# ---- block 1 ----
--- src/rtl/pll_lock_sequencer.sv ---
// ---------------------------------------------------------------------------
// pll_lock_sequencer
//
// Brings up the on-chip PLL and gates the downstream system reset.
// 1. Hold the PLL in reset for a fixed time.
// 2. Wait for extlock.
// 3. Require lock to stay high for a qualification window.
// 4. Release sys_rst_n.
//
// Lock that does not arrive in time triggers a bounded number of retries
// before the block parks in FAULT. Lock lost while running restarts the
// sequence and is counted.
//
// All logic runs on refclk, the same reference that feeds the PLL, so the
// sequencer keeps working while the PLL output is absent or unstable.
//
// Parameters
//   RST_HOLD_CYC      refclk cycles pll_reset is held per attempt
//   LOCK_STABLE_CYC   consecutive locked cycles required before release
//   LOCK_TIMEOUT_CYC  cycles allowed in WAIT_LOCK before a retry
//   MAX_RETRY         retries after the first attempt (1..3)
//   CNT_W             shared counter width, 2^CNT_W >= every cycle parameter
//
// Ports
//   refclk         in   reference clock
//   reset_n        in   asynchronous active-low reset
//   pll_extlock    in   PLL lock indicator, asynchronous to refclk
//   sw_relock      in   synchronous restart request, level sampled
//   pll_reset      out  active-high PLL reset
//   sys_rst_n      out  active-low system reset (high only in RUN)
//   locked         out  high only in RUN
//   fault          out  high only in FAULT
//   retry_cnt      out  retries consumed in the current bring-up
//   lock_loss_cnt  out  saturating count of lock losses seen in RUN
//   state_dbg      out  0 RESET_PLL, 1 WAIT_LOCK, 2 STABLE, 3 RUN, 4 FAULT
// ---------------------------------------------------------------------------
module pll_lock_sequencer #(
    parameter int RST_HOLD_CYC     = 24,
    parameter int LOCK_STABLE_CYC  = 2400,
    parameter int LOCK_TIMEOUT_CYC = 240000,
    parameter int MAX_RETRY        = 3,
    parameter int CNT_W            = 18
) (
    input  logic       refclk,
    input  logic       reset_n,
    input  logic       pll_extlock,
    input  logic       sw_relock,
    output logic       pll_reset,
    output logic       sys_rst_n,
    output logic       locked,
    output logic       fault,
    output logic [1:0] retry_cnt,
    output logic [7:0] lock_loss_cnt,
    output logic [2:0] state_dbg
);

    typedef enum logic [2:0] {
        ST_RESET_PLL = 3'd0,
        ST_WAIT_LOCK = 3'd1,
        ST_STABLE    = 3'd2,
        ST_RUN       = 3'd3,
        ST_FAULT     = 3'd4
    } state_t;

    // Terminal counts: the counter starts at 0 on state entry, so the last
    // cycle of an N-cycle interval is N-1.
    localparam logic [CNT_W-1:0] RST_LAST     = CNT_W'(RST_HOLD_CYC - 1);
    localparam logic [CNT_W-1:0] STABLE_LAST  = CNT_W'(LOCK_STABLE_CYC - 1);
    localparam logic [CNT_W-1:0] TIMEOUT_LAST = CNT_W'(LOCK_TIMEOUT_CYC - 1);
    localparam logic [1:0]       RETRY_LIMIT  = 2'(MAX_RETRY);

    state_t            state_reg;
    state_t            state_next;
    logic [CNT_W-1:0]  cnt_reg;
    logic [CNT_W-1:0]  cnt_next;
    logic [1:0]        retry_cnt_reg;
    logic [1:0]        retry_cnt_next;
    logic [7:0]        lock_loss_cnt_reg;
    logic [7:0]        lock_loss_cnt_next;
    logic              sync1_reg;
    logic              lock_s_reg;
    logic              pll_reset_reg;
    logic              sys_rst_n_reg;
    logic              locked_reg;
    logic              fault_reg;

    // Two-flop synchroniser for the asynchronous lock indicator.
    always_ff @(posedge refclk or negedge reset_n) begin
        if (!reset_n) begin
            sync1_reg  <= 1'b0;
            lock_s_reg <= 1'b0;
        end else begin
            sync1_reg  <= pll_extlock;
            lock_s_reg <= sync1_reg;
        end
    end

    // Next-state logic. sw_relock overrides every state.
    always_comb begin
        state_next         = state_reg;
        retry_cnt_next     = retry_cnt_reg;
        lock_loss_cnt_next = lock_loss_cnt_reg;

        if (sw_relock) begin
            state_next     = ST_RESET_PLL;
            retry_cnt_next = 2'd0;
        end else begin
            case (state_reg)
                ST_RESET_PLL: begin
                    if (cnt_reg == RST_LAST) begin
                        state_next = ST_WAIT_LOCK;
                    end
                end
                ST_WAIT_LOCK: begin
                    // Lock is checked first so it wins on the timeout cycle.
                    if (lock_s_reg) begin
                        state_next = ST_STABLE;
                    end else if (cnt_reg == TIMEOUT_LAST) begin
                        if (retry_cnt_reg < RETRY_LIMIT) begin
                            retry_cnt_next = retry_cnt_reg + 2'd1;
                            state_next     = ST_RESET_PLL;
                        end else begin
                            state_next = ST_FAULT;
                        end
                    end
                end
                ST_STABLE: begin
                    // A drop returns to WAIT_LOCK. The timeout window
                    // restarts, but the retry budget is not refunded.
                    if (!lock_s_reg) begin
                        state_next = ST_WAIT_LOCK;
                    end else if (cnt_reg == STABLE_LAST) begin
                        state_next     = ST_RUN;
                        retry_cnt_next = 2'd0;
                    end
                end
                ST_RUN: begin
                    if (!lock_s_reg) begin
                        state_next = ST_RESET_PLL;
                        if (lock_loss_cnt_reg != 8'hFF) begin
                            lock_loss_cnt_next = lock_loss_cnt_reg + 8'd1;
                        end
                    end
                end
                ST_FAULT: begin
                    state_next = ST_FAULT;
                end
                default: begin
                    state_next = ST_RESET_PLL;
                end
            endcase
        end

        // The counter restarts on every state entry. A held sw_relock keeps
        // it pinned at 0, which stretches the PLL reset for as long as the
        // request is held.
        if (sw_relock || (state_next != state_reg)) begin
            cnt_next = '0;
        end else begin
            cnt_next = cnt_reg + 1'b1;
        end
    end

    // State, counters, and output flops. The outputs decode state_next, so
    // they are correct on the first cycle of each state.
    always_ff @(posedge refclk or negedge reset_n) begin
        if (!reset_n) begin
            state_reg         <= ST_RESET_PLL;
            cnt_reg           <= '0;
            retry_cnt_reg     <= 2'd0;
            lock_loss_cnt_reg <= 8'd0;
            pll_reset_reg     <= 1'b1;
            sys_rst_n_reg     <= 1'b0;
            locked_reg        <= 1'b0;
            fault_reg         <= 1'b0;
        end else begin
            state_reg         <= state_next;
            cnt_reg           <= cnt_next;
            retry_cnt_reg     <= retry_cnt_next;
            lock_loss_cnt_reg <= lock_loss_cnt_next;
            pll_reset_reg     <= (state_next == ST_RESET_PLL) || (state_next == ST_FAULT);
            sys_rst_n_reg     <= (state_next == ST_RUN);
            locked_reg        <= (state_next == ST_RUN);
            fault_reg         <= (state_next == ST_FAULT);
        end
    end

    assign pll_reset     = pll_reset_reg;
    assign sys_rst_n     = sys_rst_n_reg;
    assign locked        = locked_reg;
    assign fault         = fault_reg;
    assign retry_cnt     = retry_cnt_reg;
    assign lock_loss_cnt = lock_loss_cnt_reg;
    assign state_dbg     = state_reg;

endmodule

--- config.mk ---
export PLATFORM = sky130hd
export DESIGN_NAME = pll_lock_sequencer
export DESIGN_NICKNAME = d
export VERILOG_FILES = /design/src/rtl/pll_lock_sequencer.sv
export SDC_FILE = /design/constraint.sdc
export NUM_CORES = 1
export LEC_CHECK = 0
export CAP_MARGIN = 0
export CORE_MARGIN = 2
export CORE_UTILIZATION = 46
export DETAILED_ROUTE_END_ITERATION = 7
export GPL_TIMING_DRIVEN = 0
export PLACE_DENSITY = 0.64
export SLEW_MARGIN = 40
export SYNTH_ARGS = -nofsm -noshare
export SYNTH_HDL_FRONTEND = slang
export SYNTH_SLANG_ARGS = --single-unit
--- constraint.sdc ---
create_clock -name refclk -period 3.4 [get_ports refclk]
set_input_delay 0.85 -clock refclk [delete_from_list [all_inputs] [get_ports refclk]]
set_output_delay 0.85 -clock refclk [all_outputs]
set_load 0.01 [all_outputs]
# ---- block 2 ----
### src/rtl/lock_water_level_if.sv
// lock_water_level_if
//   Operator/gate-controller side signals of the lock chamber level controller.
//   master : operator panel / gate controller side (drives requests and gate_state)
//   slave  : level controller side (drives water_status, level, busy)
//   Signals:
//     fill_req      request to raise chamber to upper height (level-sensitive)
//     drain_req     request to lower chamber to lower height (level-sensitive)
//     gate_state    2'b00 both closed, 2'b01 upper open, 2'b10 lower open
//     water_status  2'b10 low/idle, 2'b11 high/idle, 2'b01 moving or held, 2'b00 idle mid-level
//     level         current chamber level
//     busy          high while filling or draining
interface lock_water_level_if #(
  parameter int unsigned LW = 4
);
  logic          fill_req;
  logic          drain_req;
  logic [1:0]    gate_state;
  logic [1:0]    water_status;
  logic [LW-1:0] level;
  logic          busy;

  modport master (
    output fill_req, drain_req, gate_state,
    input  water_status, level, busy
  );

  modport slave (
    input  fill_req, drain_req, gate_state,
    output water_status, level, busy
  );
endinterface

### src/rtl/lock_water_level.sv
// lock_water_level
//   Lock-chamber water level model and valve controller. Fill/drain requests
//   start a move that steps the level counter by one every STEP_DIV cycles
//   until the upper (LEVEL_MAX) or lower (0) height is reached. Valves are
//   frozen whenever any gate is open. Outputs decode registered state only.
//   Ports:
//     clk    system clock, rising edge
//     reset  asynchronous, active-high; clears state, level and prescaler
//     bus    lock_water_level_if.slave (requests/gate_state in, status out)
module lock_water_level #(
  parameter int unsigned LEVEL_MAX = 15,
  parameter int unsigned LW        = 4,
  parameter int unsigned STEP_DIV  = 50,
  parameter int unsigned DW        = 6
) (
  input  logic                     clk,
  input  logic                     reset,
  lock_water_level_if.slave        bus
);

  localparam logic [1:0] S_IDLE     = 2'd0;
  localparam logic [1:0] S_FILLING  = 2'd1;
  localparam logic [1:0] S_DRAINING = 2'd2;

  localparam logic [LW-1:0] L_MAX     = LW'(LEVEL_MAX);
  localparam logic [LW-1:0] L_MAX_M1  = LW'(LEVEL_MAX - 1);
  localparam logic [LW-1:0] L_ONE     = LW'(1);
  localparam logic [DW-1:0] P_LAST    = DW'(STEP_DIV - 1);

  logic [1:0]    r_state;
  logic [LW-1:0] r_level;
  logic [DW-1:0] r_presc;

  logic          w_gate_ok;
  logic          w_step;
  logic          w_fill_go;
  logic          w_drain_go;

  assign w_gate_ok  = (bus.gate_state == 2'b00);
  assign w_step     = (r_presc == P_LAST);
  // Simultaneous fill and drain cancel each other; move only toward a boundary not yet reached.
  assign w_fill_go  = bus.fill_req & ~bus.drain_req & w_gate_ok & (r_level < L_MAX);
  assign w_drain_go = bus.drain_req & ~bus.fill_req & w_gate_ok & (r_level != '0);

  always_ff @(posedge clk or posedge reset) begin
    if (reset) begin
      r_state <= S_IDLE;
      r_level <= '0;
      r_presc <= '0;
    end else begin
      case (r_state)
        S_IDLE: begin
          if (w_fill_go) begin
            r_state <= S_FILLING;
            r_presc <= '0;
          end else if (w_drain_go) begin
            r_state <= S_DRAINING;
            r_presc <= '0;
          end
        end
        S_FILLING: begin
          // An open gate freezes prescaler and level; the move resumes where it stopped.
          if (w_gate_ok) begin
            if (w_step) begin
              r_presc <= '0;
              r_level <= r_level + L_ONE;
              if (r_level == L_MAX_M1) r_state <= S_IDLE;
            end else begin
              r_presc <= r_presc + DW'(1);
            end
          end
        end
        S_DRAINING: begin
          if (w_gate_ok) begin
            if (w_step) begin
              r_presc <= '0;
              r_level <= r_level - L_ONE;
              if (r_level == L_ONE) r_state <= S_IDLE;
            end else begin
              r_presc <= r_presc + DW'(1);
            end
          end
        end
        default: begin
          r_state <= S_IDLE;
          r_presc <= '0;
        end
      endcase
    end
  end

  assign bus.level = r_level;
  assign bus.busy  = (r_state == S_FILLING) || (r_state == S_DRAINING);

  always_comb begin
    bus.water_status = 2'b00;
    if (r_state == S_FILLING || r_state == S_DRAINING) begin
      bus.water_status = 2'b01;
    end else if (r_level == '0) begin
      bus.water_status = 2'b10;
    end else if (r_level == L_MAX) begin
      bus.water_status = 2'b11;
    end
  end

endmodule

### src/flat_wrapper.sv
// flat-port wrapper written by rule: the top's interface ports become plain ports
module lock_water_level_flat 
#(
  parameter int unsigned LEVEL_MAX = 15,
  parameter int unsigned LW        = 4,
  parameter int unsigned STEP_DIV  = 50,
  parameter int unsigned DW        = 6
)
  (clk, reset, bus_fill_req, bus_drain_req, bus_gate_state, bus_water_status, bus_level, bus_busy);
  lock_water_level_if #(.LW(LW)) bus_i ();
  input  logic clk;
  input  logic reset;
  input wire logic [$bits(bus_i.fill_req)-1:0] bus_fill_req;
  input wire logic [$bits(bus_i.drain_req)-1:0] bus_drain_req;
  input wire logic [$bits(bus_i.gate_state)-1:0] bus_gate_state;
  output wire logic [$bits(bus_i.water_status)-1:0] bus_water_status;
  output wire logic [$bits(bus_i.level)-1:0] bus_level;
  output wire logic [$bits(bus_i.busy)-1:0] bus_busy;
  assign bus_i.fill_req = bus_fill_req;
  assign bus_i.drain_req = bus_drain_req;
  assign bus_i.gate_state = bus_gate_state;
  assign bus_water_status = bus_i.water_status;
  assign bus_level = bus_i.level;
  assign bus_busy = bus_i.busy;
  lock_water_level #(.LEVEL_MAX(LEVEL_MAX), .LW(LW), .STEP_DIV(STEP_DIV), .DW(DW)) u_core (.clk(clk), .reset(reset), .bus(bus_i));
endmodule
### config.mk
export PLATFORM = sky130hd
export DESIGN_NAME = lock_water_level_flat
export DESIGN_NICKNAME = d
export VERILOG_FILES = /design/src/rtl/lock_water_level_if.sv /design/src/rtl/lock_water_level.sv /design/src/flat_wrapper.sv
export SDC_FILE = /design/constraint.sdc
export NUM_CORES = 1
export LEC_CHECK = 0
export ABC_AREA = 1
export CAP_MARGIN = 10
export CORE_MARGIN = 2
export CORE_UTILIZATION = 58
export CTS_CLUSTER_SIZE = 24
export DETAILED_ROUTE_END_ITERATION = 7
export PLACE_DENSITY = 0.84
export SYNTH_ARGS = -nofsm -noshare
export SYNTH_HDL_FRONTEND = slang
export SYNTH_SLANG_ARGS = --single-unit
### constraint.sdc
create_clock -name clk -period 3.1 [get_ports clk]
set_clock_uncertainty 0.1 [all_clocks]
set_input_delay 0.465 -clock clk [delete_from_list [all_inputs] [get_ports clk]]
set_output_delay 0.465 -clock clk [all_outputs]
set_load 0.005 [all_outputs]
# ---- block 3 ----
File: src/rtl/image_reorder_sequencer.sv
// image_reorder_sequencer
//
// Sequences a multi-image job: streams 256 pixels per image into an image
// buffer, kicks a hash engine once per image, then hands control to a
// reorder engine whose reference indices are written into an ordering table.
//
// Ports:
//   clk, reset            clock (rising edge), asynchronous active-low reset
//   start, num_images     job request (IDLE only) and image count N
//   pix_valid/pix_data    pixel stream in, pix_ready back-pressure out
//   buf_we/addr/wdata     image buffer write port (one pixel per pulse)
//   hash_start/hash_img   hash engine kick and image number, hash_done back
//   reorder_start         reorder engine kick; ref_valid/ref_index/reorder_done back
//   ord_we/addr/wdata     reordered-index table write port
//   busy, done            job active / single-cycle completion pulse
//   cur_image, error      image being processed / sticky protocol error
module image_reorder_sequencer (
  input  logic       clk,
  input  logic       reset,
  input  logic       start,
  input  logic [8:0] num_images,
  input  logic       pix_valid,
  input  logic [7:0] pix_data,
  output logic       pix_ready,
  output logic       buf_we,
  output logic [7:0] buf_addr,
  output logic [7:0] buf_wdata,
  output logic       hash_start,
  output logic [8:0] hash_img,
  input  logic       hash_done,
  output logic       reorder_start,
  input  logic       ref_valid,
  input  logic [8:0] ref_index,
  input  logic       reorder_done,
  output logic       ord_we,
  output logic [8:0] ord_addr,
  output logic [8:0] ord_wdata,
  output logic       busy,
  output logic       done,
  output logic [8:0] cur_image,
  output logic       error
);

  typedef enum logic [2:0] {
    IDLE,
    LOAD,
    HSTART,
    HWAIT,
    REORDER,
    DONE
  } stateT;

  stateT      state_q;
  logic [8:0] numImg_q;
  logic [8:0] curImage_q;
  logic [7:0] pixCnt_q;
  logic [8:0] ordCnt_q;
  logic       pixReady_q;
  logic       bufWe_q;
  logic [7:0] bufAddr_q;
  logic [7:0] bufWdata_q;
  logic       hashStart_q;
  logic [8:0] hashImg_q;
  logic       reorderStart_q;
  logic       ordWe_q;
  logic [8:0] ordAddr_q;
  logic [8:0] ordWdata_q;
  logic       busy_q;
  logic       done_q;
  logic       error_q;

  logic [7:0] pixCnt_d;
  logic [8:0] ordCnt_d;
  logic [8:0] curImage_d;
  logic       transfer;
  logic       lastImage;

  // Incremented counters and handshake decode shared by the FSM below.
  // pix_ready is only ever high in LOAD, so a transfer implies LOAD.
  assign pixCnt_d   = pixCnt_q + 8'd1;
  assign ordCnt_d   = ordCnt_q + 9'd1;
  assign curImage_d = curImage_q + 9'd1;
  assign transfer   = pix_valid & pixReady_q;
  assign lastImage  = (curImage_q == (numImg_q - 9'd1));

  // Whole controller lives in one registered block so every output is a
  // flop. Pulse outputs default low each cycle and are raised only on the
  // edge that produces them; the pixel counter is 8 bits, so the 256th
  // transfer wraps it back to 0 ready for the next image.
  always_ff @(posedge clk or negedge reset) begin
    if (!reset) begin
      state_q        <= IDLE;
      numImg_q       <= '0;
      curImage_q     <= '0;
      pixCnt_q       <= '0;
      ordCnt_q       <= '0;
      pixReady_q     <= 1'b0;
      bufWe_q        <= 1'b0;
      bufAddr_q      <= '0;
      bufWdata_q     <= '0;
      hashStart_q    <= 1'b0;
      hashImg_q      <= '0;
      reorderStart_q <= 1'b0;
      ordWe_q        <= 1'b0;
      ordAddr_q      <= '0;
      ordWdata_q     <= '0;
      busy_q         <= 1'b0;
      done_q         <= 1'b0;
      error_q        <= 1'b0;
    end else begin
      bufWe_q        <= 1'b0;
      hashStart_q    <= 1'b0;
      reorderStart_q <= 1'b0;
      ordWe_q        <= 1'b0;
      done_q         <= 1'b0;

      // Reorder-engine activity is only legal while reordering.
      if ((ref_valid || reorder_done) && (state_q != REORDER)) begin
        error_q <= 1'b1;
      end

      case (state_q)
        IDLE: begin
          if (start) begin
            numImg_q   <= num_images;
            curImage_q <= '0;
            pixCnt_q   <= '0;
            ordCnt_q   <= '0;
            busy_q     <= 1'b1;
            error_q    <= 1'b0;
            if (num_images != 9'd0) begin
              state_q    <= LOAD;
              pixReady_q <= 1'b1;
            end else begin
              state_q <= DONE;
            end
          end
        end

        LOAD: begin
          if (transfer) begin
            bufWe_q    <= 1'b1;
            bufAddr_q  <= pixCnt_q;
            bufWdata_q <= pix_data;
            pixCnt_q   <= pixCnt_d;
            if (pixCnt_q == 8'hFF) begin
              state_q    <= HSTART;
              pixReady_q <= 1'b0;
            end
          end
        end

        HSTART: begin
          hashStart_q <= 1'b1;
          hashImg_q   <= curImage_q;
          state_q     <= HWAIT;
        end

        HWAIT: begin
          if (hash_done) begin
            if (lastImage) begin
              // Image 0 is always the first reference, written on entry.
              state_q        <= REORDER;
              reorderStart_q <= 1'b1;
              ordWe_q        <= 1'b1;
              ordAddr_q      <= '0;
              ordWdata_q     <= '0;
              ordCnt_q       <= 9'd1;
            end else begin
              curImage_q <= curImage_d;
              state_q    <= LOAD;
              pixReady_q <= 1'b1;
            end
          end
        end

        REORDER: begin
          if (ref_valid) begin
            if (ordCnt_q < numImg_q) begin
              ordWe_q    <= 1'b1;
              ordAddr_q  <= ordCnt_q;
              ordWdata_q <= ref_index;
              ordCnt_q   <= ordCnt_d;
            end else begin
              error_q <= 1'b1;
            end
          end
          if (reorder_done) begin
            state_q <= DONE;
          end
        end

        DONE: begin
          done_q  <= 1'b1;
          busy_q  <= 1'b0;
          state_q <= IDLE;
        end

        default: begin
          state_q    <= IDLE;
          busy_q     <= 1'b0;
          pixReady_q <= 1'b0;
        end
      endcase
    end
  end

  assign pix_ready     = pixReady_q;
  assign buf_we        = bufWe_q;
  assign buf_addr      = bufAddr_q;
  assign buf_wdata     = bufWdata_q;
  assign hash_start    = hashStart_q;
  assign hash_img      = hashImg_q;
  assign reorder_start = reorderStart_q;
  assign ord_we        = ordWe_q;
  assign ord_addr      = ordAddr_q;
  assign ord_wdata     = ordWdata_q;
  assign busy          = busy_q;
  assign done          = done_q;
  assign cur_image     = curImage_q;
  assign error         = error_q;

endmodule

File: config.mk
export PLATFORM = sky130hd
export DESIGN_NAME = image_reorder_sequencer
export DESIGN_NICKNAME = d
export VERILOG_FILES = /design/src/rtl/image_reorder_sequencer.sv
export SDC_FILE = /design/constraint.sdc
export NUM_CORES = 1
export LEC_CHECK = 0
export CAP_MARGIN = 10
export CORE_MARGIN = 2
export CORE_UTILIZATION = 46
export CTS_CLUSTER_DIAMETER = 40
export DETAILED_ROUTE_END_ITERATION = 6
export MAX_ROUTING_LAYER = met4
export PLACE_DENSITY = 0.76
export RECOVER_POWER = 25
export SYNTH_ARGS = -nofsm -noshare
export SYNTH_HDL_FRONTEND = slang
export SYNTH_SLANG_ARGS = --single-unit
File: constraint.sdc
create_clock -name clk -period 2.3 [get_ports clk]
set_input_delay 0.46 -clock clk [delete_from_list [all_inputs] [get_ports clk]]
set_output_delay 0.46 -clock clk [all_outputs]
set_load 0.02 [all_outputs]
# ---- block 4 ----
<file path="src/rtl/port_scheduler_if.sv">
// port_scheduler_if: per-port bus between the input ports, the scheduler and the output buffers.
//   in_valid/in_data/in_dest : word offered by each input port, with its destination output
//   in_ready                 : grant returned to each input port
//   outp/out_ram_wr          : registered word and write strobe for each output buffer RAM
//   port_full                : output buffer has reached its capacity
interface port_scheduler_if #(
   parameter int NPORTS = 4,
   parameter int DATA_W = 32
);
   logic [NPORTS-1:0] in_valid;
   logic [DATA_W-1:0] in_data [NPORTS];
   logic [1:0]        in_dest [NPORTS];
   logic [NPORTS-1:0] in_ready;
   logic [DATA_W-1:0] outp [NPORTS];
   logic [NPORTS-1:0] out_ram_wr;
   logic [NPORTS-1:0] port_full;
   modport master (output in_valid, in_data, in_dest, input in_ready, outp, out_ram_wr, port_full);
   modport slave  (input in_valid, in_data, in_dest, output in_ready, outp, out_ram_wr, port_full);
endinterface

</file>
<file path="src/rtl/port_scheduler.sv">
// port_scheduler: 4x4 crossbar scheduler with per-output round-robin arbitration and word counting.
//   clk, reset (async, active-high), enable (run request), clear_counts (sync counter clear)
//   bus          : slave side of port_scheduler_if (inputs, grants, output strobes/data, full flags)
//   total_time   : cycles spent in RUN, saturating
//   busy         : high in RUN and DRAIN
module port_scheduler #(
   parameter int NPORTS = 4,
   parameter int DATA_W = 32,
   parameter int DEPTH  = 4096
) (
   input  logic               clk,
   input  logic               reset,
   input  logic               enable,
   input  logic               clear_counts,
   port_scheduler_if.slave    bus,
   output logic [31:0]        total_time,
   output logic               busy
);
   localparam int CW = $clog2(DEPTH + 1);
   typedef enum logic [1:0] {IDLE, RUN, DRAIN} state_t;
   state_t            state_q;
   logic [31:0]       time_q;
   logic              busy_q;
   logic [CW-1:0]     cnt_q [NPORTS];
   logic [1:0]        rr_q [NPORTS];
   logic [DATA_W-1:0] outp_q [NPORTS];
   logic [NPORTS-1:0] wr_q;
   logic [NPORTS-1:0] full_d, any_d, ready_d;
   logic [1:0]        win_d [NPORTS];
   logic [1:0]        idx;
   logic              req_ok;

   // grants only while actively running with the host still asking to run
   assign req_ok = (state_q == RUN) && enable;

   always_comb begin
      ready_d = '0;
      any_d   = '0;
      full_d  = '0;
      idx     = '0;
      for (int j = 0; j < NPORTS; j++) begin
         full_d[j] = cnt_q[j] == CW'(DEPTH);
         win_d[j]  = rr_q[j];
         // scan farthest-first so the requester nearest to rr_q overwrites the others
         for (int k = NPORTS - 1; k >= 0; k--) begin
            idx = rr_q[j] + 2'(k);
            if (bus.in_valid[idx] && bus.in_dest[idx] == 2'(j) && req_ok && !full_d[j]) begin
               win_d[j] = idx;
               any_d[j] = 1'b1;
            end
         end
         if (any_d[j]) ready_d[win_d[j]] = 1'b1;
      end
   end

   always_ff @(posedge clk or posedge reset) begin
      if (reset) begin
         state_q <= IDLE;
         time_q  <= '0;
         busy_q  <= 1'b0;
      end else begin
         case (state_q)
            IDLE: if (enable) begin
               state_q <= RUN;
               time_q  <= '0;
               busy_q  <= 1'b1;
            end
            RUN: begin
               time_q <= time_q + {31'b0, ~&time_q};
               if (!enable) state_q <= DRAIN;
            end
            default: begin
               state_q <= IDLE;
               busy_q  <= 1'b0;
            end
         endcase
      end
   end

   always_ff @(posedge clk or posedge reset) begin
      if (reset) begin
         wr_q <= '0;
         for (int j = 0; j < NPORTS; j++) begin
            cnt_q[j]  <= '0;
            rr_q[j]   <= '0;
            outp_q[j] <= '0;
         end
      end else begin
         wr_q <= any_d;
         for (int j = 0; j < NPORTS; j++) begin
            if (any_d[j]) begin
               outp_q[j] <= bus.in_data[win_d[j]];
               rr_q[j]   <= win_d[j] + 2'd1;
            end
            cnt_q[j] <= clear_counts ? CW'(any_d[j]) : cnt_q[j] + CW'(any_d[j]);
         end
      end
   end

   assign bus.in_ready   = ready_d;
   assign bus.out_ram_wr = wr_q;
   assign bus.port_full  = full_d;
   assign bus.outp       = outp_q;
   assign total_time     = time_q;
   assign busy           = busy_q;
endmodule

</file>
<file path="src/flat_wrapper.sv">
// flat-port wrapper written by rule: the top's interface ports become plain ports
module port_scheduler_flat 
#(
   parameter int NPORTS = 4,
   parameter int DATA_W = 32,
   parameter int DEPTH  = 4096
)
  (clk, reset, enable, clear_counts, total_time, busy, bus_in_valid, bus_in_data, bus_in_dest, bus_in_ready, bus_outp, bus_out_ram_wr, bus_port_full);
  port_scheduler_if #(.NPORTS(NPORTS), .DATA_W(DATA_W)) bus_i ();
  input  logic clk;
  input  logic reset;
  input  logic enable;
  input  logic clear_counts;
  output logic [31:0] total_time;
  output logic busy;
  input wire logic [$bits(bus_i.in_valid)-1:0] bus_in_valid;
  input wire logic [$bits(bus_i.in_data)-1:0] bus_in_data;
  input wire logic [$bits(bus_i.in_dest)-1:0] bus_in_dest;
  output wire logic [$bits(bus_i.in_ready)-1:0] bus_in_ready;
  output wire logic [$bits(bus_i.outp)-1:0] bus_outp;
  output wire logic [$bits(bus_i.out_ram_wr)-1:0] bus_out_ram_wr;
  output wire logic [$bits(bus_i.port_full)-1:0] bus_port_full;
  assign bus_i.in_valid = bus_in_valid;
  assign bus_i.in_data = {>>{bus_in_data}};
  assign bus_i.in_dest = {>>{bus_in_dest}};
  assign bus_in_ready = bus_i.in_ready;
  assign bus_outp = {>>{bus_i.outp}};
  assign bus_out_ram_wr = bus_i.out_ram_wr;
  assign bus_port_full = bus_i.port_full;
  port_scheduler #(.NPORTS(NPORTS), .DATA_W(DATA_W), .DEPTH(DEPTH)) u_core (.clk(clk), .reset(reset), .enable(enable), .clear_counts(clear_counts), .bus(bus_i), .total_time(total_time), .busy(busy));
endmodule
</file>
<file path="config.mk">
export PLATFORM = sky130hd
export DESIGN_NAME = port_scheduler_flat
export DESIGN_NICKNAME = d
export VERILOG_FILES = /design/src/rtl/port_scheduler_if.sv /design/src/rtl/port_scheduler.sv /design/src/flat_wrapper.sv
export SDC_FILE = /design/constraint.sdc
export NUM_CORES = 1
export LEC_CHECK = 0
export ABC_AREA = 1
export CAP_MARGIN = 20
export CELL_PAD_IN_SITES_DETAIL_PLACEMENT = 1
export CELL_PAD_IN_SITES_GLOBAL_PLACEMENT = 2
export CORE_ASPECT_RATIO = 0.9
export CORE_MARGIN = 8
export CORE_UTILIZATION = 25
export DETAILED_ROUTE_END_ITERATION = 10
export GPL_TIMING_DRIVEN = 0
export PLACE_DENSITY = 0.81
export SLEW_MARGIN = 20
export SYNTH_ARGS = -nofsm -noshare
export SYNTH_HDL_FRONTEND = slang
export SYNTH_SLANG_ARGS = --single-unit
</file>
<file path="constraint.sdc">
create_clock -name clk -period 7.65 [get_ports clk]
set_input_delay 1.1475 -clock clk [delete_from_list [all_inputs] [get_ports clk]]
set_output_delay 1.1475 -clock clk [all_outputs]
set_load 0.03 [all_outputs]
</file>

## Gallery

Routed metal per tile.
(a)
Bar = 100 um. 29 x 26 tiles, from dark blue (low) to red (high), scaled to the fullest tile. Values are wire area over tile area, all layers added.
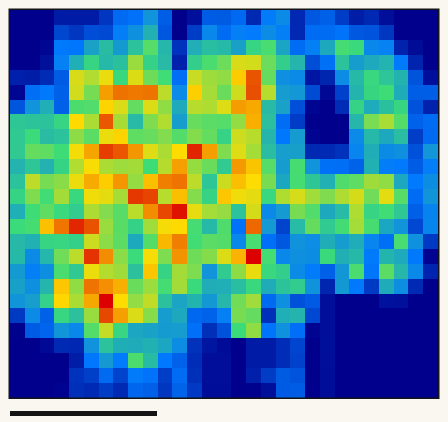
(b)
Bar = 20 um. 20 x 20 tiles, from dark blue (low) to red (high), scaled to the fullest tile. Values are wire area over tile area, all layers added.
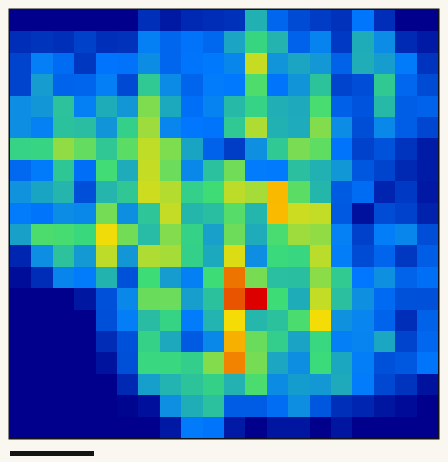
(c)
Bar = 10 um. 9 x 9 tiles, from dark blue (low) to red (high), scaled to the fullest tile. Values are wire area over tile area, all layers added.
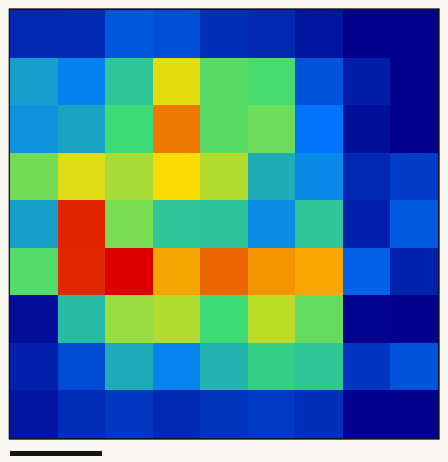
(d)
Bar = 20 um. 14 x 14 tiles, from dark blue (low) to red (high), scaled to the fullest tile. Values are wire area over tile area, all layers added.
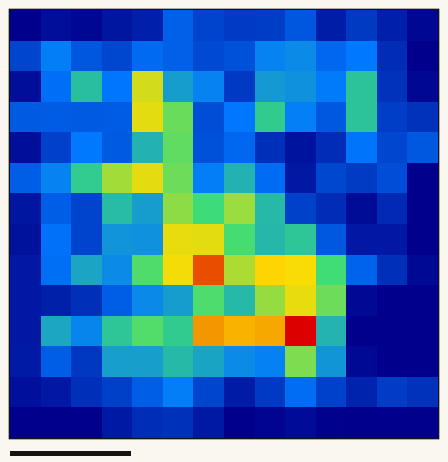
Of these, smallest die: (c)
block 1: (d)
block 3: (b)
block 2: (c)
block 4: (a)

Block 4, placement density heat map:
Bar = 100 um. 29 x 26 tiles, from dark blue (low) to red (high), 0 to 100% covered.
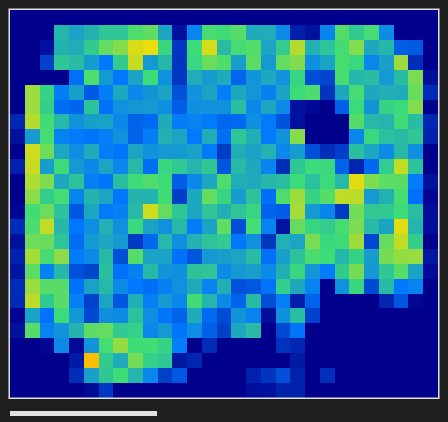
The emptiest ninth of the die: bottom right. The fullest tile reaches 79%. 22% of the tiles are nearly empty. The mean over all tiles is 28%. The densest ninth of the die: right middle.
fp util: 25.3%
Post-Route Utilization: 33.2%
Core ar.: 0.0672 mm^2

==> reports/metrics.yaml, block 4 <==
place:
  dpl.cell_count: 3959
  place_congestion: 0.885
setup_path:
  rr_worst_depth: 19
  end_kind: "output port"
  worst_ep_arrival_time_ns: 4.86
  r2r_slack_ns: 3.22
routing:
  drc_errors: 0
  wl_met2_um: 39900
  initialDrtViolationCount: 1258
sta:
  hold_viol_final: 0
  rsz0062_at_grt: "false"
  holdWs_ns: 0.480
logic_synthesis:
  edf_count: 0
  ys_top_cells_by_count: "nand2_1, nand3_1, dfrtp_1, inv_1, nor2_1"
  top_cell_area_share_pct: 33.4
cells_and_area:
  drive_gt1_share_pct: 7.37
  final_common_cell: "nand2_1"
clocking:
  cts-buffers-inserted: 28
  clk_latency_ns: 0.59
outcome:
  status: "complete, no violations"
==> block 4: cells by family (layout without fill, tap and decap cells) <==
family / count (synthesis) / after routing / synth area share [%]
buf+inv: 324 / 692 / 9.63
mux: 5 / 5 / 0.294
compound gates: 105 / 105 / 3.77
flops: 227 / 227 / 33.4
other cells: 0 / 6 / 0
xor+xnor: 5 / 5 / 0.257
fa+ha+maj: 22 / 22 / 1.62
simple gates: 2080 / 2080 / 51.0
==> block 4: cell type report <==
cell class,instances,area share [%]
Multi-Input combinational cell,2217,43.4
Timing Repair Buffer,317,14.4
Buffer,158,4.52
Clock buffer,40,3.74
Clock inverter,11,0.667
Sequential cell,227,25.4
Antenna cell,6,0.0673
Inverter,166,2.85
Tap cell,874,4.90
==> block 4: worst max-delay path: stages <==
cell and delay [ns]:
clkdlybuf4s50_1 0.70, inv_1 0.15, o21ai_0 0.19, nor2_1 0.09, nand2_1 0.08, nand2_1 0.09
o21ai_0 0.24, nand2_1 0.11, nand3_1 0.09, nand2_2 0.20, inv_2 0.24, buf_2 0.32
nand3_1 0.16, nand4_1 0.28, clkdlybuf4s50_1 0.75
==> block 4: power breakdown <==
part,internal [uW],switching [uW]
Clock,859,580
Sequential,1550,236
Combinational,1950,4030
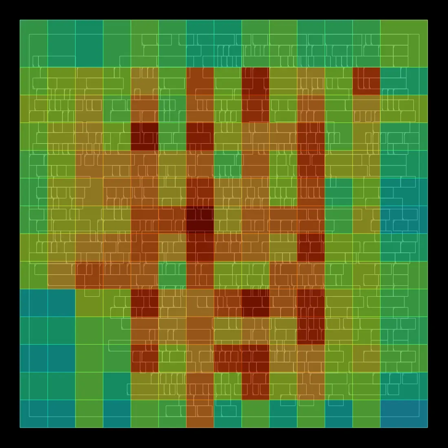
Block 3: congestion heat map
drt wl/cell: 15.7 um
met3 usage: 3.66%
Tot GR Track Use: 23.6%
GRT Max-Usage Layer: met2

==> reports/metrics.yaml, block 3 <==
outcome:
  status: "finished, violations left"
  violations: "negative setup slack"
clocking:
  htreeDepth: 3
  post_cts_buffers: 5
  cts-buffers-inserted: 9
  cts.sinks: 89
cells_and_area:
  fin_nets: 648
  antenna_cells: 0
  final_util_pct: 66.5
  area_share_nonclk_buffers_pct: 22.2
  clk_share_pct: 3.28
  regArea_mm2: 0.00223
  sh_seq_area_pct: 36.3
  stdcell_area_mm2: 0.00614
routing:
  drc_errors: 0
  wl_met2_um: 5830
  drtAntennaViolNets: 0
  drt_first_pass_iters: 4
die:
  boundaryPins: 93
  die_h_um: 101
  dieWidth_um: 101
power:
  maxPowerGroup: "sequential cells"
  clock_power_share_pct: 22.6
  power_leakage_uw: 0.00275
  power.internal_uw: 3130
  seqPwrFrac_pct: 39.5
  ir_drop_mv: 0.416
  powerClk_uw: 1110
logic_synthesis:
  synth_area_mm2: 0.00437
  topCellsByArea: "dfrtp_1, nand2_1, ha_1"
  top_cell_area_share_pct: 51.0
  synth_top_cell_by_count: "nand2_1"
global_route:
  overflow: 0
  antenna_found_initial: 0
  grt_max_degree: 90
setup_path:
  path_delay_family: "simple AND/OR/NAND/NOR gates"
  worst_ep_arrival_time_ns: 2.62
  cp-start-kind: "flop"
place:
  port_buffers: 92
sta:
  finalSetupViolations: 31
  setup_ws_ns: -0.0688
  post-route-min-period_ns: 2.37
  max_slew_margin_pct: 18.2
block 3: path summary, 6_finish.rpt:
| check | depth (start not counted) | slack, ns | start | endpoint |
|---|---|---|---|---|
| setup / recovery | 8 | -0.07 | numImg_q[1] | ord_addr[4] |
| hold / removal | 2 | 0.45 | reset | hash_img[3] |
| setup reg to reg | 8 | -0.07 | numImg_q[1] | ord_addr[4] |
| hold reg to reg | 2 | 0.48 | buf_addr[4] | buf_addr[4] |
| max in group asynchronous | 2 | 1.01 | reset | numImg_q[3] |
| min in group clk | 2 | 0.48 | buf_addr[4] | buf_addr[4] |
block 3: cell usage in the layout (no fill, tap or decap), types with 6 or more instances in the layout:
cell type	count
a21oi_1	9
and3_1	10
buf_4	45
clkbuf_8	9
clkdlybuf4s50_1	91
dfrtp_1	88
ha_1	11
inv_1	15
mux2_2	10
nand2_1	113
nand2b_1	6
nand3_1	16
nor2_1	25
nor3_1	7
o21ai_0	26
o22a_1	7
o22ai_1	17
xnor2_1	9
xor2_1	9
block 3: stage by stage:
step           hold slack, ns  total power [uW]
2_1_floorplan           0.164              2900
3_3_place_gp            0.457              3540
3_5_place_dp            0.461              3610
4_1_cts                 0.139              4850
5_1_grt                 0.509              5170
6_report                0.453              4890
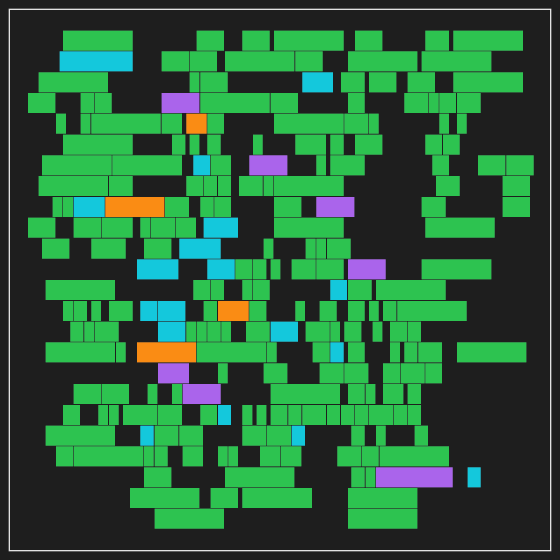
Block 1: sizing map
drive 6 and up: shown in purple, cells 7, most used clkbuf_8. drive 3 to 4: shown in orange, cells 4. drive 1 or less: shown in green, cells 203, most used dfrtp_1. drive 2: shown in cyan, cells 18, most used buf_2.
fin area: 0.00240 mm^2
P&R area growth vs syn: 17.6%
nonclk buf count: 29

==> reports/metrics.yaml, block 1 <==
sta:
  worst_slew_pin_slew_ns: 0.597
  max_freq_ghz: 0.441
  setup_ws_ns: 1.13
  max_slew_margin_pct: 60.0
  tns_ns: 0
  post-route-min-period_ns: 2.27
  rsz0062_at_grt: "false"
setup_path:
  worstSetupEndpoint: "cnt_reg[11]"
  path_buffers: 2
  worst-path-max-fanout: 10
  crit_path_top_delay_cell: "a31oi_2"
place:
  port_buffers: 19
die:
  rows: 24
  dieWidth_um: 70.6
power:
  switching_power_uw: 169
  ir_drop_mv: 0.186
  power.internal_uw: 589
clocking:
  cts_resized: 0
  cts_hold_buffers: 0
routing:
  wl_um: 4340
  routedLengthMet1_um: 1940
  num_vias: 1641
  drc_errors: 0
  wire_per_inst_um: 15.3
  drtAntennaViolNets: 0
cells_and_area:
  final_common_cell: "dfrtp_1"
  fillerInstances: 386
  sh_seq_area_pct: 37.6
  ff_count: 36
  num-multi-input-gates: 157
global_route:
  top_usage_layer: "met2"
  grt_pass1_wl_um: 7510
  antenna_found_initial: 0
  grt_max_degree: 23
  use_met3_pct: 5.13
outcome:
  status: "complete, no violations"
worst_hold_path:
  min_from: "sync1_reg"
logic_synthesis:
  ys.flops: 36
  synth_cell_types: 48
  synthArstFlopShare_pct: 100
  yosys_area_mm2: 0.00204
  synthFlopType: "dfrtp_1"
==> block 1: synth_stat cells (4+ instances only) <==
library cell / number / area [um^2]
nand4_1: 12 / 75.1
o21ai_0: 15 / 75.1
o21a_1: 4 / 30.0
and4_1: 4 / 35.0
mux2i_1: 7 / 70.1
nor2_1: 6 / 22.5
clkbuf_1: 4 / 15.0
nand2_1: 31 / 116
xnor2_1: 14 / 123
xor2_1: 6 / 52.6
nand3_1: 7 / 35.0
dfrtp_1: 35 / 876
==> block 1: metrics by stage <==
step / hold slack, ns / utilization (%) / cell area [um^2] / instances / power, uW
6_report: 0.361 / 55.6 / 2400 / 284 / 758
5_1_grt: 0.369 / 55.6 / 2400 / 284 / 799
4_1_cts: 0.366 / 55.6 / 2400 / 284 / 771
3_5_place_dp: 0.351 / 53.7 / 2320 / 276 / 479
3_3_place_gp: 0.340 / 53.2 / 2300 / 275 / 474
2_1_floorplan: 0.331 / - / 2040 / 204 / 460
==> block 1: worst reg2reg max path, stage by stage (launching register included) <==
cell     delay (ns)
dfrtp_1        0.40
ha_1           0.27
nand3_2        0.23
nor4_4         0.41
a31oi_2        0.29
buf_2          0.28
o21a_1         0.19
Block 2, congestion heat map:
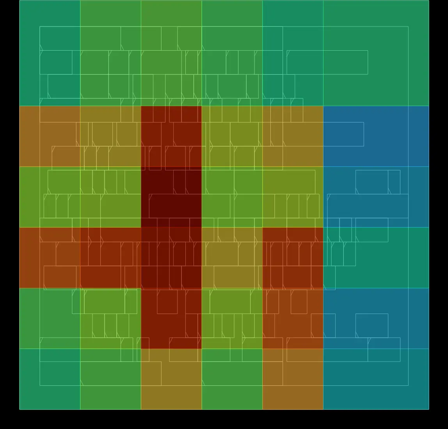
met2 Track Usage GR: 38.6%
Post-Route Utilization: 68.9%
met3 usage: 2.75%
GRT Max-Usage Layer: met2

Block 2, placement density heat map:
Bar = 10 um. 9 x 9 tiles, from dark blue (low) to red (high), 0 to 100% covered.
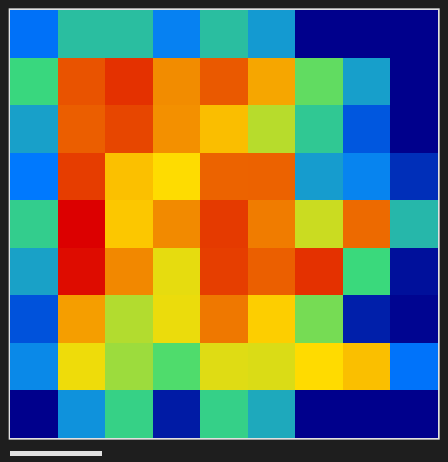
The emptiest ninth of the die: top right. The fullest tile reaches 100%. The mean over all tiles is 53%.
Core ar.: 0.00171 mm^2
fp util: 61.3%

==> reports/metrics.yaml, block 2 <==
clocking:
  clk_latency_ns: 0.29
  cts.reportedPaths.clkPinSlew_ns: 0.08
  cts_resized: 0
outcome:
  status: "complete, no violations"
cells_and_area:
  stdcell_area_mm2: 0.00118
logic_synthesis:
  synth_seq_share_pct: 28.7
  synth_nets: 153
  ys_sh_mux_pct: 0
  postSynthCellCount: 138
  synthSimpleGateAreaFrac_pct: 37.8
  yosys_area_mm2: 0.00105
  yosys.area_share.aoi_pct: 6.45
  top_logic_kind: "simple AND/OR/NAND/NOR gates"
  xor_share_pct: 4.18
sta:
  worst_slew_pin_slew_ns: 0.498
  max_freq_ghz: 0.409
  finalMaxSlewViolations: 0
  finalSetupViolations: 0
setup_path:
  r2r_slack_ns: 1.48
  r2r-end: "u_core.bus.level[1]"
  cp-start-kind: "flop"
  critical_path_cell_count: 5
place:
  port_buffers: 12
  dpl.hpwl_um: 1600
global_route:
  antenna_found_initial: 0
  overflow: 0
  met1_usage_pct: 28.6
  grt_usage_pct: 23.6
die:
  chip_area_mm2: 0.00216
  dieWidth_um: 46.5
routing:
  wl_met2_um: 943
  wire_per_inst_um: 11.5
  num_vias: 892
==> block 2: flip-flops by register name (all words and copies together) (netlist names) <==
name              cells
u_core.r_state        2
u_core.bus.level      4
u_core.r_presc        6
==> block 2: report_power, final <==
part | leakage [uW] | switching (uW) | total [uW] | internal [uW]
clock | 0.0000138 | 57.9 | 103 | 45.2
sequential | 0.000161 | 68.7 | 272 | 204
combinational | 0.000406 | 389 | 686 | 297
total | 0.000581 | 515 | 1060 | 546
==> block 2: layout make-up <==
type,instances,area [um^2],area share [%]
clock buffer,3,22.5,1.91
tap,25,31.3,2.66
timing repair buffer,12,120,10.2
multi-input combinational,101,619,52.7
sequential,12,300,25.5
inverter,22,82.6,7.02
==> block 2: Yosys cell counts (all sizes together) <==
library cell,number,share of area [%]
nor2,7,2.5
or2,4,2.4
nand3,14,9.8
clkinv,1,0.36
inv,21,7.5
clkbuf,1,1.3
o21ai,8,6.0
nand2,48,20
dfrtp,12,29
buf,2,3.0
xor2,2,1.7
ha,9,11
a21oi,1,0.48
nand4,5,3.0
xnor2,3,2.5

# ---- block 5 ----
Block 5, placement density heat map:
Bar = 20 um. 11 x 11 tiles, from dark blue (low) to red (high), 0 to 100% covered.
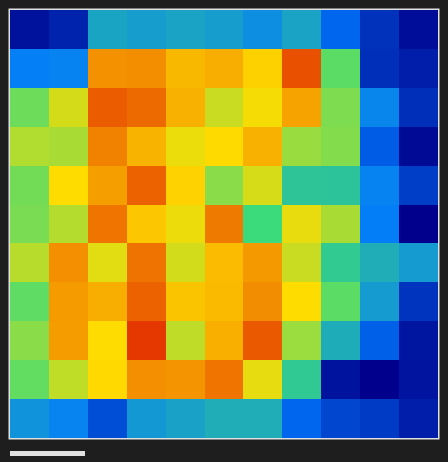

==> src/rtl/dram_csr_bank.sv <==
// Per-channel DRAM controller CSR bank: fixed-latency CSR read port, write port,
// and the correctable-error counter with threshold interrupt.
module dram_csr_bank #(
  parameter int unsigned RD_LAT    = 2,
  parameter int unsigned ERR_CNT_W = 16
) (
  input  logic        clk,
  input  logic        rst_l,
  input  logic        ucb_dram_rd_req_vld,
  input  logic        ucb_dram_wr_req_vld,
  input  logic [31:0] ucb_dram_addr,
  input  logic [63:0] ucb_dram_data,
  input  logic        err_event,
  output logic        dram_ucb_ack_vld,
  output logic        dram_ucb_nack_vld,
  output logic [63:0] dram_ucb_data,
  output logic        l2if_err_intr,
  output logic [31:0] csr_cfg,
  output logic [12:0] csr_rfsh_int
);

  localparam logic [8:0] IDX_CFG      = 9'd0;
  localparam logic [8:0] IDX_RFSH_INT = 9'd1;
  localparam logic [8:0] IDX_ERR_CNT  = 9'd2;
  localparam logic [8:0] IDX_ERR_MAX  = 9'd3;
  localparam logic [8:0] IDX_ERR_STAT = 9'd4;

  localparam logic [12:0] RFSH_RST = 13'h0C30;
  localparam logic [2:0]  LAT_LOAD = 3'(RD_LAT - 1);
  localparam logic [ERR_CNT_W-1:0] CNT_ONE = {{(ERR_CNT_W-1){1'b0}}, 1'b1};

  typedef enum logic [1:0] {
    ST_IDLE,
    ST_WAIT,
    ST_RESP
  } rd_state_e;

  rd_state_e             r_state;
  logic [2:0]            r_lat_cnt;
  logic [8:0]            r_rd_idx;
  logic                  r_rd_mapped;
  logic                  r_ack;
  logic                  r_nack;
  logic                  r_intr;

  logic [31:0]           r_cfg;
  logic [12:0]           r_rfsh_int;
  logic [ERR_CNT_W-1:0]  r_err_cnt;
  logic [ERR_CNT_W-1:0]  r_err_max;
  logic [1:0]            r_err_stat;   // {INTR_SEEN, OVF}

  logic [8:0]            w_idx;
  logic                  w_mapped;
  logic                  w_wr_cfg;
  logic                  w_wr_rfsh;
  logic                  w_wr_cnt;
  logic                  w_wr_max;
  logic                  w_wr_stat;
  logic                  w_rd_accept;
  logic                  w_cnt_sat;
  logic [ERR_CNT_W-1:0]  w_cnt_inc;
  logic                  w_cnt_evt;
  logic                  w_fire;
  logic                  w_ovf_set;
  logic [1:0]            w_stat_clr;
  logic [1:0]            w_stat_nxt;
  logic [63:0]           w_rd_data;
  logic                  w_unused_ok;

  assign w_idx     = ucb_dram_addr[11:3];
  assign w_mapped  = (w_idx <= IDX_ERR_STAT);
  assign w_wr_cfg  = ucb_dram_wr_req_vld && (w_idx == IDX_CFG);
  assign w_wr_rfsh = ucb_dram_wr_req_vld && (w_idx == IDX_RFSH_INT);
  assign w_wr_cnt  = ucb_dram_wr_req_vld && (w_idx == IDX_ERR_CNT);
  assign w_wr_max  = ucb_dram_wr_req_vld && (w_idx == IDX_ERR_MAX);
  assign w_wr_stat = ucb_dram_wr_req_vld && (w_idx == IDX_ERR_STAT);

  // A simultaneous write takes the request slot, so the read is dropped.
  assign w_rd_accept = ucb_dram_rd_req_vld && !ucb_dram_wr_req_vld;

  // An ERR_CNT write in the same cycle swallows the event entirely.
  assign w_cnt_evt = err_event && !w_wr_cnt;
  assign w_cnt_sat = &r_err_cnt;
  assign w_cnt_inc = r_err_cnt + CNT_ONE;
  assign w_ovf_set = w_cnt_evt && w_cnt_sat;
  // Equality only on a real increment means one pulse per crossing; the count
  // must be rewritten below ERR_MAX before it can fire again.
  assign w_fire    = w_cnt_evt && !w_cnt_sat && (w_cnt_inc == r_err_max) &&
                     (r_err_max != '0);

  assign w_stat_clr = w_wr_stat ? ucb_dram_data[1:0] : 2'b00;
  assign w_stat_nxt = (r_err_stat & ~w_stat_clr) | {w_fire, w_ovf_set};

  assign w_unused_ok = ^{ucb_dram_addr[31:12], ucb_dram_addr[2:0],
                         ucb_dram_data[63:32]};

  // NOTE: every sequential block uses non-blocking assignments so all state
  // updates see the same pre-edge values regardless of block ordering.
  always_ff @(posedge clk or negedge rst_l) begin
    if (!rst_l) begin
      r_cfg      <= '0;
      r_rfsh_int <= RFSH_RST;
      r_err_cnt  <= '0;
      r_err_max  <= '1;
      r_err_stat <= '0;
      r_intr     <= 1'b0;
    end else begin
      if (w_wr_cfg)  r_cfg      <= ucb_dram_data[31:0];
      if (w_wr_rfsh) r_rfsh_int <= ucb_dram_data[12:0];
      if (w_wr_max)  r_err_max  <= ucb_dram_data[ERR_CNT_W-1:0];
      if (w_wr_cnt)       r_err_cnt <= ucb_dram_data[ERR_CNT_W-1:0];
      else if (w_cnt_evt && !w_cnt_sat) r_err_cnt <= w_cnt_inc;
      r_err_stat <= w_stat_nxt;
      r_intr     <= w_fire;
    end
  end

  always_ff @(posedge clk or negedge rst_l) begin
    if (!rst_l) begin
      r_state     <= ST_IDLE;
      r_lat_cnt   <= '0;
      r_rd_idx    <= '0;
      r_rd_mapped <= 1'b0;
      r_ack       <= 1'b0;
      r_nack      <= 1'b0;
    end else begin
      r_ack  <= 1'b0;
      r_nack <= 1'b0;
      unique case (r_state)
        ST_IDLE: begin
          if (w_rd_accept) begin
            r_rd_idx    <= w_idx;
            r_rd_mapped <= w_mapped;
            if (RD_LAT == 1) begin
              r_state <= ST_RESP;
              r_ack   <= w_mapped;
              r_nack  <= !w_mapped;
            end else begin
              r_state   <= ST_WAIT;
              r_lat_cnt <= LAT_LOAD;
            end
          end
        end
        ST_WAIT: begin
          if (r_lat_cnt == 3'd1) begin
            r_state <= ST_RESP;
            r_ack   <= r_rd_mapped;
            r_nack  <= !r_rd_mapped;
          end else begin
            r_lat_cnt <= r_lat_cnt - 3'd1;
          end
        end
        ST_RESP: r_state <= ST_IDLE;
        default: r_state <= ST_IDLE;
      endcase
    end
  end

  // NOTE: default assignment first keeps this combinational mux latch-free.
  always_comb begin
    w_rd_data = '0;
    case (r_rd_idx)
      IDX_CFG:      w_rd_data[31:0]          = r_cfg;
      IDX_RFSH_INT: w_rd_data[12:0]          = r_rfsh_int;
      IDX_ERR_CNT:  w_rd_data[ERR_CNT_W-1:0] = r_err_cnt;
      IDX_ERR_MAX:  w_rd_data[ERR_CNT_W-1:0] = r_err_max;
      IDX_ERR_STAT: w_rd_data[1:0]           = r_err_stat;
      default:      w_rd_data                = '0;
    endcase
  end

  // Data reflects the register in the response cycle itself, so a write
  // landing on the preceding edge is visible.
  assign dram_ucb_data     = r_ack ? w_rd_data : '0;
  assign dram_ucb_ack_vld  = r_ack;
  assign dram_ucb_nack_vld = r_nack;
  assign l2if_err_intr     = r_intr;
  assign csr_cfg           = r_cfg;
  assign csr_rfsh_int      = r_rfsh_int;

endmodule
==> config.mk <==
export PLATFORM = sky130hd
export DESIGN_NAME = dram_csr_bank
export DESIGN_NICKNAME = d
export VERILOG_FILES = /design/src/rtl/dram_csr_bank.sv
export SDC_FILE = /design/constraint.sdc
export NUM_CORES = 1
export LEC_CHECK = 0
export ABC_AREA = 1
export CAP_MARGIN = 20
export CORE_MARGIN = 3
export CORE_UTILIZATION = 48
export DETAILED_ROUTE_END_ITERATION = 7
export PLACE_DENSITY = 0.86
export SYNTH_ARGS = -nofsm -noshare
export SYNTH_HDL_FRONTEND = slang
export SYNTH_SLANG_ARGS = --single-unit
==> constraint.sdc <==
create_clock -name clk -period 4.4 [get_ports clk]
set_input_delay 0.88 -clock clk [delete_from_list [all_inputs] [get_ports clk]]
set_output_delay 0.88 -clock clk [all_outputs]
set_load 0.005 [all_outputs]
# ---- block 6 ----
--- config.mk ---
export PLATFORM = sky130hd
export DESIGN_NAME = reg_file_sb_flat
export DESIGN_NICKNAME = d
export VERILOG_FILES = /design/src/rtl/reg_file_sb_if.sv /design/src/rtl/reg_file_sb.sv /design/src/flat_wrapper.sv
export SDC_FILE = /design/constraint.sdc
export NUM_CORES = 2
export LEC_CHECK = 0
export CAP_MARGIN = 40
export CORE_MARGIN = 3
export CORE_UTILIZATION = 40
export DETAILED_ROUTE_END_ITERATION = 16
export PLACE_DENSITY_LB_ADDON = 0.1
export REMOVE_ABC_BUFFERS = 1
export SETUP_SLACK_MARGIN = 0.05
export SYNTH_ARGS = -nofsm -noshare
export SYNTH_HDL_FRONTEND = slang
export SYNTH_SLANG_ARGS = --single-unit
--- constraint.sdc ---
create_clock -name SYS_clk -period 8.9 [get_ports SYS_clk]
set_input_delay 0.89 -clock SYS_clk [delete_from_list [all_inputs] [get_ports SYS_clk]]
set_output_delay 0.89 -clock SYS_clk [all_outputs]
set_load 0.02 [all_outputs]
--- src/rtl/reg_file_sb_if.sv ---
// Register-file bus: two read ports, two write-back ports, issue request and scoreboard outputs.
// The master modport is the decode/writeback side; the slave modport is the register file.
interface reg_file_sb_if #(
  parameter int DATA_W = 32,
  parameter int ADDR_W = 5
);
  logic [ADDR_W-1:0] REG_address1;
  logic [ADDR_W-1:0] REG_address2;
  logic [DATA_W-1:0] REG_data_out1;
  logic [DATA_W-1:0] REG_data_out2;
  logic              REG_write_1;
  logic [ADDR_W-1:0] REG_address_wr1;
  logic [DATA_W-1:0] REG_data_wb_in1;
  logic              REG_write_2;
  logic [ADDR_W-1:0] REG_address_wr2;
  logic [DATA_W-1:0] REG_data_wb_in2;
  logic              REG_issue;
  logic [ADDR_W-1:0] REG_issue_address;
  logic              REG_busy1;
  logic              REG_busy2;
  logic              REG_stall;
  logic [ADDR_W:0]   REG_pending_cnt;

  modport master (
    output REG_address1, REG_address2,
    output REG_write_1, REG_address_wr1, REG_data_wb_in1,
    output REG_write_2, REG_address_wr2, REG_data_wb_in2,
    output REG_issue, REG_issue_address,
    input  REG_data_out1, REG_data_out2,
    input  REG_busy1, REG_busy2, REG_stall, REG_pending_cnt
  );

  modport slave (
    input  REG_address1, REG_address2,
    input  REG_write_1, REG_address_wr1, REG_data_wb_in1,
    input  REG_write_2, REG_address_wr2, REG_data_wb_in2,
    input  REG_issue, REG_issue_address,
    output REG_data_out1, REG_data_out2,
    output REG_busy1, REG_busy2, REG_stall, REG_pending_cnt
  );
endinterface

--- src/rtl/reg_file_sb.sv ---
// 2-read/2-write register file with a per-register pending-write scoreboard driving RAW/WAW issue stalls.
// Reads combinational; writes visible next cycle, or same cycle with REG_BYPASS_EN defined; stall is combinational.
module reg_file_sb #(
  parameter int          DATA_W   = 32,
  parameter int          ADDR_W   = 5,
  parameter bit          ZERO_REG = 1'b1,
  parameter int unsigned RST_VAL  = 0
) (
  input logic          SYS_clk,
  input logic          SYS_reset_n,
  reg_file_sb_if.slave rf
);
  localparam int                DEPTH    = 1 << ADDR_W;
  localparam int                CNT_W    = ADDR_W + 1;
  localparam logic [DATA_W-1:0] RST_WORD = DATA_W'(RST_VAL);

  logic [DATA_W-1:0] regs_q [DEPTH];
  logic [DATA_W-1:0] regs_d [DEPTH];
  logic [DEPTH-1:0]  pending_q, pending_d;
  logic [CNT_W-1:0]  pending_cnt_q, pending_cnt_d;

  logic              we1, we2;
  logic [DATA_W-1:0] rd1, rd2;
  logic              busy1, busy2, waw, stall, accept;

  function automatic logic is_r0(input logic [ADDR_W-1:0] a);
    return ZERO_REG && (a == '0);
  endfunction

  // Writes to the hard-wired zero register never reach the array or the scoreboard.
  always_comb begin
    we1 = rf.REG_write_1 && !is_r0(rf.REG_address_wr1);
    we2 = rf.REG_write_2 && !is_r0(rf.REG_address_wr2);
  end

  always_comb begin
    rd1   = regs_q[rf.REG_address1];
    rd2   = regs_q[rf.REG_address2];
    busy1 = pending_q[rf.REG_address1];
    busy2 = pending_q[rf.REG_address2];
    waw   = pending_q[rf.REG_issue_address];
`ifdef REG_BYPASS_EN
    if (we1 && rf.REG_address_wr1 == rf.REG_address1) begin
      rd1   = rf.REG_data_wb_in1;
      busy1 = 1'b0;
    end
    if (we2 && rf.REG_address_wr2 == rf.REG_address1) begin
      rd1   = rf.REG_data_wb_in2;
      busy1 = 1'b0;
    end
    if (we1 && rf.REG_address_wr1 == rf.REG_address2) begin
      rd2   = rf.REG_data_wb_in1;
      busy2 = 1'b0;
    end
    if (we2 && rf.REG_address_wr2 == rf.REG_address2) begin
      rd2   = rf.REG_data_wb_in2;
      busy2 = 1'b0;
    end
    if ((we1 && rf.REG_address_wr1 == rf.REG_issue_address) ||
        (we2 && rf.REG_address_wr2 == rf.REG_issue_address)) begin
      waw = 1'b0;
    end
`endif
    if (is_r0(rf.REG_address1)) begin
      rd1   = '0;
      busy1 = 1'b0;
    end
    if (is_r0(rf.REG_address2)) begin
      rd2   = '0;
      busy2 = 1'b0;
    end
    stall  = rf.REG_issue && (busy1 || busy2 || waw);
    accept = rf.REG_issue && !stall;
  end

  always_comb begin
    regs_d = regs_q;
    if (we1) regs_d[rf.REG_address_wr1] = rf.REG_data_wb_in1;
    if (we2) regs_d[rf.REG_address_wr2] = rf.REG_data_wb_in2;

    pending_d = pending_q;
    if (we1) pending_d[rf.REG_address_wr1] = 1'b0;
    if (we2) pending_d[rf.REG_address_wr2] = 1'b0;
    // Set after clear: a newly issued producer supersedes the one writing back now.
    if (accept && !is_r0(rf.REG_issue_address)) pending_d[rf.REG_issue_address] = 1'b1;

    pending_cnt_d = pending_cnt_q
                  + CNT_W'($countones(pending_d & ~pending_q))
                  - CNT_W'($countones(pending_q & ~pending_d));
  end

  always_ff @(posedge SYS_clk or negedge SYS_reset_n) begin
    if (!SYS_reset_n) begin
      regs_q        <= '{default: RST_WORD};
      pending_q     <= '0;
      pending_cnt_q <= '0;
    end else begin
      regs_q        <= regs_d;
      pending_q     <= pending_d;
      pending_cnt_q <= pending_cnt_d;
    end
  end

  assign rf.REG_data_out1   = rd1;
  assign rf.REG_data_out2   = rd2;
  assign rf.REG_busy1       = busy1;
  assign rf.REG_busy2       = busy2;
  assign rf.REG_stall       = stall;
  assign rf.REG_pending_cnt = pending_cnt_q;
endmodule

--- src/flat_wrapper.sv ---
// flat-port wrapper written by rule: the top's interface ports become plain ports
module reg_file_sb_flat 
#(
  parameter int          DATA_W   = 32,
  parameter int          ADDR_W   = 5,
  parameter bit          ZERO_REG = 1'b1,
  parameter int unsigned RST_VAL  = 0
)
  (SYS_clk, SYS_reset_n, rf_REG_address1, rf_REG_address2, rf_REG_write_1, rf_REG_address_wr1, rf_REG_data_wb_in1, rf_REG_write_2, rf_REG_address_wr2, rf_REG_data_wb_in2, rf_REG_issue, rf_REG_issue_address, rf_REG_data_out1, rf_REG_data_out2, rf_REG_busy1, rf_REG_busy2, rf_REG_stall, rf_REG_pending_cnt);
  reg_file_sb_if #(.DATA_W(DATA_W), .ADDR_W(ADDR_W)) rf_i ();
  input logic SYS_clk;
  input logic SYS_reset_n;
  input wire logic [$bits(rf_i.REG_address1)-1:0] rf_REG_address1;
  input wire logic [$bits(rf_i.REG_address2)-1:0] rf_REG_address2;
  input wire logic [$bits(rf_i.REG_write_1)-1:0] rf_REG_write_1;
  input wire logic [$bits(rf_i.REG_address_wr1)-1:0] rf_REG_address_wr1;
  input wire logic [$bits(rf_i.REG_data_wb_in1)-1:0] rf_REG_data_wb_in1;
  input wire logic [$bits(rf_i.REG_write_2)-1:0] rf_REG_write_2;
  input wire logic [$bits(rf_i.REG_address_wr2)-1:0] rf_REG_address_wr2;
  input wire logic [$bits(rf_i.REG_data_wb_in2)-1:0] rf_REG_data_wb_in2;
  input wire logic [$bits(rf_i.REG_issue)-1:0] rf_REG_issue;
  input wire logic [$bits(rf_i.REG_issue_address)-1:0] rf_REG_issue_address;
  output wire logic [$bits(rf_i.REG_data_out1)-1:0] rf_REG_data_out1;
  output wire logic [$bits(rf_i.REG_data_out2)-1:0] rf_REG_data_out2;
  output wire logic [$bits(rf_i.REG_busy1)-1:0] rf_REG_busy1;
  output wire logic [$bits(rf_i.REG_busy2)-1:0] rf_REG_busy2;
  output wire logic [$bits(rf_i.REG_stall)-1:0] rf_REG_stall;
  output wire logic [$bits(rf_i.REG_pending_cnt)-1:0] rf_REG_pending_cnt;
  assign rf_i.REG_address1 = rf_REG_address1;
  assign rf_i.REG_address2 = rf_REG_address2;
  assign rf_i.REG_write_1 = rf_REG_write_1;
  assign rf_i.REG_address_wr1 = rf_REG_address_wr1;
  assign rf_i.REG_data_wb_in1 = rf_REG_data_wb_in1;
  assign rf_i.REG_write_2 = rf_REG_write_2;
  assign rf_i.REG_address_wr2 = rf_REG_address_wr2;
  assign rf_i.REG_data_wb_in2 = rf_REG_data_wb_in2;
  assign rf_i.REG_issue = rf_REG_issue;
  assign rf_i.REG_issue_address = rf_REG_issue_address;
  assign rf_REG_data_out1 = rf_i.REG_data_out1;
  assign rf_REG_data_out2 = rf_i.REG_data_out2;
  assign rf_REG_busy1 = rf_i.REG_busy1;
  assign rf_REG_busy2 = rf_i.REG_busy2;
  assign rf_REG_stall = rf_i.REG_stall;
  assign rf_REG_pending_cnt = rf_i.REG_pending_cnt;
  reg_file_sb #(.DATA_W(DATA_W), .ADDR_W(ADDR_W), .ZERO_REG(ZERO_REG), .RST_VAL(RST_VAL)) u_core (.SYS_clk(SYS_clk), .SYS_reset_n(SYS_reset_n), .rf(rf_i));
endmodule
Block 5, routed metal per tile:
Bar = 20 um. 23 x 23 tiles, from dark blue (low) to red (high), scaled to the fullest tile. Values are wire area over tile area, all layers added.
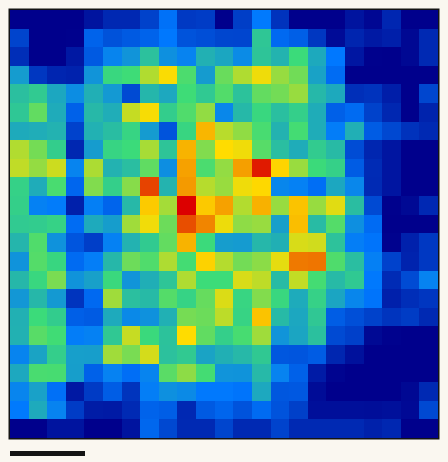
12% of the tiles are nearly empty. The mean over all tiles is 0.20. 23% of the tiles are over half the peak. The fullest tile reaches 0.63. The densest ninth of the die: middle. The emptiest ninth of the die: bottom right.

Block 5, congestion heat map:
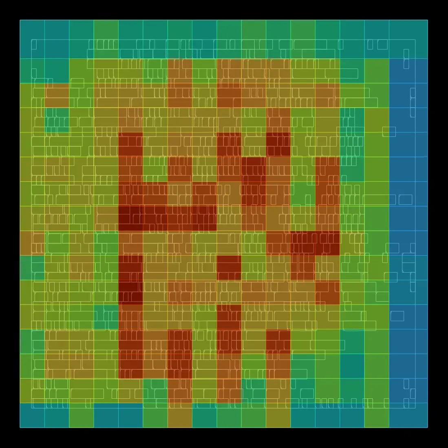
Tot GR Track Use: 24.8%
drt wl/cell: 15.4 um
Post-Route Utilization: 64.7%
met3 usage: 5.97%

About 'placement density heat map' of block 5:
1.7% of the tiles are nearly empty. The mean over all tiles is 54%. 32% of the tiles are over 75% full. The fullest tile reaches 94%.
fp util: 50.6%
Core ar.: 0.0111 mm^2

==> reports/metrics.yaml, block 5 <==
outcome:
  status: "complete, no violations"
clocking:
  tritoncts: "yes"
power:
  p_comb_uw: 581
  seqPwrFrac_pct: 45.3
  powerClk_uw: 766
logic_synthesis:
  synthArstFlopShare_pct: 100
  synthSimpleGateAreaFrac_pct: 29.4
  ys_top_cells_by_count: "nand2_1, inv_1, nor2_1, dfrtp_1, o21ai_0"
  edf_count: 0
  yosys.area_share.aoi_pct: 13.3
  synth_top_cell_by_count: "nand2_1"
  ys.flops: 97
run:
  maxCapViolations: 0
routing:
  wl_met2_um: 7590
  viasPerCell: 5.37
cells_and_area:
  sh_seq_area_pct: 34.1
  largest_class: "combinational gates"
  drive_gt1_share_pct: 7.89
  ff_count: 97
  comb_area_share_pct: 35.9
setup_path:
  path_delay_family: "simple AND/OR/NAND/NOR gates"
  worst_ep_arrival_time_ns: 2.85
  end_kind: "output port"
  r2r_slack_ns: 2.31
  criticalPathCategory: "flop to output port"
  cp-start-kind: "flop"
global_route:
  grt_max_degree: 74
  grt_pass1_vias: 5214
  antenna_found_initial: 0
sta:
  post-route-min-period_ns: 3.73
  max_freq_ghz: 0.268
  worst_slew_pin_slew_ns: 0.929
  fin_crit_sh_pct: 84.8
die:
  nWellTaps: 140
  dieWidth_um: 114
  boundaryPins: 213
place:
  dp_slack_ns: 1.03
-- block 5: placed cells by master, fill, tap and decap left out, types with 15 or more instances in the layout --
cell,n
a21oi_1,20
clkdlybuf4s50_1,124
conb_1,32
dfrtp_1,77
dfstp_2,20
inv_1,97
nand2_1,218
nand3_1,48
nand4_1,15
nor2_1,83
o21ai_0,69
-- block 5: state kept, by name, summed over array words and instances (netlist names) --
signal             cells
csr_cfg               32
r_err_cnt             16
r_err_max             16
csr_rfsh_int          13
r_rd_idx               9
r_lat_cnt              3
r_err_stat             2
r_state                2
dram_ucb_ack_vld       1
dram_ucb_nack_vld      1
l2if_err_intr          1
r_rd_mapped            1
-- block 5: worst paths after layout --
check                                    end    startpoint  cells after the start
hold reg to reg            dram_ucb_nack_vld   r_rd_mapped                      1
min in group asynchronous         csr_cfg[8]         rst_l                      1
setup reg to reg               r_err_stat[1]  r_err_cnt[0]                     10
setup / recovery           dram_ucb_data[25]   r_rd_idx[3]                      8
max in group asynchronous      r_err_max[12]         rst_l                      2
hold / removal             dram_ucb_nack_vld   r_rd_mapped                      1
Block 6, placement by cell class:
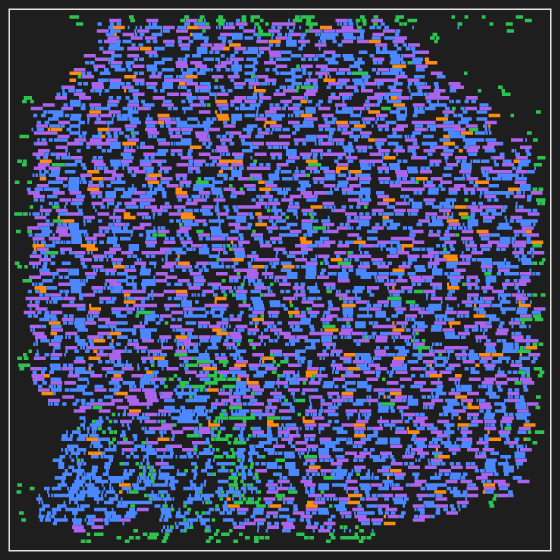
all other logic: shown in blue, cells 4355, share of their area 52%. clock drivers and dummy loads: shown in orange, cells 231, share of their area 5.7%. other buffers and delay cells: shown in green, cells 457, share of their area 6.4%. flip-flops: shown in purple, cells 1062, share of their area 36%.

==> reports/metrics.yaml, block 6 <==
outcome:
  status: "complete, no violations"
power:
  cellPowerDensity_mw_per_mm2: 232
  ir_drop_mv: 0.301
  swShare_pct: 32.2
  combPwrFrac_pct: 29.8
  maxPowerGroup: "sequential cells"
  powerSeq_uw: 7070
sta:
  max_freq_ghz: 0.124
  fin_skew_ns: 0.00738
  setup_ws_ns: 0.826
  worst_slew_pin_slew_ns: 1.17
  holdWs_ns: 0.187
  post-route-min-period_ns: 8.07
  finalSetupViolations: 0
cells_and_area:
  largest_reg_flops: 1024
  clk_share_pct: 5.54
  fillerInstances: 15309
  inv_count: 104
  drive_gt1_share_pct: 20.4
  stdcell_area_mm2: 0.0772
routing:
  wl_um: 294000
  viasPerCell: 6.41
  wl_met2_um: 136000
clocking:
  cts-root-buf: "clkbuf_16"
  cts_resized: 0
  cts.reportedPaths.clkPinSlew_ns: 0.06
place:
  port_buffers: 166
logic_synthesis:
  yosys_warnings: 0
  edf_count: 0
  synth_area_mm2: 0.0677
  synth_seq_share_pct: 39.2
  synth_stat.cells: 6173
  synthArstFlopShare_pct: 100
die:
  dieWidth_um: 417
  fp.coreArea_mm2: 0.168
  rows: 150
  die_h_um: 417
  chip_area_mm2: 0.174
setup_path:
  r2r-end: "u_core.rf.REG_pending_cnt[4]"
  end_kind: "flop"
  rr_worst_depth: 25
[block 6: critical path, stage by stage]
cell and delay, ns:
clkdlybuf4s50_1 0.51, buf_12 0.16, mux4_2 0.51, inv_1 0.07, o22ai_1 0.07, or4_1 0.70, or4_1 0.59, nor2_1 0.15
ha_1 0.27, fa_1 0.52, inv_1 0.05, fa_1 0.48, fa_1 0.52, fa_1 0.53, inv_1 0.06, fa_1 0.53
inv_1 0.05, fa_1 0.45, fa_1 0.52, fa_1 0.17, inv_1 0.07, fa_1 0.46, a21oi_1 0.16, nor2_1 0.06
nor2_1 0.11, xnor2_1 0.13
[block 6: cells in the mapped netlist (all sizes together), types with 63 or more instances]
cell	number
inv	102
nor2	435
mux2i	838
a21oi	364
fa	63
mux4	665
nand2	784
clkbuf	652
a32oi	160
buf	105
o21ai	689
dfrtp	1062
[block 6: logic make-up (layout without fill, tap and decap cells)]
logic type,count (synthesis),after routing,share of synthesized area [%]
multiplexers,1504,1504,34.5
AND/OR/NAND/NOR,1345,1345,7.88
AND-OR/OR-AND,1281,1281,10.7
flip-flops,1062,1062,39.2
buffers and inverters,861,792,4.84
adder cells (fa/ha/maj),109,109,2.71
XOR/XNOR,10,10,0.129
other,1,13,0.00554

# ---- block 7 ----
<file path="src/rtl/dma_wdata_streamer.sv">
// Streams a fixed-length burst from an upstream read-latency-1 FIFO onto an AXI-style W channel.
// A 2-entry skid buffer decouples FIFO read latency from W-channel backpressure.
module dma_wdata_streamer #(
  parameter int unsigned DATA_WIDTH = 512,
  parameter int unsigned LEN_WIDTH  = 8
) (
  input  logic                    clk,
  input  logic                    srst,
  input  logic                    start_i,
  input  logic [LEN_WIDTH-1:0]    beats_i,
  input  logic [DATA_WIDTH/8-1:0] last_strb_i,
  output logic                    busy_o,
  output logic                    done_o,
  output logic                    fifo_rd_o,
  input  logic [DATA_WIDTH-1:0]   fifo_data_i,
  input  logic                    fifo_empty_i,
  output logic                    wvalid_o,
  input  logic                    wready_i,
  output logic [DATA_WIDTH-1:0]   wdata_o,
  output logic [DATA_WIDTH/8-1:0] wstrb_o,
  output logic                    wlast_o
);

  localparam int unsigned StrbWidth = DATA_WIDTH / 8;
  localparam logic [LEN_WIDTH:0] LenOne = (LEN_WIDTH + 1)'(1);

  typedef enum logic [1:0] {StIdle, StStream, StDone} state_e;

  state_e                 state_q;
  logic [LEN_WIDTH:0]     rd_left_q;
  logic [LEN_WIDTH:0]     wr_left_q;
  logic [DATA_WIDTH-1:0]  buf_q [2];
  logic                   rd_ptr_q;
  logic                   wr_ptr_q;
  logic [1:0]             cnt_q;
  logic                   inflight_q;
  logic [StrbWidth-1:0]   strb_q;

  logic       pop;
  logic       rd_en;
  logic [2:0] occ;

  always_comb begin
    pop   = !srst && (cnt_q != 2'd0) && wready_i;
    // Slots that will be taken once this cycle's pop and the in-flight read settle.
    occ   = {1'b0, cnt_q} + {2'b00, inflight_q} - {2'b00, pop};
    rd_en = !srst && (state_q == StStream) && !fifo_empty_i && (rd_left_q != '0) &&
            (occ < 3'd2);
  end

  always_comb begin
    fifo_rd_o = rd_en;
    busy_o    = !srst && (state_q == StStream);
    done_o    = !srst && (state_q == StDone);
    wvalid_o  = !srst && (cnt_q != 2'd0);
    wdata_o   = srst ? '0 : buf_q[rd_ptr_q];
    wlast_o   = wvalid_o && (wr_left_q == LenOne);
    wstrb_o   = '0;
    if (wvalid_o) wstrb_o = wlast_o ? strb_q : '1;
  end

  always_ff @(posedge clk) begin
    if (srst) begin
      state_q    <= StIdle;
      rd_left_q  <= '0;
      wr_left_q  <= '0;
      rd_ptr_q   <= 1'b0;
      wr_ptr_q   <= 1'b0;
      cnt_q      <= 2'd0;
      inflight_q <= 1'b0;
      strb_q     <= '0;
      for (int i = 0; i < 2; i++) buf_q[i] <= '0;
    end else begin
      unique case (state_q)
        StIdle: begin
          if (start_i) begin
            state_q   <= StStream;
            rd_left_q <= {1'b0, beats_i} + LenOne;
            wr_left_q <= {1'b0, beats_i} + LenOne;
            strb_q    <= last_strb_i;
          end
        end
        StStream: if (pop && (wr_left_q == LenOne)) state_q <= StDone;
        StDone:   state_q <= StIdle;
        default:  state_q <= StIdle;
      endcase
      if (rd_en) rd_left_q <= rd_left_q - LenOne;
      if (pop) begin
        wr_left_q <= wr_left_q - LenOne;
        rd_ptr_q  <= ~rd_ptr_q;
      end
      inflight_q <= rd_en;
      if (inflight_q) begin
        buf_q[wr_ptr_q] <= fifo_data_i;
        wr_ptr_q        <= ~wr_ptr_q;
      end
      cnt_q <= cnt_q + {1'b0, inflight_q} - {1'b0, pop};
    end
  end

endmodule

</file>
<file path="config.mk">
export PLATFORM = sky130hd
export DESIGN_NAME = dma_wdata_streamer
export DESIGN_NICKNAME = d
export VERILOG_FILES = /design/src/rtl/dma_wdata_streamer.sv
export SDC_FILE = /design/constraint.sdc
export NUM_CORES = 2
export LEC_CHECK = 0
export CAP_MARGIN = 5
export CORE_AREA = 5 5 456 458
export CTS_CLUSTER_DIAMETER = 80
export DETAILED_ROUTE_END_ITERATION = 8
export DIE_AREA = 0 0 461 463
export PLACE_DENSITY = 0.41
export SETUP_SLACK_MARGIN = 0.05
export SLEW_MARGIN = 30
export SYNTH_ARGS = -nofsm -noshare
export SYNTH_HDL_FRONTEND = slang
export SYNTH_SLANG_ARGS = --single-unit
</file>
<file path="constraint.sdc">
create_clock -name clk -period 30.2 [get_ports clk]
set_input_delay 3.02 -clock clk [delete_from_list [all_inputs] [get_ports clk]]
set_output_delay 3.02 -clock clk [all_outputs]
set_load 0.05 [all_outputs]
</file>
# ---- block 8 ----
--- src/rtl/fetch_unit_pkg.sv ---
// Shared types and constants for the 3BC fetch sequencer.
package fetch_unit_pkg;

   typedef enum logic [1:0] {
      FETCH_IDLE,
      FETCH_RUN,
      FETCH_HALT
   } fetch_state_t;

   localparam logic [8:0] kHALT_INSTR = 9'h1FF;

endpackage

--- src/rtl/fetch_unit_lut_branch.sv ---
// Branch target ROM, table held inline as a combinational case.
// Only compiled when BRANCH_LUT_EN is defined.
`ifdef BRANCH_LUT_EN
module lut_branch #(
  parameter int LUT_IDX_W = 5,
  parameter int PC_W      = 10
) (
  input  logic [LUT_IDX_W-1:0] idx,
  output logic [PC_W-1:0]      entry
);

  always_comb begin
    case (int'(idx))
      0:       entry = PC_W'(0);
      1:       entry = PC_W'(16);
      2:       entry = PC_W'(64);
      3:       entry = PC_W'(200);
      4:       entry = PC_W'(256);
      5:       entry = PC_W'(300);
      6:       entry = PC_W'(400);
      7:       entry = PC_W'(512);
      default: entry = '0;
    endcase
  end

endmodule
`endif

--- src/rtl/fetch_unit.sv ---
// Program counter / fetch sequencer for the 9-bit 3BC processor.
// Optional BRANCH_LUT_EN: Target indexes lut_branch instead of being used directly.
module fetch_unit
   import fetch_unit_pkg::*;
#(
   parameter int PC_W      = 10,
   parameter int LUT_IDX_W = 5,
   parameter int CNT_W     = 16
) (
   input  logic             Clk,
   input  logic             Reset,
   input  logic             Start,
   input  logic             Jump,
   input  logic             Cond,
   input  logic             BranchRel,
   input  logic [PC_W-1:0]  Target,
   input  logic             Ack,
   output logic [PC_W-1:0]  ProgCtr,
   output logic             Done,
   output logic [CNT_W-1:0] InstrCnt
);

   fetch_state_t    state;
   logic [PC_W-1:0] branch_val;
   logic [PC_W-1:0] next_pc;

`ifdef BRANCH_LUT_EN
   logic unused_target_hi;

   assign unused_target_hi = ^Target[PC_W-1:LUT_IDX_W];

   lut_branch #(
      .LUT_IDX_W(LUT_IDX_W),
      .PC_W     (PC_W)
   ) u_lut_branch (
      .idx  (Target[LUT_IDX_W-1:0]),
      .entry(branch_val)
   );
`else
   localparam int unused_lut_idx_w = LUT_IDX_W;

   assign branch_val = Target;
`endif

   // Unsigned PC_W-bit add gives the signed-offset result modulo 2**PC_W.
   always_comb begin
      next_pc = ProgCtr + 1'b1;
      if (Jump && Cond) begin
         next_pc = BranchRel ? (ProgCtr + branch_val) : branch_val;
      end
   end

   always_ff @(posedge Clk or posedge Reset) begin
      if (Reset) begin
         state    <= FETCH_IDLE;
         ProgCtr  <= '0;
         Done     <= 1'b0;
         InstrCnt <= '0;
      end else if (Start) begin
         state    <= FETCH_IDLE;
         ProgCtr  <= '0;
         Done     <= 1'b0;
         InstrCnt <= '0;
      end else begin
         case (state)
            FETCH_IDLE: begin
               state <= FETCH_RUN;
            end
            FETCH_RUN: begin
               if (InstrCnt != '1) begin
                  InstrCnt <= InstrCnt + 1'b1;
               end
               if (Ack) begin
                  state <= FETCH_HALT;
                  Done  <= 1'b1;
               end else begin
                  ProgCtr <= next_pc;
               end
            end
            FETCH_HALT: begin
               Done <= 1'b1;
            end
            default: begin
               state <= FETCH_IDLE;
               Done  <= 1'b0;
            end
         endcase
      end
   end

endmodule

--- config.mk ---
export PLATFORM = sky130hd
export DESIGN_NAME = fetch_unit
export DESIGN_NICKNAME = d
export VERILOG_FILES = /design/src/rtl/fetch_unit_pkg.sv /design/src/rtl/fetch_unit_lut_branch.sv /design/src/rtl/fetch_unit.sv
export SDC_FILE = /design/constraint.sdc
export NUM_CORES = 1
export LEC_CHECK = 0
export CORE_MARGIN = 2
export CORE_UTILIZATION = 30
export DETAILED_ROUTE_END_ITERATION = 8
export PLACE_DENSITY = 0.6
export SYNTH_ARGS = -nofsm -noshare
export SYNTH_HDL_FRONTEND = slang
export SYNTH_HIERARCHICAL = 1
export SYNTH_SLANG_ARGS = --single-unit
--- constraint.sdc ---
create_clock -name Clk -period 5.5 [get_ports Clk]
set_input_delay 0.825 -clock Clk [delete_from_list [all_inputs] [get_ports Clk]]
set_output_delay 0.825 -clock Clk [all_outputs]
set_load 0.01 [all_outputs]
# ---- block 9 ----
## src/rtl/hazard_scoreboard_n.sv

```systemverilog
// hazard_scoreboard_n
// Hazard unit for an N-issue in-order pipeline, placed between decode (ID)
// and the EX operand muxes. It keeps private copies of the per-lane
// destination info for ID/EX, EX/MEM and MEM/WB. From these it produces a
// whole-bundle load-use stall and per-lane, per-operand forwarding selects.
//
// Ports:
//   clk, reset           clock; synchronous active-high reset (clears valids)
//   id_valid[LANES]      lane holds a real instruction in ID
//   id_rs1/rs2/rd        packed per lane, lane k at [k*REG_W +: REG_W]
//   id_wb, id_load       lane writes the register file / lane is a load
//   flush                redirect; kills the ID bundle
//   stall                hold PC and IF/ID, bubble into EX
//   stall_lane           per-lane load-use victim flags
//   fwd_a, fwd_b         per-lane operand selects, {stage[1:0], lane[LW-1:0]}
//                        stage 1 = ID/EX (intra-bundle), 2 = EX/MEM,
//                        3 = MEM/WB, 0 = register file
module hazard_scoreboard_n #(
  parameter int LANES = 2,
  parameter int REG_W = 5,
  parameter int LW    = (LANES > 1) ? $clog2(LANES) : 1,
  parameter int FW    = 2 + LW
) (
  input  logic                   clk,
  input  logic                   reset,
  input  logic [LANES-1:0]       id_valid,
  input  logic [LANES*REG_W-1:0] id_rs1,
  input  logic [LANES*REG_W-1:0] id_rs2,
  input  logic [LANES*REG_W-1:0] id_rd,
  input  logic [LANES-1:0]       id_wb,
  input  logic [LANES-1:0]       id_load,
  input  logic                   flush,
  output logic                   stall,
  output logic [LANES-1:0]       stall_lane,
  output logic [LANES*FW-1:0]    fwd_a,
  output logic [LANES*FW-1:0]    fwd_b
);

  // ID/EX record
  logic [LANES-1:0]       ix_vld_q, ix_vld_d;
  logic [LANES*REG_W-1:0] ix_rs1_q, ix_rs2_q, ix_rd_q;
  logic [LANES-1:0]       ix_wb_q, ix_load_q;
  // EX/MEM record
  logic [LANES-1:0]       xm_vld_q;
  logic [LANES*REG_W-1:0] xm_rd_q;
  logic [LANES-1:0]       xm_wb_q;
  // MEM/WB record
  logic [LANES-1:0]       mw_vld_q;
  logic [LANES*REG_W-1:0] mw_rd_q;
  logic [LANES-1:0]       mw_wb_q;

  logic [LANES-1:0] ix_wr, xm_wr, mw_wr;

  function automatic logic [REG_W-1:0] fld(input logic [LANES*REG_W-1:0] v,
                                           input int k);
    return v[k*REG_W +: REG_W];
  endfunction

  // A stage entry only counts as a producer if it really writes a nonzero reg.
  always_comb begin
    ix_wr = '0;
    xm_wr = '0;
    mw_wr = '0;
    for (int j = 0; j < LANES; j++) begin
      ix_wr[j] = ix_vld_q[j] && ix_wb_q[j] && (fld(ix_rd_q, j) != '0);
      xm_wr[j] = xm_vld_q[j] && xm_wb_q[j] && (fld(xm_rd_q, j) != '0);
      mw_wr[j] = mw_vld_q[j] && mw_wb_q[j] && (fld(mw_rd_q, j) != '0);
    end
  end

  // Load-use detection: any ID lane reading a load destination now in EX.
  always_comb begin
    logic victim;
    stall_lane = '0;
    for (int k = 0; k < LANES; k++) begin
      victim = 1'b0;
      for (int j = 0; j < LANES; j++) begin
        if (ix_wr[j] && ix_load_q[j] &&
            ((fld(ix_rd_q, j) == fld(id_rs1, k)) ||
             (fld(ix_rd_q, j) == fld(id_rs2, k))))
          victim = 1'b1;
      end
      stall_lane[k] = id_valid[k] && victim && !flush;
    end
    stall = |stall_lane;
  end

  // Forwarding: scan oldest stage first, lanes low to high, so the last hit
  // written is the youngest producer (nearest stage, highest lane).
  always_comb begin
    logic [REG_W-1:0] src_a, src_b;
    logic [FW-1:0]    sel_a, sel_b;
    fwd_a = '0;
    fwd_b = '0;
    for (int k = 0; k < LANES; k++) begin
      src_a = fld(ix_rs1_q, k);
      src_b = fld(ix_rs2_q, k);
      sel_a = '0;
      sel_b = '0;
      for (int j = 0; j < LANES; j++) begin
        if (mw_wr[j] && fld(mw_rd_q, j) == src_a) sel_a = {2'd3, LW'(j)};
        if (mw_wr[j] && fld(mw_rd_q, j) == src_b) sel_b = {2'd3, LW'(j)};
      end
      for (int j = 0; j < LANES; j++) begin
        if (xm_wr[j] && fld(xm_rd_q, j) == src_a) sel_a = {2'd2, LW'(j)};
        if (xm_wr[j] && fld(xm_rd_q, j) == src_b) sel_b = {2'd2, LW'(j)};
      end
      // Only older lanes of the same bundle may feed lane k.
      for (int j = 0; j < LANES; j++) begin
        if (j < k && ix_wr[j] && fld(ix_rd_q, j) == src_a) sel_a = {2'd1, LW'(j)};
        if (j < k && ix_wr[j] && fld(ix_rd_q, j) == src_b) sel_b = {2'd1, LW'(j)};
      end
      if (!ix_vld_q[k] || src_a == '0) sel_a = '0;
      if (!ix_vld_q[k] || src_b == '0) sel_b = '0;
      fwd_a[k*FW +: FW] = sel_a;
      fwd_b[k*FW +: FW] = sel_b;
    end
  end

  // A stalled or flushed bundle enters EX as a bubble.
  always_comb begin
    ix_vld_d = (flush || stall) ? '0 : id_valid;
  end

  // Control: stage valids, the only state that reset touches.
  always_ff @(posedge clk) begin
    if (reset) begin
      ix_vld_q <= '0;
      xm_vld_q <= '0;
      mw_vld_q <= '0;
    end else begin
      ix_vld_q <= ix_vld_d;
      xm_vld_q <= ix_vld_q;
      mw_vld_q <= xm_vld_q;
    end
  end

  // Data: qualified by the valids above, so no reset needed.
  always_ff @(posedge clk) begin
    ix_rs1_q  <= id_rs1;
    ix_rs2_q  <= id_rs2;
    ix_rd_q   <= id_rd;
    ix_wb_q   <= id_wb;
    ix_load_q <= id_load;
    xm_rd_q   <= ix_rd_q;
    xm_wb_q   <= ix_wb_q;
    mw_rd_q   <= xm_rd_q;
    mw_wb_q   <= xm_wb_q;
  end

endmodule

```

## config.mk

```make
export PLATFORM = sky130hd
export DESIGN_NAME = hazard_scoreboard_n
export DESIGN_NICKNAME = d
export VERILOG_FILES = /design/src/rtl/hazard_scoreboard_n.sv
export SDC_FILE = /design/constraint.sdc
export NUM_CORES = 1
export LEC_CHECK = 0
export CAP_MARGIN = 20
export CORE_MARGIN = 2
export CORE_UTILIZATION = 45
export DETAILED_ROUTE_END_ITERATION = 12
export PLACE_DENSITY = 0.73
export REMOVE_ABC_BUFFERS = 1
export SETUP_SLACK_MARGIN = 0.02
export SKIP_CTS_REPAIR_TIMING = 1
export SYNTH_ARGS = -nofsm -noshare
export SYNTH_HDL_FRONTEND = slang
export SYNTH_SLANG_ARGS = --single-unit
export TNS_END_PERCENT = 5
```

## constraint.sdc

```tcl
create_clock -name clk -period 2.23 [get_ports clk]
set_input_delay 0.3345 -clock clk [delete_from_list [all_inputs] [get_ports clk]]
set_output_delay 0.3345 -clock clk [all_outputs]
set_load 0.02 [all_outputs]
```

Block 8, congestion heat map:
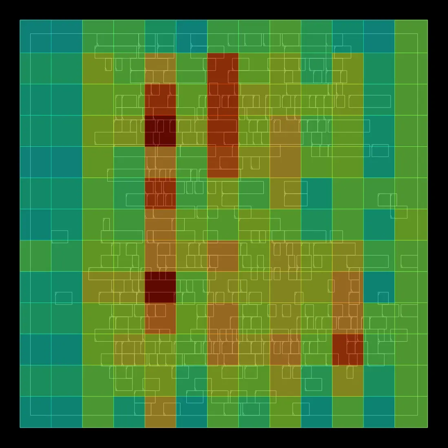
met2 Track Usage GR: 23.4%
met1 Use GR: 19.2%
met3 usage: 2.51%
drt wl/cell: 13.6 um

==> reports/metrics.yaml, block 8 <==
die:
  dieWidth_um: 90.1
  rows: 31
setup_path:
  r2r_slack_ns: 3.18
  worstSetupEndpoint: "ProgCtr[9]"
power:
  ir_drop_mv: 0.0933
  powerSeq_uw: 265
  swShare_pct: 35.0
  maxPowerGroup: "sequential cells"
  seqPwrFrac_pct: 38.5
cells_and_area:
  clk_share_pct: 3.05
  final_util_pct: 39.3
  comb_area_share_pct: 49.5
  n_all_buffers: 46
  sh_seq_area_pct: 25.6
  fillerInstances: 764
  mostFrequentLayoutCells: "clkdlybuf4s50_1, dfrtp_1, nor2_1"
  fin_nets: 349
worst_hold_path:
  min_to: "Done"
clocking:
  cts.sinks: 29
  cts-root-buf: "clkbuf_8"
  htreeDepth: 2
  clk_latency_ns: 0.28
outcome:
  status: "complete, no violations"
logic_synthesis:
  postSynthCellCount: 275
  top_cell_area_share_pct: 32.7
sta:
  tns_ns: 0
  max_freq_ghz: 0.353
run:
  tool_warnings: 29
[block 8: logic make-up after synthesis]
logic type	count (synthesis)	synth area share [%]
xor gates and xnor gates	15	5.91
AOI/OAI and AO/OA	77	21.6
adders and majority gates	16	9.35
and+or+nand+nor	110	24.0
muxes	5	2.25
DFF	29	32.7
buffers and inverters	23	4.22
[block 8: synth_stat cells (3+ instances only)]
cell type  instances
xnor2_1           10
nor3b_1            3
mux2i_1            5
nor2_1            29
a211oi_1           8
and3_1             3
ha_1              15
inv_1             11
nor3_1            11
a21oi_1           23
nand3_1           14
nand2_1           26
a22oi_1            3
or3_1              7
clkbuf_1          11
nor4_1             3
xor2_1             5
dfrtp_1           29
o21ai_0           23
nor2b_1            3
nand4_1            4
[block 8: sequential cells by signal (all words and copies together), names as in the netlist]
| signal | cells |
|---|---|
| state | 2 |
| Done | 1 |
| InstrCnt | 16 |
| ProgCtr | 10 |
[block 8: critical path, stage by stage]
cell and delay [ns]:
clkdlybuf4s50_1 0.44, ha_1 0.32, a211oi_1 0.36, nor4_1 0.11, nor2_1 0.31, o211ai_1 0.14
o221ai_1 0.20, a21oi_1 0.06, nor4_1 0.24
Block 7, placement by cell class:
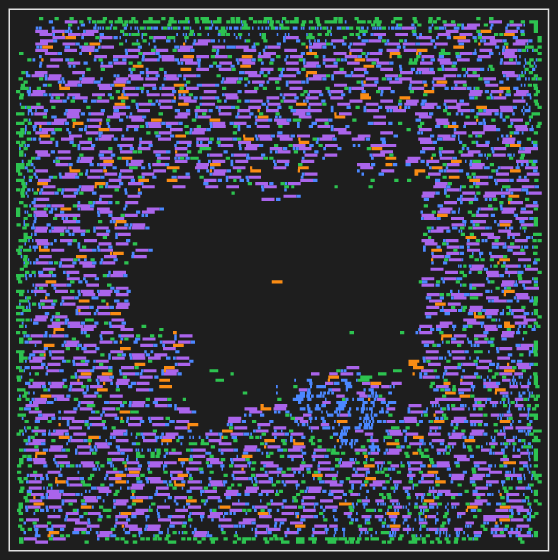
flip-flops: shown in purple, cells 1114, share of their area 50%. other buffers and delay cells: shown in green, cells 1220, share of their area 19%. clock drivers and dummy loads: shown in orange, cells 248, share of their area 6.5%. all other logic: shown in blue, cells 2540, share of their area 24%.

==> reports/metrics.yaml, block 7 <==
outcome:
  status: "complete, no violations"
setup_path:
  worstSetupEndpoint: "wdata_o[334]"
  crit_start: "srst"
  criticalPathCategory: "input port to output port"
  cp-start-kind: "input port"
  crit_chain: "buf_8 -> buf_4 -> buf_4 -> buf_4 -> buf_6 -> nor2_1 -> clkdlybuf4s50_1"
  end_kind: "output port"
  max_stage_delay_ns: 0.75
routing:
  wl_um: 185000
  initialDrtViolationCount: 2065
  routed.top_layer: "met5"
  drtAntennaViolNets: 0
clocking:
  tritoncts: "yes"
  cts-root-buf: "clkbuf_16"
sta:
  worst_slew_pin_slew_ns: 1.03
  hold_viol_final: 0
  rsz0062_at_grt: "false"
  max_slew_margin_pct: 31.2
  max_freq_ghz: 0.0986
cells_and_area:
  stdcell_area_mm2: 0.0684
logic_synthesis:
  synth_stat.cells: 3926
  ys_sh_mux_pct: 10.4
  yosys.area_share.aoi_pct: 1.46
  synth_top_cell_by_count: "and2_1"
  top_cell_area_share_pct: 62.1
  synthArstFlopShare_pct: 0
  edf_count: 1024
  synth.largest_area_cell: "edfxtp_1"
  synth_seq_share_pct: 65.7
  avgSynthCellArea_um2: 12.6
  yosys_area_mm2: 0.0495
power:
  power_leakage_uw: 0.0240
  cellPowerDensity_mw_per_mm2: 57.1
worst_hold_path:
  hold_depth: 2
  min_from: "strb_q[59]"
run:
  tool_warnings: 49
global_route:
  use_met3_pct: 6.59
  grt_pass1_wl_um: 259000
  met1_usage_pct: 20.2
  grt_max_degree: 187
die:
  initCoreUtil_pct: 24.3
  boundaryPins: 1170
place:
  port_buffers: 1169
[block 7: worst max-delay path: cells and delay by family]
family / cells / cell delay [ns]
buffers and inverters: 6 / 3.63
AND/OR/NAND/NOR: 1 / 0.14
[block 7: area by class of cell]
type / instances / area [um^2] / area share, %
flip-flops and latches: 1114 / 32600 / 47.6
diodes: 36 / 90.1 / 0.132
repair buffers: 1220 / 12300 / 18.0
multi-input cells: 2524 / 15800 / 23.1
inverters: 16 / 62.6 / 0.0914
clock inverters: 55 / 420 / 0.614
clock buffers: 193 / 3830 / 5.60
well taps: 2688 / 3360 / 4.92
[block 7: through the flow]
step	setup slack [ns]	util [%]	total power, uW
after detailed placement	19.85	31.4	2380
final	20.06	33.6	3910
after CTS	19.85	33.5	3980
after floorplan	15.62	-	2140
after global routing	19.74	33.6	4070
after global placement	19.97	31.4	2380
[block 7: flip-flops by register name (all words and copies together) (netlist names), named ones only]
register,cells
buf_q,1024
cnt_q,2
inflight_q,1
rd_left_q,9
rd_ptr_q,1
state_q,2
strb_q,64
wr_left_q,9
wr_ptr_q,1
Block 9, placement by cell class:
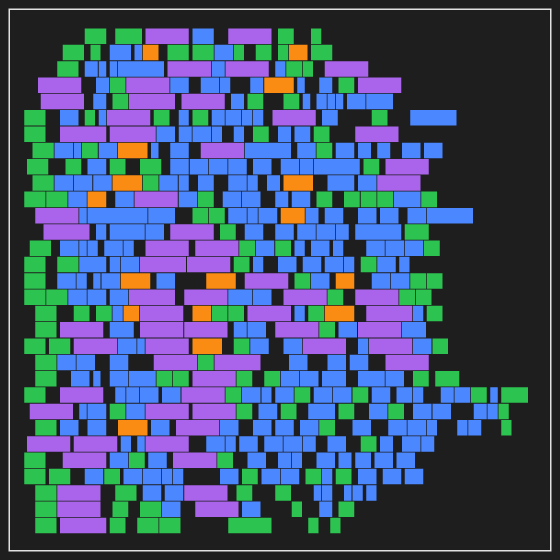
all other logic: shown in blue, cells 248, share of their area 44%. other buffers and delay cells: shown in green, cells 130, share of their area 24%. clock drivers and dummy loads: shown in orange, cells 16, share of their area 4.1%. flip-flops: shown in purple, cells 64, share of their area 28%.
Cell Rows: 31
sequential cell area share: 27.7%
Core ar.: 0.00721 mm^2
fin area: 0.00466 mm^2

==> reports/metrics.yaml, block 9 <==
outcome:
  status: "finished, violations left"
  violations: "negative setup slack"
run:
  tool_warnings: 26
logic_synthesis:
  top_logic_kind: "XOR/XNOR gates"
  yosys_warnings: 0
  synthFlopType: "dfxtp_1"
die:
  initCoreUtil_pct: 46.2
sta:
  rsz0062_at_grt: "true"
  setup_ws_ns: -0.272
  finalSetupViolations: 15
  max_slew_margin_pct: 73.8
global_route:
  antenna_found_initial: 0
power:
  ir_drop_mv: 0.443
  cellPowerDensity_mw_per_mm2: 589
setup_path:
  r2r-end: "ix_vld_q[0]"
  rr_worst_depth: 7
  crit_path_top_delay_cell: "or4_4"
place:
  dpl.hpwl_um: 7200
cells_and_area:
  final_util_pct: 64.6
  area_share_nonclk_buffers_pct: 23.0
  n_all_buffers: 130
  inv_count: 0
-- block 9: power by group --
group / switching (uW) / internal [uW]
clock network: 515 / 424
logic: 227 / 294
registers: 80.1 / 1200
total: 823 / 1920
-- block 9: cells in the mapped netlist, drive strengths merged (5+ instances only) --
cell    count
a21oi       7
buf         6
clkbuf     44
dfxtp      64
nand2      12
nand3      16
nand4       9
nor2        8
nor2b       6
nor3       12
nor4        8
o21ai       5
o22ai       5
or4         6
xnor2      83
xor2       47
-- block 9: state kept, by name, summed over array words and instances (netlist names), 10 cells and up --
name / cells
ix_rd_q: 10
ix_rs1_q: 10
ix_rs2_q: 10
mw_rd_q: 10
xm_rd_q: 10
-- block 9: routing by layer --
layer	wire length (um)	vias up	track usage [%]	share of wire [%]
met5	0	-	0	0
met4	272	0	11.8	2.8
met3	465	27	3.69	4.8
met2	5190	112	41.9	53
met1	3810	1384	26.0	39
li1	-	1372	-	-
-- block 9: per-stage QoR --
step                      cell area, um^2  instances  worst slack (ns)
after detailed placement             4370        541            -0.494
final                                4660        557            -0.272
after floorplan                      3120        312             0.212
after global routing                 4660        557            -0.331
after global placement               4370        541            -0.426
after CTS                            4550        557            -0.762

# ---- block 10 ----
$ cat config.mk
export PLATFORM = sky130hd
export DESIGN_NAME = branch_stats_reporter_flat
export DESIGN_NICKNAME = d
export VERILOG_FILES = /design/src/rtl/branch_stats_reporter_if.sv /design/src/rtl/branch_stats_reporter.sv /design/src/flat_wrapper.sv
export SDC_FILE = /design/constraint.sdc
export NUM_CORES = 1
export LEC_CHECK = 0
export CAP_MARGIN = 25
export CORE_UTILIZATION = 30
export CTS_CLUSTER_DIAMETER = 40
export DETAILED_ROUTE_END_ITERATION = 8
export PLACE_DENSITY = 0.63
export SLEW_MARGIN = 20
export SYNTH_ARGS = -nofsm -noshare
export SYNTH_HDL_FRONTEND = slang
export SYNTH_SLANG_ARGS = --single-unit
$ cat constraint.sdc
create_clock -name clk -period 3.9 [get_ports clk]
set_clock_uncertainty 0.1 [all_clocks]
set_input_delay 1.17 -clock clk [delete_from_list [all_inputs] [get_ports clk]]
set_output_delay 1.17 -clock clk [all_outputs]
set_load 0.05 [all_outputs]
$ cat src/rtl/branch_stats_reporter_if.sv
// Byte-stream handshake between the statistics reporter and its sink (UART TX or trace FIFO).
interface branch_stats_reporter_if;
    logic [7:0] tx_data;
    logic       tx_valid;
    logic       tx_ready;

    modport master (output tx_data, output tx_valid, input tx_ready);
    modport slave  (input tx_data, input tx_valid, output tx_ready);
endinterface

$ cat src/rtl/branch_stats_reporter.sv
// Snapshots the branch-predictor counters and sends them as a checksummed byte frame.
// Optional macro STATS_FRAME_SEQ_EN inserts an 8-bit frame sequence number after the header.
module branch_stats_reporter #(
    parameter logic [7:0]  HEADER_BYTE  = 8'hA5,
    parameter int unsigned AUTO_PERIOD  = 0,
    parameter int unsigned PERIOD_WIDTH = 32
) (
    input  logic                           clk,
    input  logic                           reset,
    input  logic                           start,
    input  logic [31:0]                    total_branches,
    input  logic [31:0]                    correct_sbp,
    input  logic [31:0]                    correct_dbp,
    branch_stats_reporter_if.master        tx,
    output logic                           busy,
    output logic                           done
);
`ifdef STATS_FRAME_SEQ_EN
    typedef enum logic [2:0] {IDLE, HEADER, SEQ, PAYLOAD, CHECKSUM} state_t;
`else
    typedef enum logic [2:0] {IDLE, HEADER, PAYLOAD, CHECKSUM} state_t;
`endif

    state_t      state;
    state_t      state_nxt;
    logic [95:0] snap;
    logic [3:0]  idx;
    logic [7:0]  csum;
    logic [7:0]  byte_out;
    logic        auto_fire;
    logic        trigger;
    logic        accept;
`ifdef STATS_FRAME_SEQ_EN
    logic [7:0]  seq;
`endif

    generate
        if (AUTO_PERIOD > 0) begin : g_auto
            localparam logic [PERIOD_WIDTH-1:0] LAST = PERIOD_WIDTH'(AUTO_PERIOD - 1);
            logic [PERIOD_WIDTH-1:0] auto_cnt;

            always_ff @(posedge clk) begin
                if (reset)
                    auto_cnt <= '0;
                else if (auto_cnt == LAST)
                    auto_cnt <= '0;
                else
                    auto_cnt <= auto_cnt + PERIOD_WIDTH'(1);
            end

            assign auto_fire = (auto_cnt == LAST);
        end else begin : g_no_auto
            assign auto_fire = 1'b0;
        end
    endgenerate

    assign trigger = start || auto_fire;
    assign accept  = tx.tx_valid && tx.tx_ready;

    always_comb begin
        byte_out = 8'h00;
        case (state)
            HEADER:   byte_out = HEADER_BYTE;
`ifdef STATS_FRAME_SEQ_EN
            SEQ:      byte_out = seq;
`endif
            PAYLOAD:  byte_out = snap[{idx, 3'b000} +: 8];
            CHECKSUM: byte_out = csum;
            default:  byte_out = 8'h00;
        endcase
    end

    always_comb begin
        state_nxt = state;
        case (state)
            IDLE:     if (trigger) state_nxt = HEADER;
`ifdef STATS_FRAME_SEQ_EN
            HEADER:   if (accept) state_nxt = SEQ;
            SEQ:      if (accept) state_nxt = PAYLOAD;
`else
            HEADER:   if (accept) state_nxt = PAYLOAD;
`endif
            PAYLOAD:  if (accept && idx == 4'd11) state_nxt = CHECKSUM;
            CHECKSUM: if (accept) state_nxt = IDLE;
            default:  state_nxt = IDLE;
        endcase
    end

    always_ff @(posedge clk) begin
        if (reset) begin
            state <= IDLE;
            snap  <= '0;
            idx   <= '0;
            csum  <= '0;
            done  <= 1'b0;
        end else begin
            state <= state_nxt;
            done  <= (state == CHECKSUM) && accept;
            // All three counters are captured on the same edge so the frame is coherent.
            if (state == IDLE && trigger) begin
                snap <= {correct_dbp, correct_sbp, total_branches};
                csum <= '0;
                idx  <= '0;
            end else if (accept && state != CHECKSUM) begin
                csum <= csum + byte_out;
            end
            if (state == PAYLOAD && accept)
                idx <= idx + 4'd1;
        end
    end

`ifdef STATS_FRAME_SEQ_EN
    always_ff @(posedge clk) begin
        if (reset)
            seq <= '0;
        else if (state == CHECKSUM && accept)
            seq <= seq + 8'd1;
    end
`endif

    assign tx.tx_valid = (state != IDLE);
    assign tx.tx_data  = byte_out;
    assign busy        = (state != IDLE);
endmodule

$ cat src/flat_wrapper.sv
// flat-port wrapper written by rule: the top's interface ports become plain ports
module branch_stats_reporter_flat 
#(
    parameter logic [7:0]  HEADER_BYTE  = 8'hA5,
    parameter int unsigned AUTO_PERIOD  = 0,
    parameter int unsigned PERIOD_WIDTH = 32
)
  (clk, reset, start, total_branches, correct_sbp, correct_dbp, busy, done, tx_tx_data, tx_tx_valid, tx_tx_ready);
  branch_stats_reporter_if tx_i ();
  input  logic clk;
  input  logic reset;
  input  logic start;
  input  logic [31:0] total_branches;
  input  logic [31:0] correct_sbp;
  input  logic [31:0] correct_dbp;
  output logic busy;
  output logic done;
  output wire logic [$bits(tx_i.tx_data)-1:0] tx_tx_data;
  output wire logic [$bits(tx_i.tx_valid)-1:0] tx_tx_valid;
  input wire logic [$bits(tx_i.tx_ready)-1:0] tx_tx_ready;
  assign tx_tx_data = tx_i.tx_data;
  assign tx_tx_valid = tx_i.tx_valid;
  assign tx_i.tx_ready = tx_tx_ready;
  branch_stats_reporter #(.HEADER_BYTE(HEADER_BYTE), .AUTO_PERIOD(AUTO_PERIOD), .PERIOD_WIDTH(PERIOD_WIDTH)) u_core (.clk(clk), .reset(reset), .start(start), .total_branches(total_branches), .correct_sbp(correct_sbp), .correct_dbp(correct_dbp), .tx(tx_i), .busy(busy), .done(done));
endmodule
# ---- block 11 ----
## config.mk

```make
export PLATFORM = sky130hd
export DESIGN_NAME = div_seq
export DESIGN_NICKNAME = d
export VERILOG_FILES = /design/src/rtl/div_seq.sv
export SDC_FILE = /design/constraint.sdc
export NUM_CORES = 1
export LEC_CHECK = 0
export CORE_ASPECT_RATIO = 1.2
export CORE_MARGIN = 4
export CORE_UTILIZATION = 52
export CTS_BUF_LIST = sky130_fd_sc_hd__clkbuf_8
export DETAILED_ROUTE_END_ITERATION = 16
export PLACE_DENSITY = 0.78
export SLEW_MARGIN = 40
export SYNTH_ARGS = -nofsm -noshare
export SYNTH_HDL_FRONTEND = slang
export SYNTH_SLANG_ARGS = --single-unit
```

## constraint.sdc

```tcl
create_clock -name clk -period 2.3 [get_ports clk]
set_clock_uncertainty 0.15 [all_clocks]
set_input_delay 0.345 -clock clk [delete_from_list [all_inputs] [get_ports clk]]
set_output_delay 0.345 -clock clk [all_outputs]
set_load 0.1 [all_outputs]
```

## src/rtl/div_seq.sv

```systemverilog
// Sequential radix-2 restoring signed divider with valid/ready handshakes on both sides.
// Define DIV_SAT_EN to saturate the overflow quotient instead of wrapping it.
module div_seq #(
  parameter int DW = 15,
  parameter int VW = 8
) (
  input  logic          clk,
  input  logic          rst_n,
  input  logic          i_valid,
  output logic          o_ready,
  input  logic [DW-1:0] i_dividend,
  input  logic [VW-1:0] i_divisor,
  output logic          o_valid,
  input  logic          i_ready,
  output logic [DW-1:0] o_quot,
  output logic [VW-1:0] o_rem,
  output logic          o_dz,
  output logic          o_ovf
);

  localparam int CW = $clog2(DW + 1);
  localparam logic [DW-1:0] Q_MAX = {1'b0, {(DW-1){1'b1}}};
  localparam logic [DW-1:0] Q_MIN = {1'b1, {(DW-1){1'b0}}};

  typedef enum logic [1:0] {IDLE, CALC, SIGN, DONE} state_t;

  state_t        state;
  logic [CW-1:0] cnt;
  logic [DW-1:0] quo;    // dividend magnitude shifts out, quotient bits shift in
  logic [VW:0]   rem;    // one bit wider than VW so a divisor of -2^(VW-1) works
  logic [VW-1:0] dmag;
  logic          neg_q;
  logic          neg_r;

  // Magnitudes of the incoming operands, taken at the accepting edge.
  logic [DW-1:0] dividend_mag;
  logic [VW-1:0] divisor_mag;

  // One restoring step.
  logic [VW:0]   shifted;
  logic [VW+1:0] diff;
  logic          take;
  logic [VW:0]   rem_next;
  logic [DW-1:0] quo_next;

  // Sign correction and overflow.
  logic [DW-1:0] q_signed;
  logic [VW-1:0] r_signed;
  logic          ovf;

  // NOTE: every signal assigned here gets a value on every path, so no latch is inferred.
  always_comb begin
    dividend_mag = i_dividend[DW-1] ? -i_dividend : i_dividend;
    divisor_mag  = i_divisor[VW-1]  ? -i_divisor  : i_divisor;

    shifted  = {rem[VW-1:0], quo[DW-1]};
    diff     = {1'b0, shifted} - {2'b00, dmag};
    take     = ~diff[VW+1];
    rem_next = take ? diff[VW:0] : shifted;
    quo_next = {quo[DW-2:0], take};

    q_signed = neg_q ? -quo : quo;
    r_signed = neg_r ? -rem[VW-1:0] : rem[VW-1:0];
    // A positive quotient with its top bit set only arises from -2^(DW-1) / -1.
    ovf      = ~neg_q & quo[DW-1];
  end

  // NOTE: sequential state uses non-blocking assignments so every flop samples pre-edge values.
  // NOTE: all state, including datapath registers, is cleared asynchronously by rst_n.
  always_ff @(posedge clk or negedge rst_n) begin
    if (!rst_n) begin
      state   <= IDLE;
      o_ready <= 1'b1;
      o_valid <= 1'b0;
      cnt     <= '0;
      quo     <= '0;
      rem     <= '0;
      dmag    <= '0;
      neg_q   <= 1'b0;
      neg_r   <= 1'b0;
      o_quot  <= '0;
      o_rem   <= '0;
      o_dz    <= 1'b0;
      o_ovf   <= 1'b0;
    end else begin
      unique case (state)
        IDLE: begin
          if (i_valid) begin
            o_ready <= 1'b0;
            cnt     <= '0;
            quo     <= dividend_mag;
            rem     <= '0;
            dmag    <= divisor_mag;
            neg_q   <= i_dividend[DW-1] ^ i_divisor[VW-1];
            neg_r   <= i_dividend[DW-1];
            if (i_divisor == '0) begin
              state   <= DONE;
              o_valid <= 1'b1;
              o_quot  <= i_dividend[DW-1] ? Q_MIN : Q_MAX;
              o_rem   <= '0;
              o_dz    <= 1'b1;
              o_ovf   <= 1'b0;
            end else begin
              state <= CALC;
            end
          end
        end

        CALC: begin
          quo <= quo_next;
          rem <= rem_next;
          if (cnt == CW'(DW - 1)) begin
            state <= SIGN;
          end else begin
            cnt <= cnt + 1'b1;
          end
        end

        SIGN: begin
          state   <= DONE;
          o_valid <= 1'b1;
          o_dz    <= 1'b0;
          o_ovf   <= ovf;
          if (ovf) begin
`ifdef DIV_SAT_EN
            o_quot <= Q_MAX;
`else
            o_quot <= Q_MIN;
`endif
            o_rem  <= '0;
          end else begin
            o_quot <= q_signed;
            o_rem  <= r_signed;
          end
        end

        DONE: begin
          if (i_ready) begin
            state   <= IDLE;
            o_valid <= 1'b0;
            o_ready <= 1'b1;
          end
        end

        default: begin
          state   <= IDLE;
          o_valid <= 1'b0;
          o_ready <= 1'b1;
        end
      endcase
    end
  end

endmodule

```


## Gallery

Sizing map.
Plate I
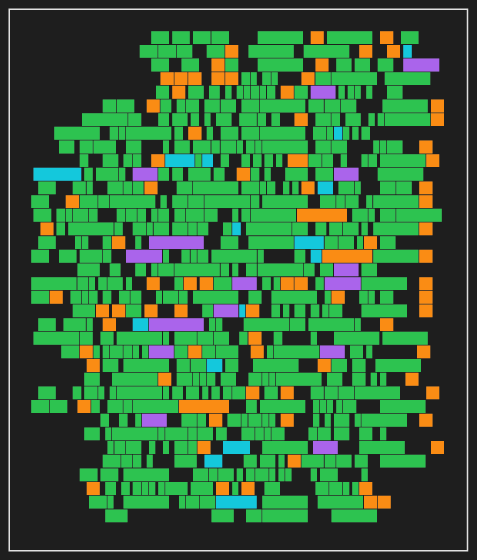
Plate II
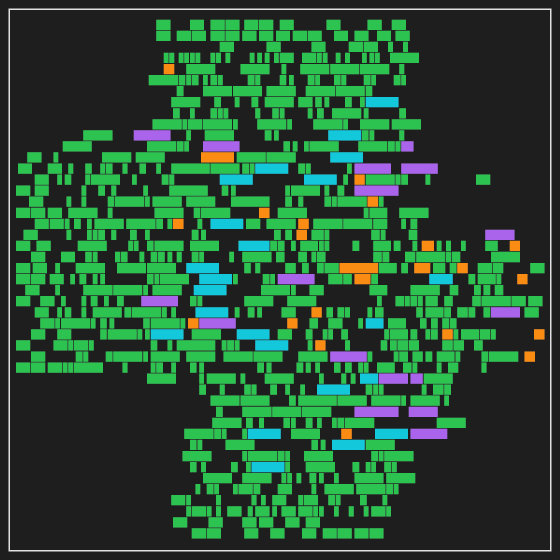
- block 11 = Plate I
- block 10 = Plate II
The one with the most cells is Plate II.

Block 11, placement density heat map:
Bar = 20 um. 9 x 11 tiles, from dark blue (low) to red (high), 0 to 100% covered.
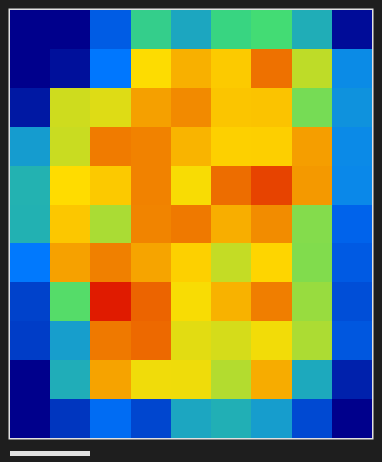
37% of the tiles are over 75% full. 6.1% of the tiles are nearly empty. The fullest tile reaches 97%. The emptiest ninth of the die: top left. The densest ninth of the die: middle.

==> reports/metrics.yaml, block 11 <==
cells_and_area:
  area_growth_pct: 26.7
  ff_count: 66
  largest_class: "combinational gates"
  area_share_nonclk_buffers_pct: 16.3
  sh_seq_area_pct: 30.4
  regArea_mm2: 0.00165
  num-multi-input-gates: 360
setup_path:
  r2r_slack_ns: 0.1
  rr_worst_depth: 9
  crit_path_top_delay_cell: "dfrtp_1"
  cpMostUsedCell: "o211ai_1"
  criticalPathCategory: "flop to flop"
  critical_path_cell_count: 9
  path_buffers: 2
sta:
  hold_viol_final: 0
  worst_slew_pin_slew_ns: 0.408
  fin_crit_sh_pct: 95.8
  tns_ns: 0
  finalSetupViolations: 0
  finalMaxSlewViolations: 0
routing:
  viasPerCell: 5.85
  drt_first_pass_iters: 4
logic_synthesis:
  ys_top_cells_by_count: "dfrtp_1, nand2_1, o21ai_0, xor2_1, nor2_1"
  synthSimpleGateAreaFrac_pct: 16.0
  edf_count: 0
  ys_sh_adder_pct: 5.72
  ys_sh_mux_pct: 2.57
global_route:
  grt_max_degree: 67
  antenna_found_initial: 0
  grt_usage_pct: 21.2
place:
  port_buffers: 53
  dpl_cell_area_mm2: 0.00516
outcome:
  status: "complete, no violations"
worst_hold_path:
  min_path_type: "flop to flop"
run:
  maxCapViolations: 0
clocking:
  cts.sinks: 66
die:
  boundaryPins: 54
block 11: sequential cells by signal, summed over array words and instances (netlist names):
| signal | count |
|---|---|
| o_quot | 15 |
| quo | 15 |
| dmag | 8 |
| o_rem | 8 |
| rem | 8 |
| cnt | 4 |
| state | 2 |
| neg_q | 1 |
| neg_r | 1 |
| o_dz | 1 |
| o_ovf | 1 |
| o_ready | 1 |
| o_valid | 1 |
block 11: metal layers:
metal	vias up	GRT usage, %	part of all wire [%]
li1	1921	-	-
met1	1881	26.3	42
met2	86	36.2	51
met3	17	4.34	5.1
met4	0	8.08	1.6
met5	-	0	0
block 11: report_power, final:
group          leakage (uW)  internal (uW)  switching [uW]
Sequential         0.000825           1680             417
Clock              0.000113            632             457
Combinational       0.00152           2060            3750
block 11: placed cells by master, fill, tap and decap left out, types with 6 or more instances in the layout:
cell type and instances:
clkbuf_8 10, nand3_1 6, o31ai_1 23, a21oi_1 18
nor2b_1 7, xor2_1 30, o211ai_1 8, nand2_1 61
ha_1 17, nor2_1 29, mux2i_1 11, nor3_1 7
o22a_1 11, buf_4 75, inv_1 26, clkdlybuf4s50_1 25
xnor2_1 9, o21ai_0 40, dfrtp_1 65
Block 10, congestion heat map:
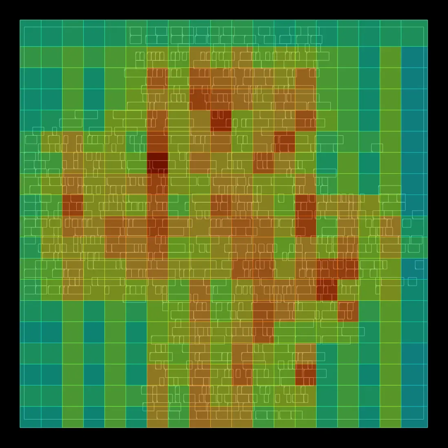
Tot GR Track Use: 16.1%
met1 Use GR: 21.8%
drt wl/cell: 14.8 um

==> reports/metrics.yaml, block 10 <==
outcome:
  status: "complete, no violations"
setup_path:
  path_delay_family: "multiplexers"
  path_buffers: 2
  worst-path-max-fanout: 14
  critical_path_cell_count: 7
  r2r-start: "u_core.idx[0]"
die:
  chip_area_mm2: 0.0176
  boundaryPins: 111
  nWellTaps: 220
  dieWidth_um: 133
routing:
  drtAntennaViolNets: 0
  initialDrtViolationCount: 226
  wl_um: 13700
cells_and_area:
  final_util_pct: 40.7
  ff_count: 111
  n_all_buffers: 123
  logic_area_mm2: 0.00271
  num-multi-input-gates: 453
  antenna_cells: 0
  fillerInstances: 1710
logic_synthesis:
  ys_top_cells_by_count: "nand2_1, dfxtp_1, a21oi_1, clkbuf_1, mux4_2"
  ys_sh_mux_pct: 12.9
  ys.flops: 111
  synth.largest_area_cell: "dfxtp_1"
  synthSimpleGateAreaFrac_pct: 20.6
  synth_stat.cells: 619
  yosys_area_mm2: 0.00514
sta:
  post-route-min-period_ns: 3.68
  max_slew_margin_pct: 51.2
  holdWs_ns: 0.353
  max_freq_ghz: 0.271
  worst_slew_pin_slew_ns: 0.731
clocking:
  tritoncts: "yes"
  cts_hold_buffers: 0
  post_cts_buffers: 0
  clk_latency_ns: 0.35
run:
  tool_warnings: 29
  maxCapViolations: 0
place:
  dpl.cell_count: 915
  port_buffers: 110
power:
  cellPowerDensity_mw_per_mm2: 571
  power_leakage_uw: 0.00245
global_route:
  grt_max_degree: 72
  overflow: 0
==> block 10: worst register-to-register path, delay by kind of cell, from the launching register on <==
kind	cells	cell delay [ns]
adder cells (fa/ha/maj)	2	0.43
AND-OR/OR-AND	5	0.77
buffers and inverters	2	0.40
multiplexers	1	0.53
AND/OR/NAND/NOR	5	0.63
flip-flops	1	0.52
==> block 10: where the power goes <==
part | leakage, uW | internal (uW) | switching, uW | total [uW]
Clock | 0.000149 | 561 | 420 | 981
Sequential | 0.000910 | 1330 | 133 | 1470
Combinational | 0.00139 | 562 | 855 | 1420
==> block 10: state kept, by name, indices dropped and copies added, names as in the netlist <==
signal,count
u_core.snap,96
u_core.done,1
u_core.idx,4
u_core.state,2
u_core.csum,8
==> block 10: layer usage <==
metal / GRT usage, % / part of all wire (%) / up-vias / routed length (um)
met4: 4.41 / 1.0 / 0 / 142
met3: 2.91 / 4.6 / 8 / 630
met2: 26.2 / 47 / 90 / 6490
met1: 21.8 / 47 / 2015 / 6470
li1: - / - / 2262 / -
met5: 0 / 0 / - / 0


==> gallery <==
Routed metal per tile.
panel A
Bar = 100 um. 23 x 23 tiles, from dark blue (low) to red (high), scaled to the fullest tile. Values are wire area over tile area, all layers added.
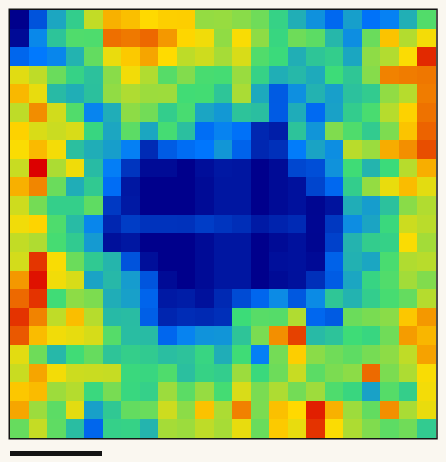
panel B
Bar = 100 um. 21 x 21 tiles, from dark blue (low) to red (high), scaled to the fullest tile. Values are wire area over tile area, all layers added.
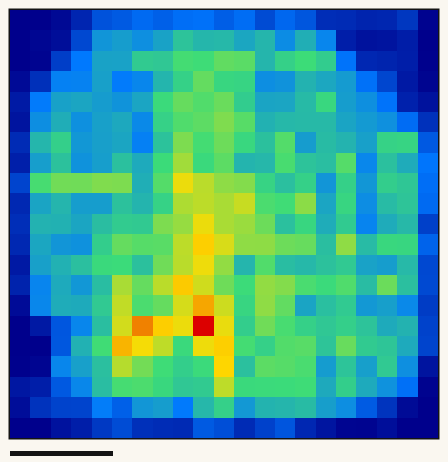
panel C
Bar = 20 um. 18 x 18 tiles, from dark blue (low) to red (high), scaled to the fullest tile. Values are wire area over tile area, all layers added.
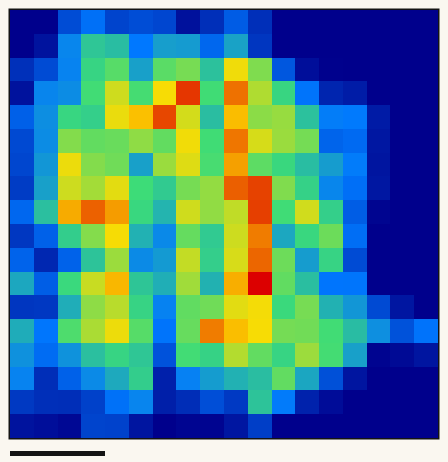
panel D
Bar = 50 um. 27 x 27 tiles, from dark blue (low) to red (high), scaled to the fullest tile. Values are wire area over tile area, all layers added.
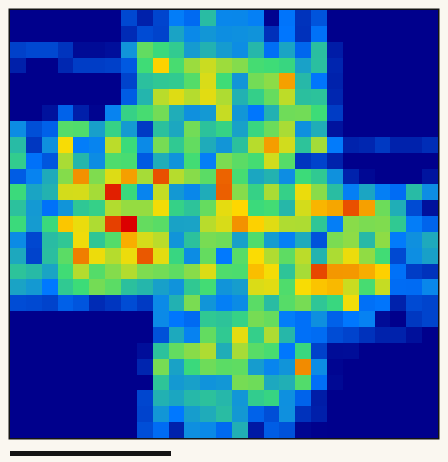
panel E
Bar = 20 um. 18 x 18 tiles, from dark blue (low) to red (high), scaled to the fullest tile. Values are wire area over tile area, all layers added.
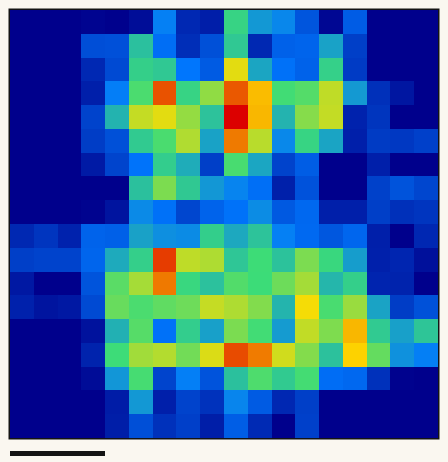
panel F
Bar = 20 um. 18 x 22 tiles, from dark blue (low) to red (high), scaled to the fullest tile. Values are wire area over tile area, all layers added.
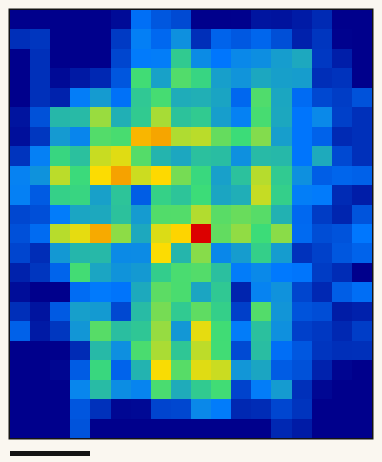
Of these, largest die: panel A
- panel F = block 11
- panel D = block 10
- panel A = block 7
- panel E = block 8
- panel B = block 6
- panel C = block 9

Key to panel E:
26% of the tiles are nearly empty. The densest ninth of the die: top middle. The emptiest ninth of the die: top left. The mean over all tiles is 0.11.


==> notes/layouts.md <==
Pictures saved along the way, in no particular order.

Placement density heat map.
shot_01.png
Bar = 100 um. 21 x 21 tiles, from dark blue (low) to red (high), 0 to 100% covered.
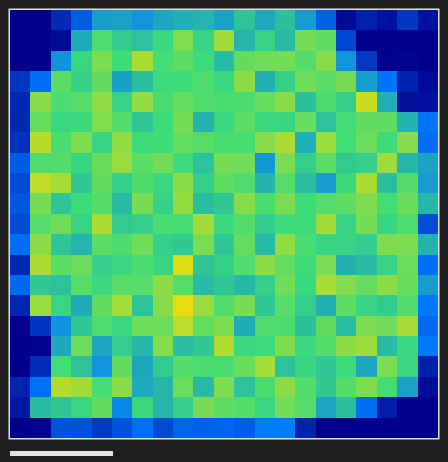
shot_02.png
Bar = 20 um. 9 x 9 tiles, from dark blue (low) to red (high), 0 to 100% covered.
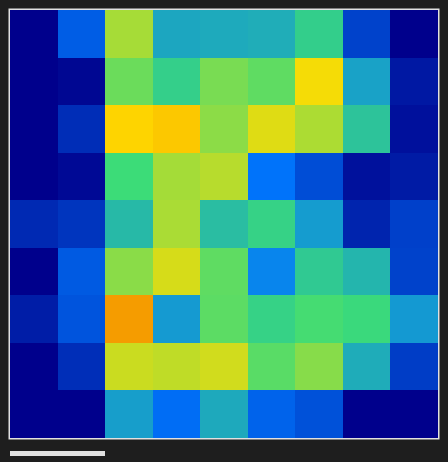
shot_03.png
Bar = 50 um. 13 x 13 tiles, from dark blue (low) to red (high), 0 to 100% covered.
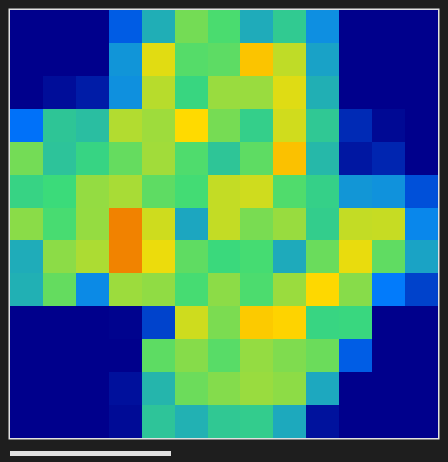
shot_04.png
Bar = 20 um. 7 x 7 tiles, from dark blue (low) to red (high), 0 to 100% covered.
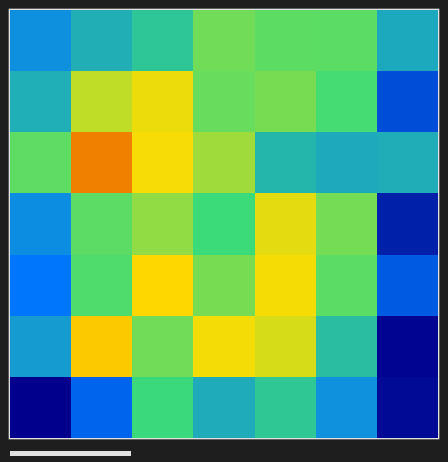
shot_05.png
Bar = 20 um. 9 x 9 tiles, from dark blue (low) to red (high), 0 to 100% covered.
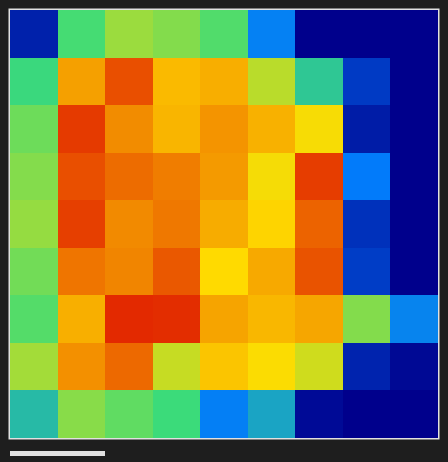
shot_06.png
Bar = 20 um. 10 x 10 tiles, from dark blue (low) to red (high), 0 to 100% covered.
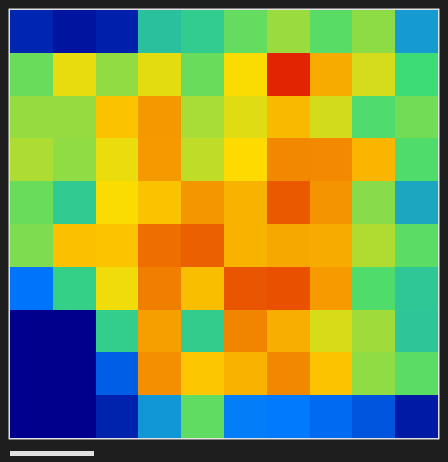
shot_01.png is block 6.
shot_02.png is block 8.
shot_05.png is block 9.
shot_06.png is block 3.
shot_03.png is block 10.
shot_04.png is block 1.

Key to shot_03.png:
The emptiest ninth of the die: bottom left. 25% of the tiles are nearly empty. The mean over all tiles is 37%. 4.7% of the tiles are over 75% full. The fullest tile reaches 85%.

No activity file was given, so power comes from the tool's default toggle rates.
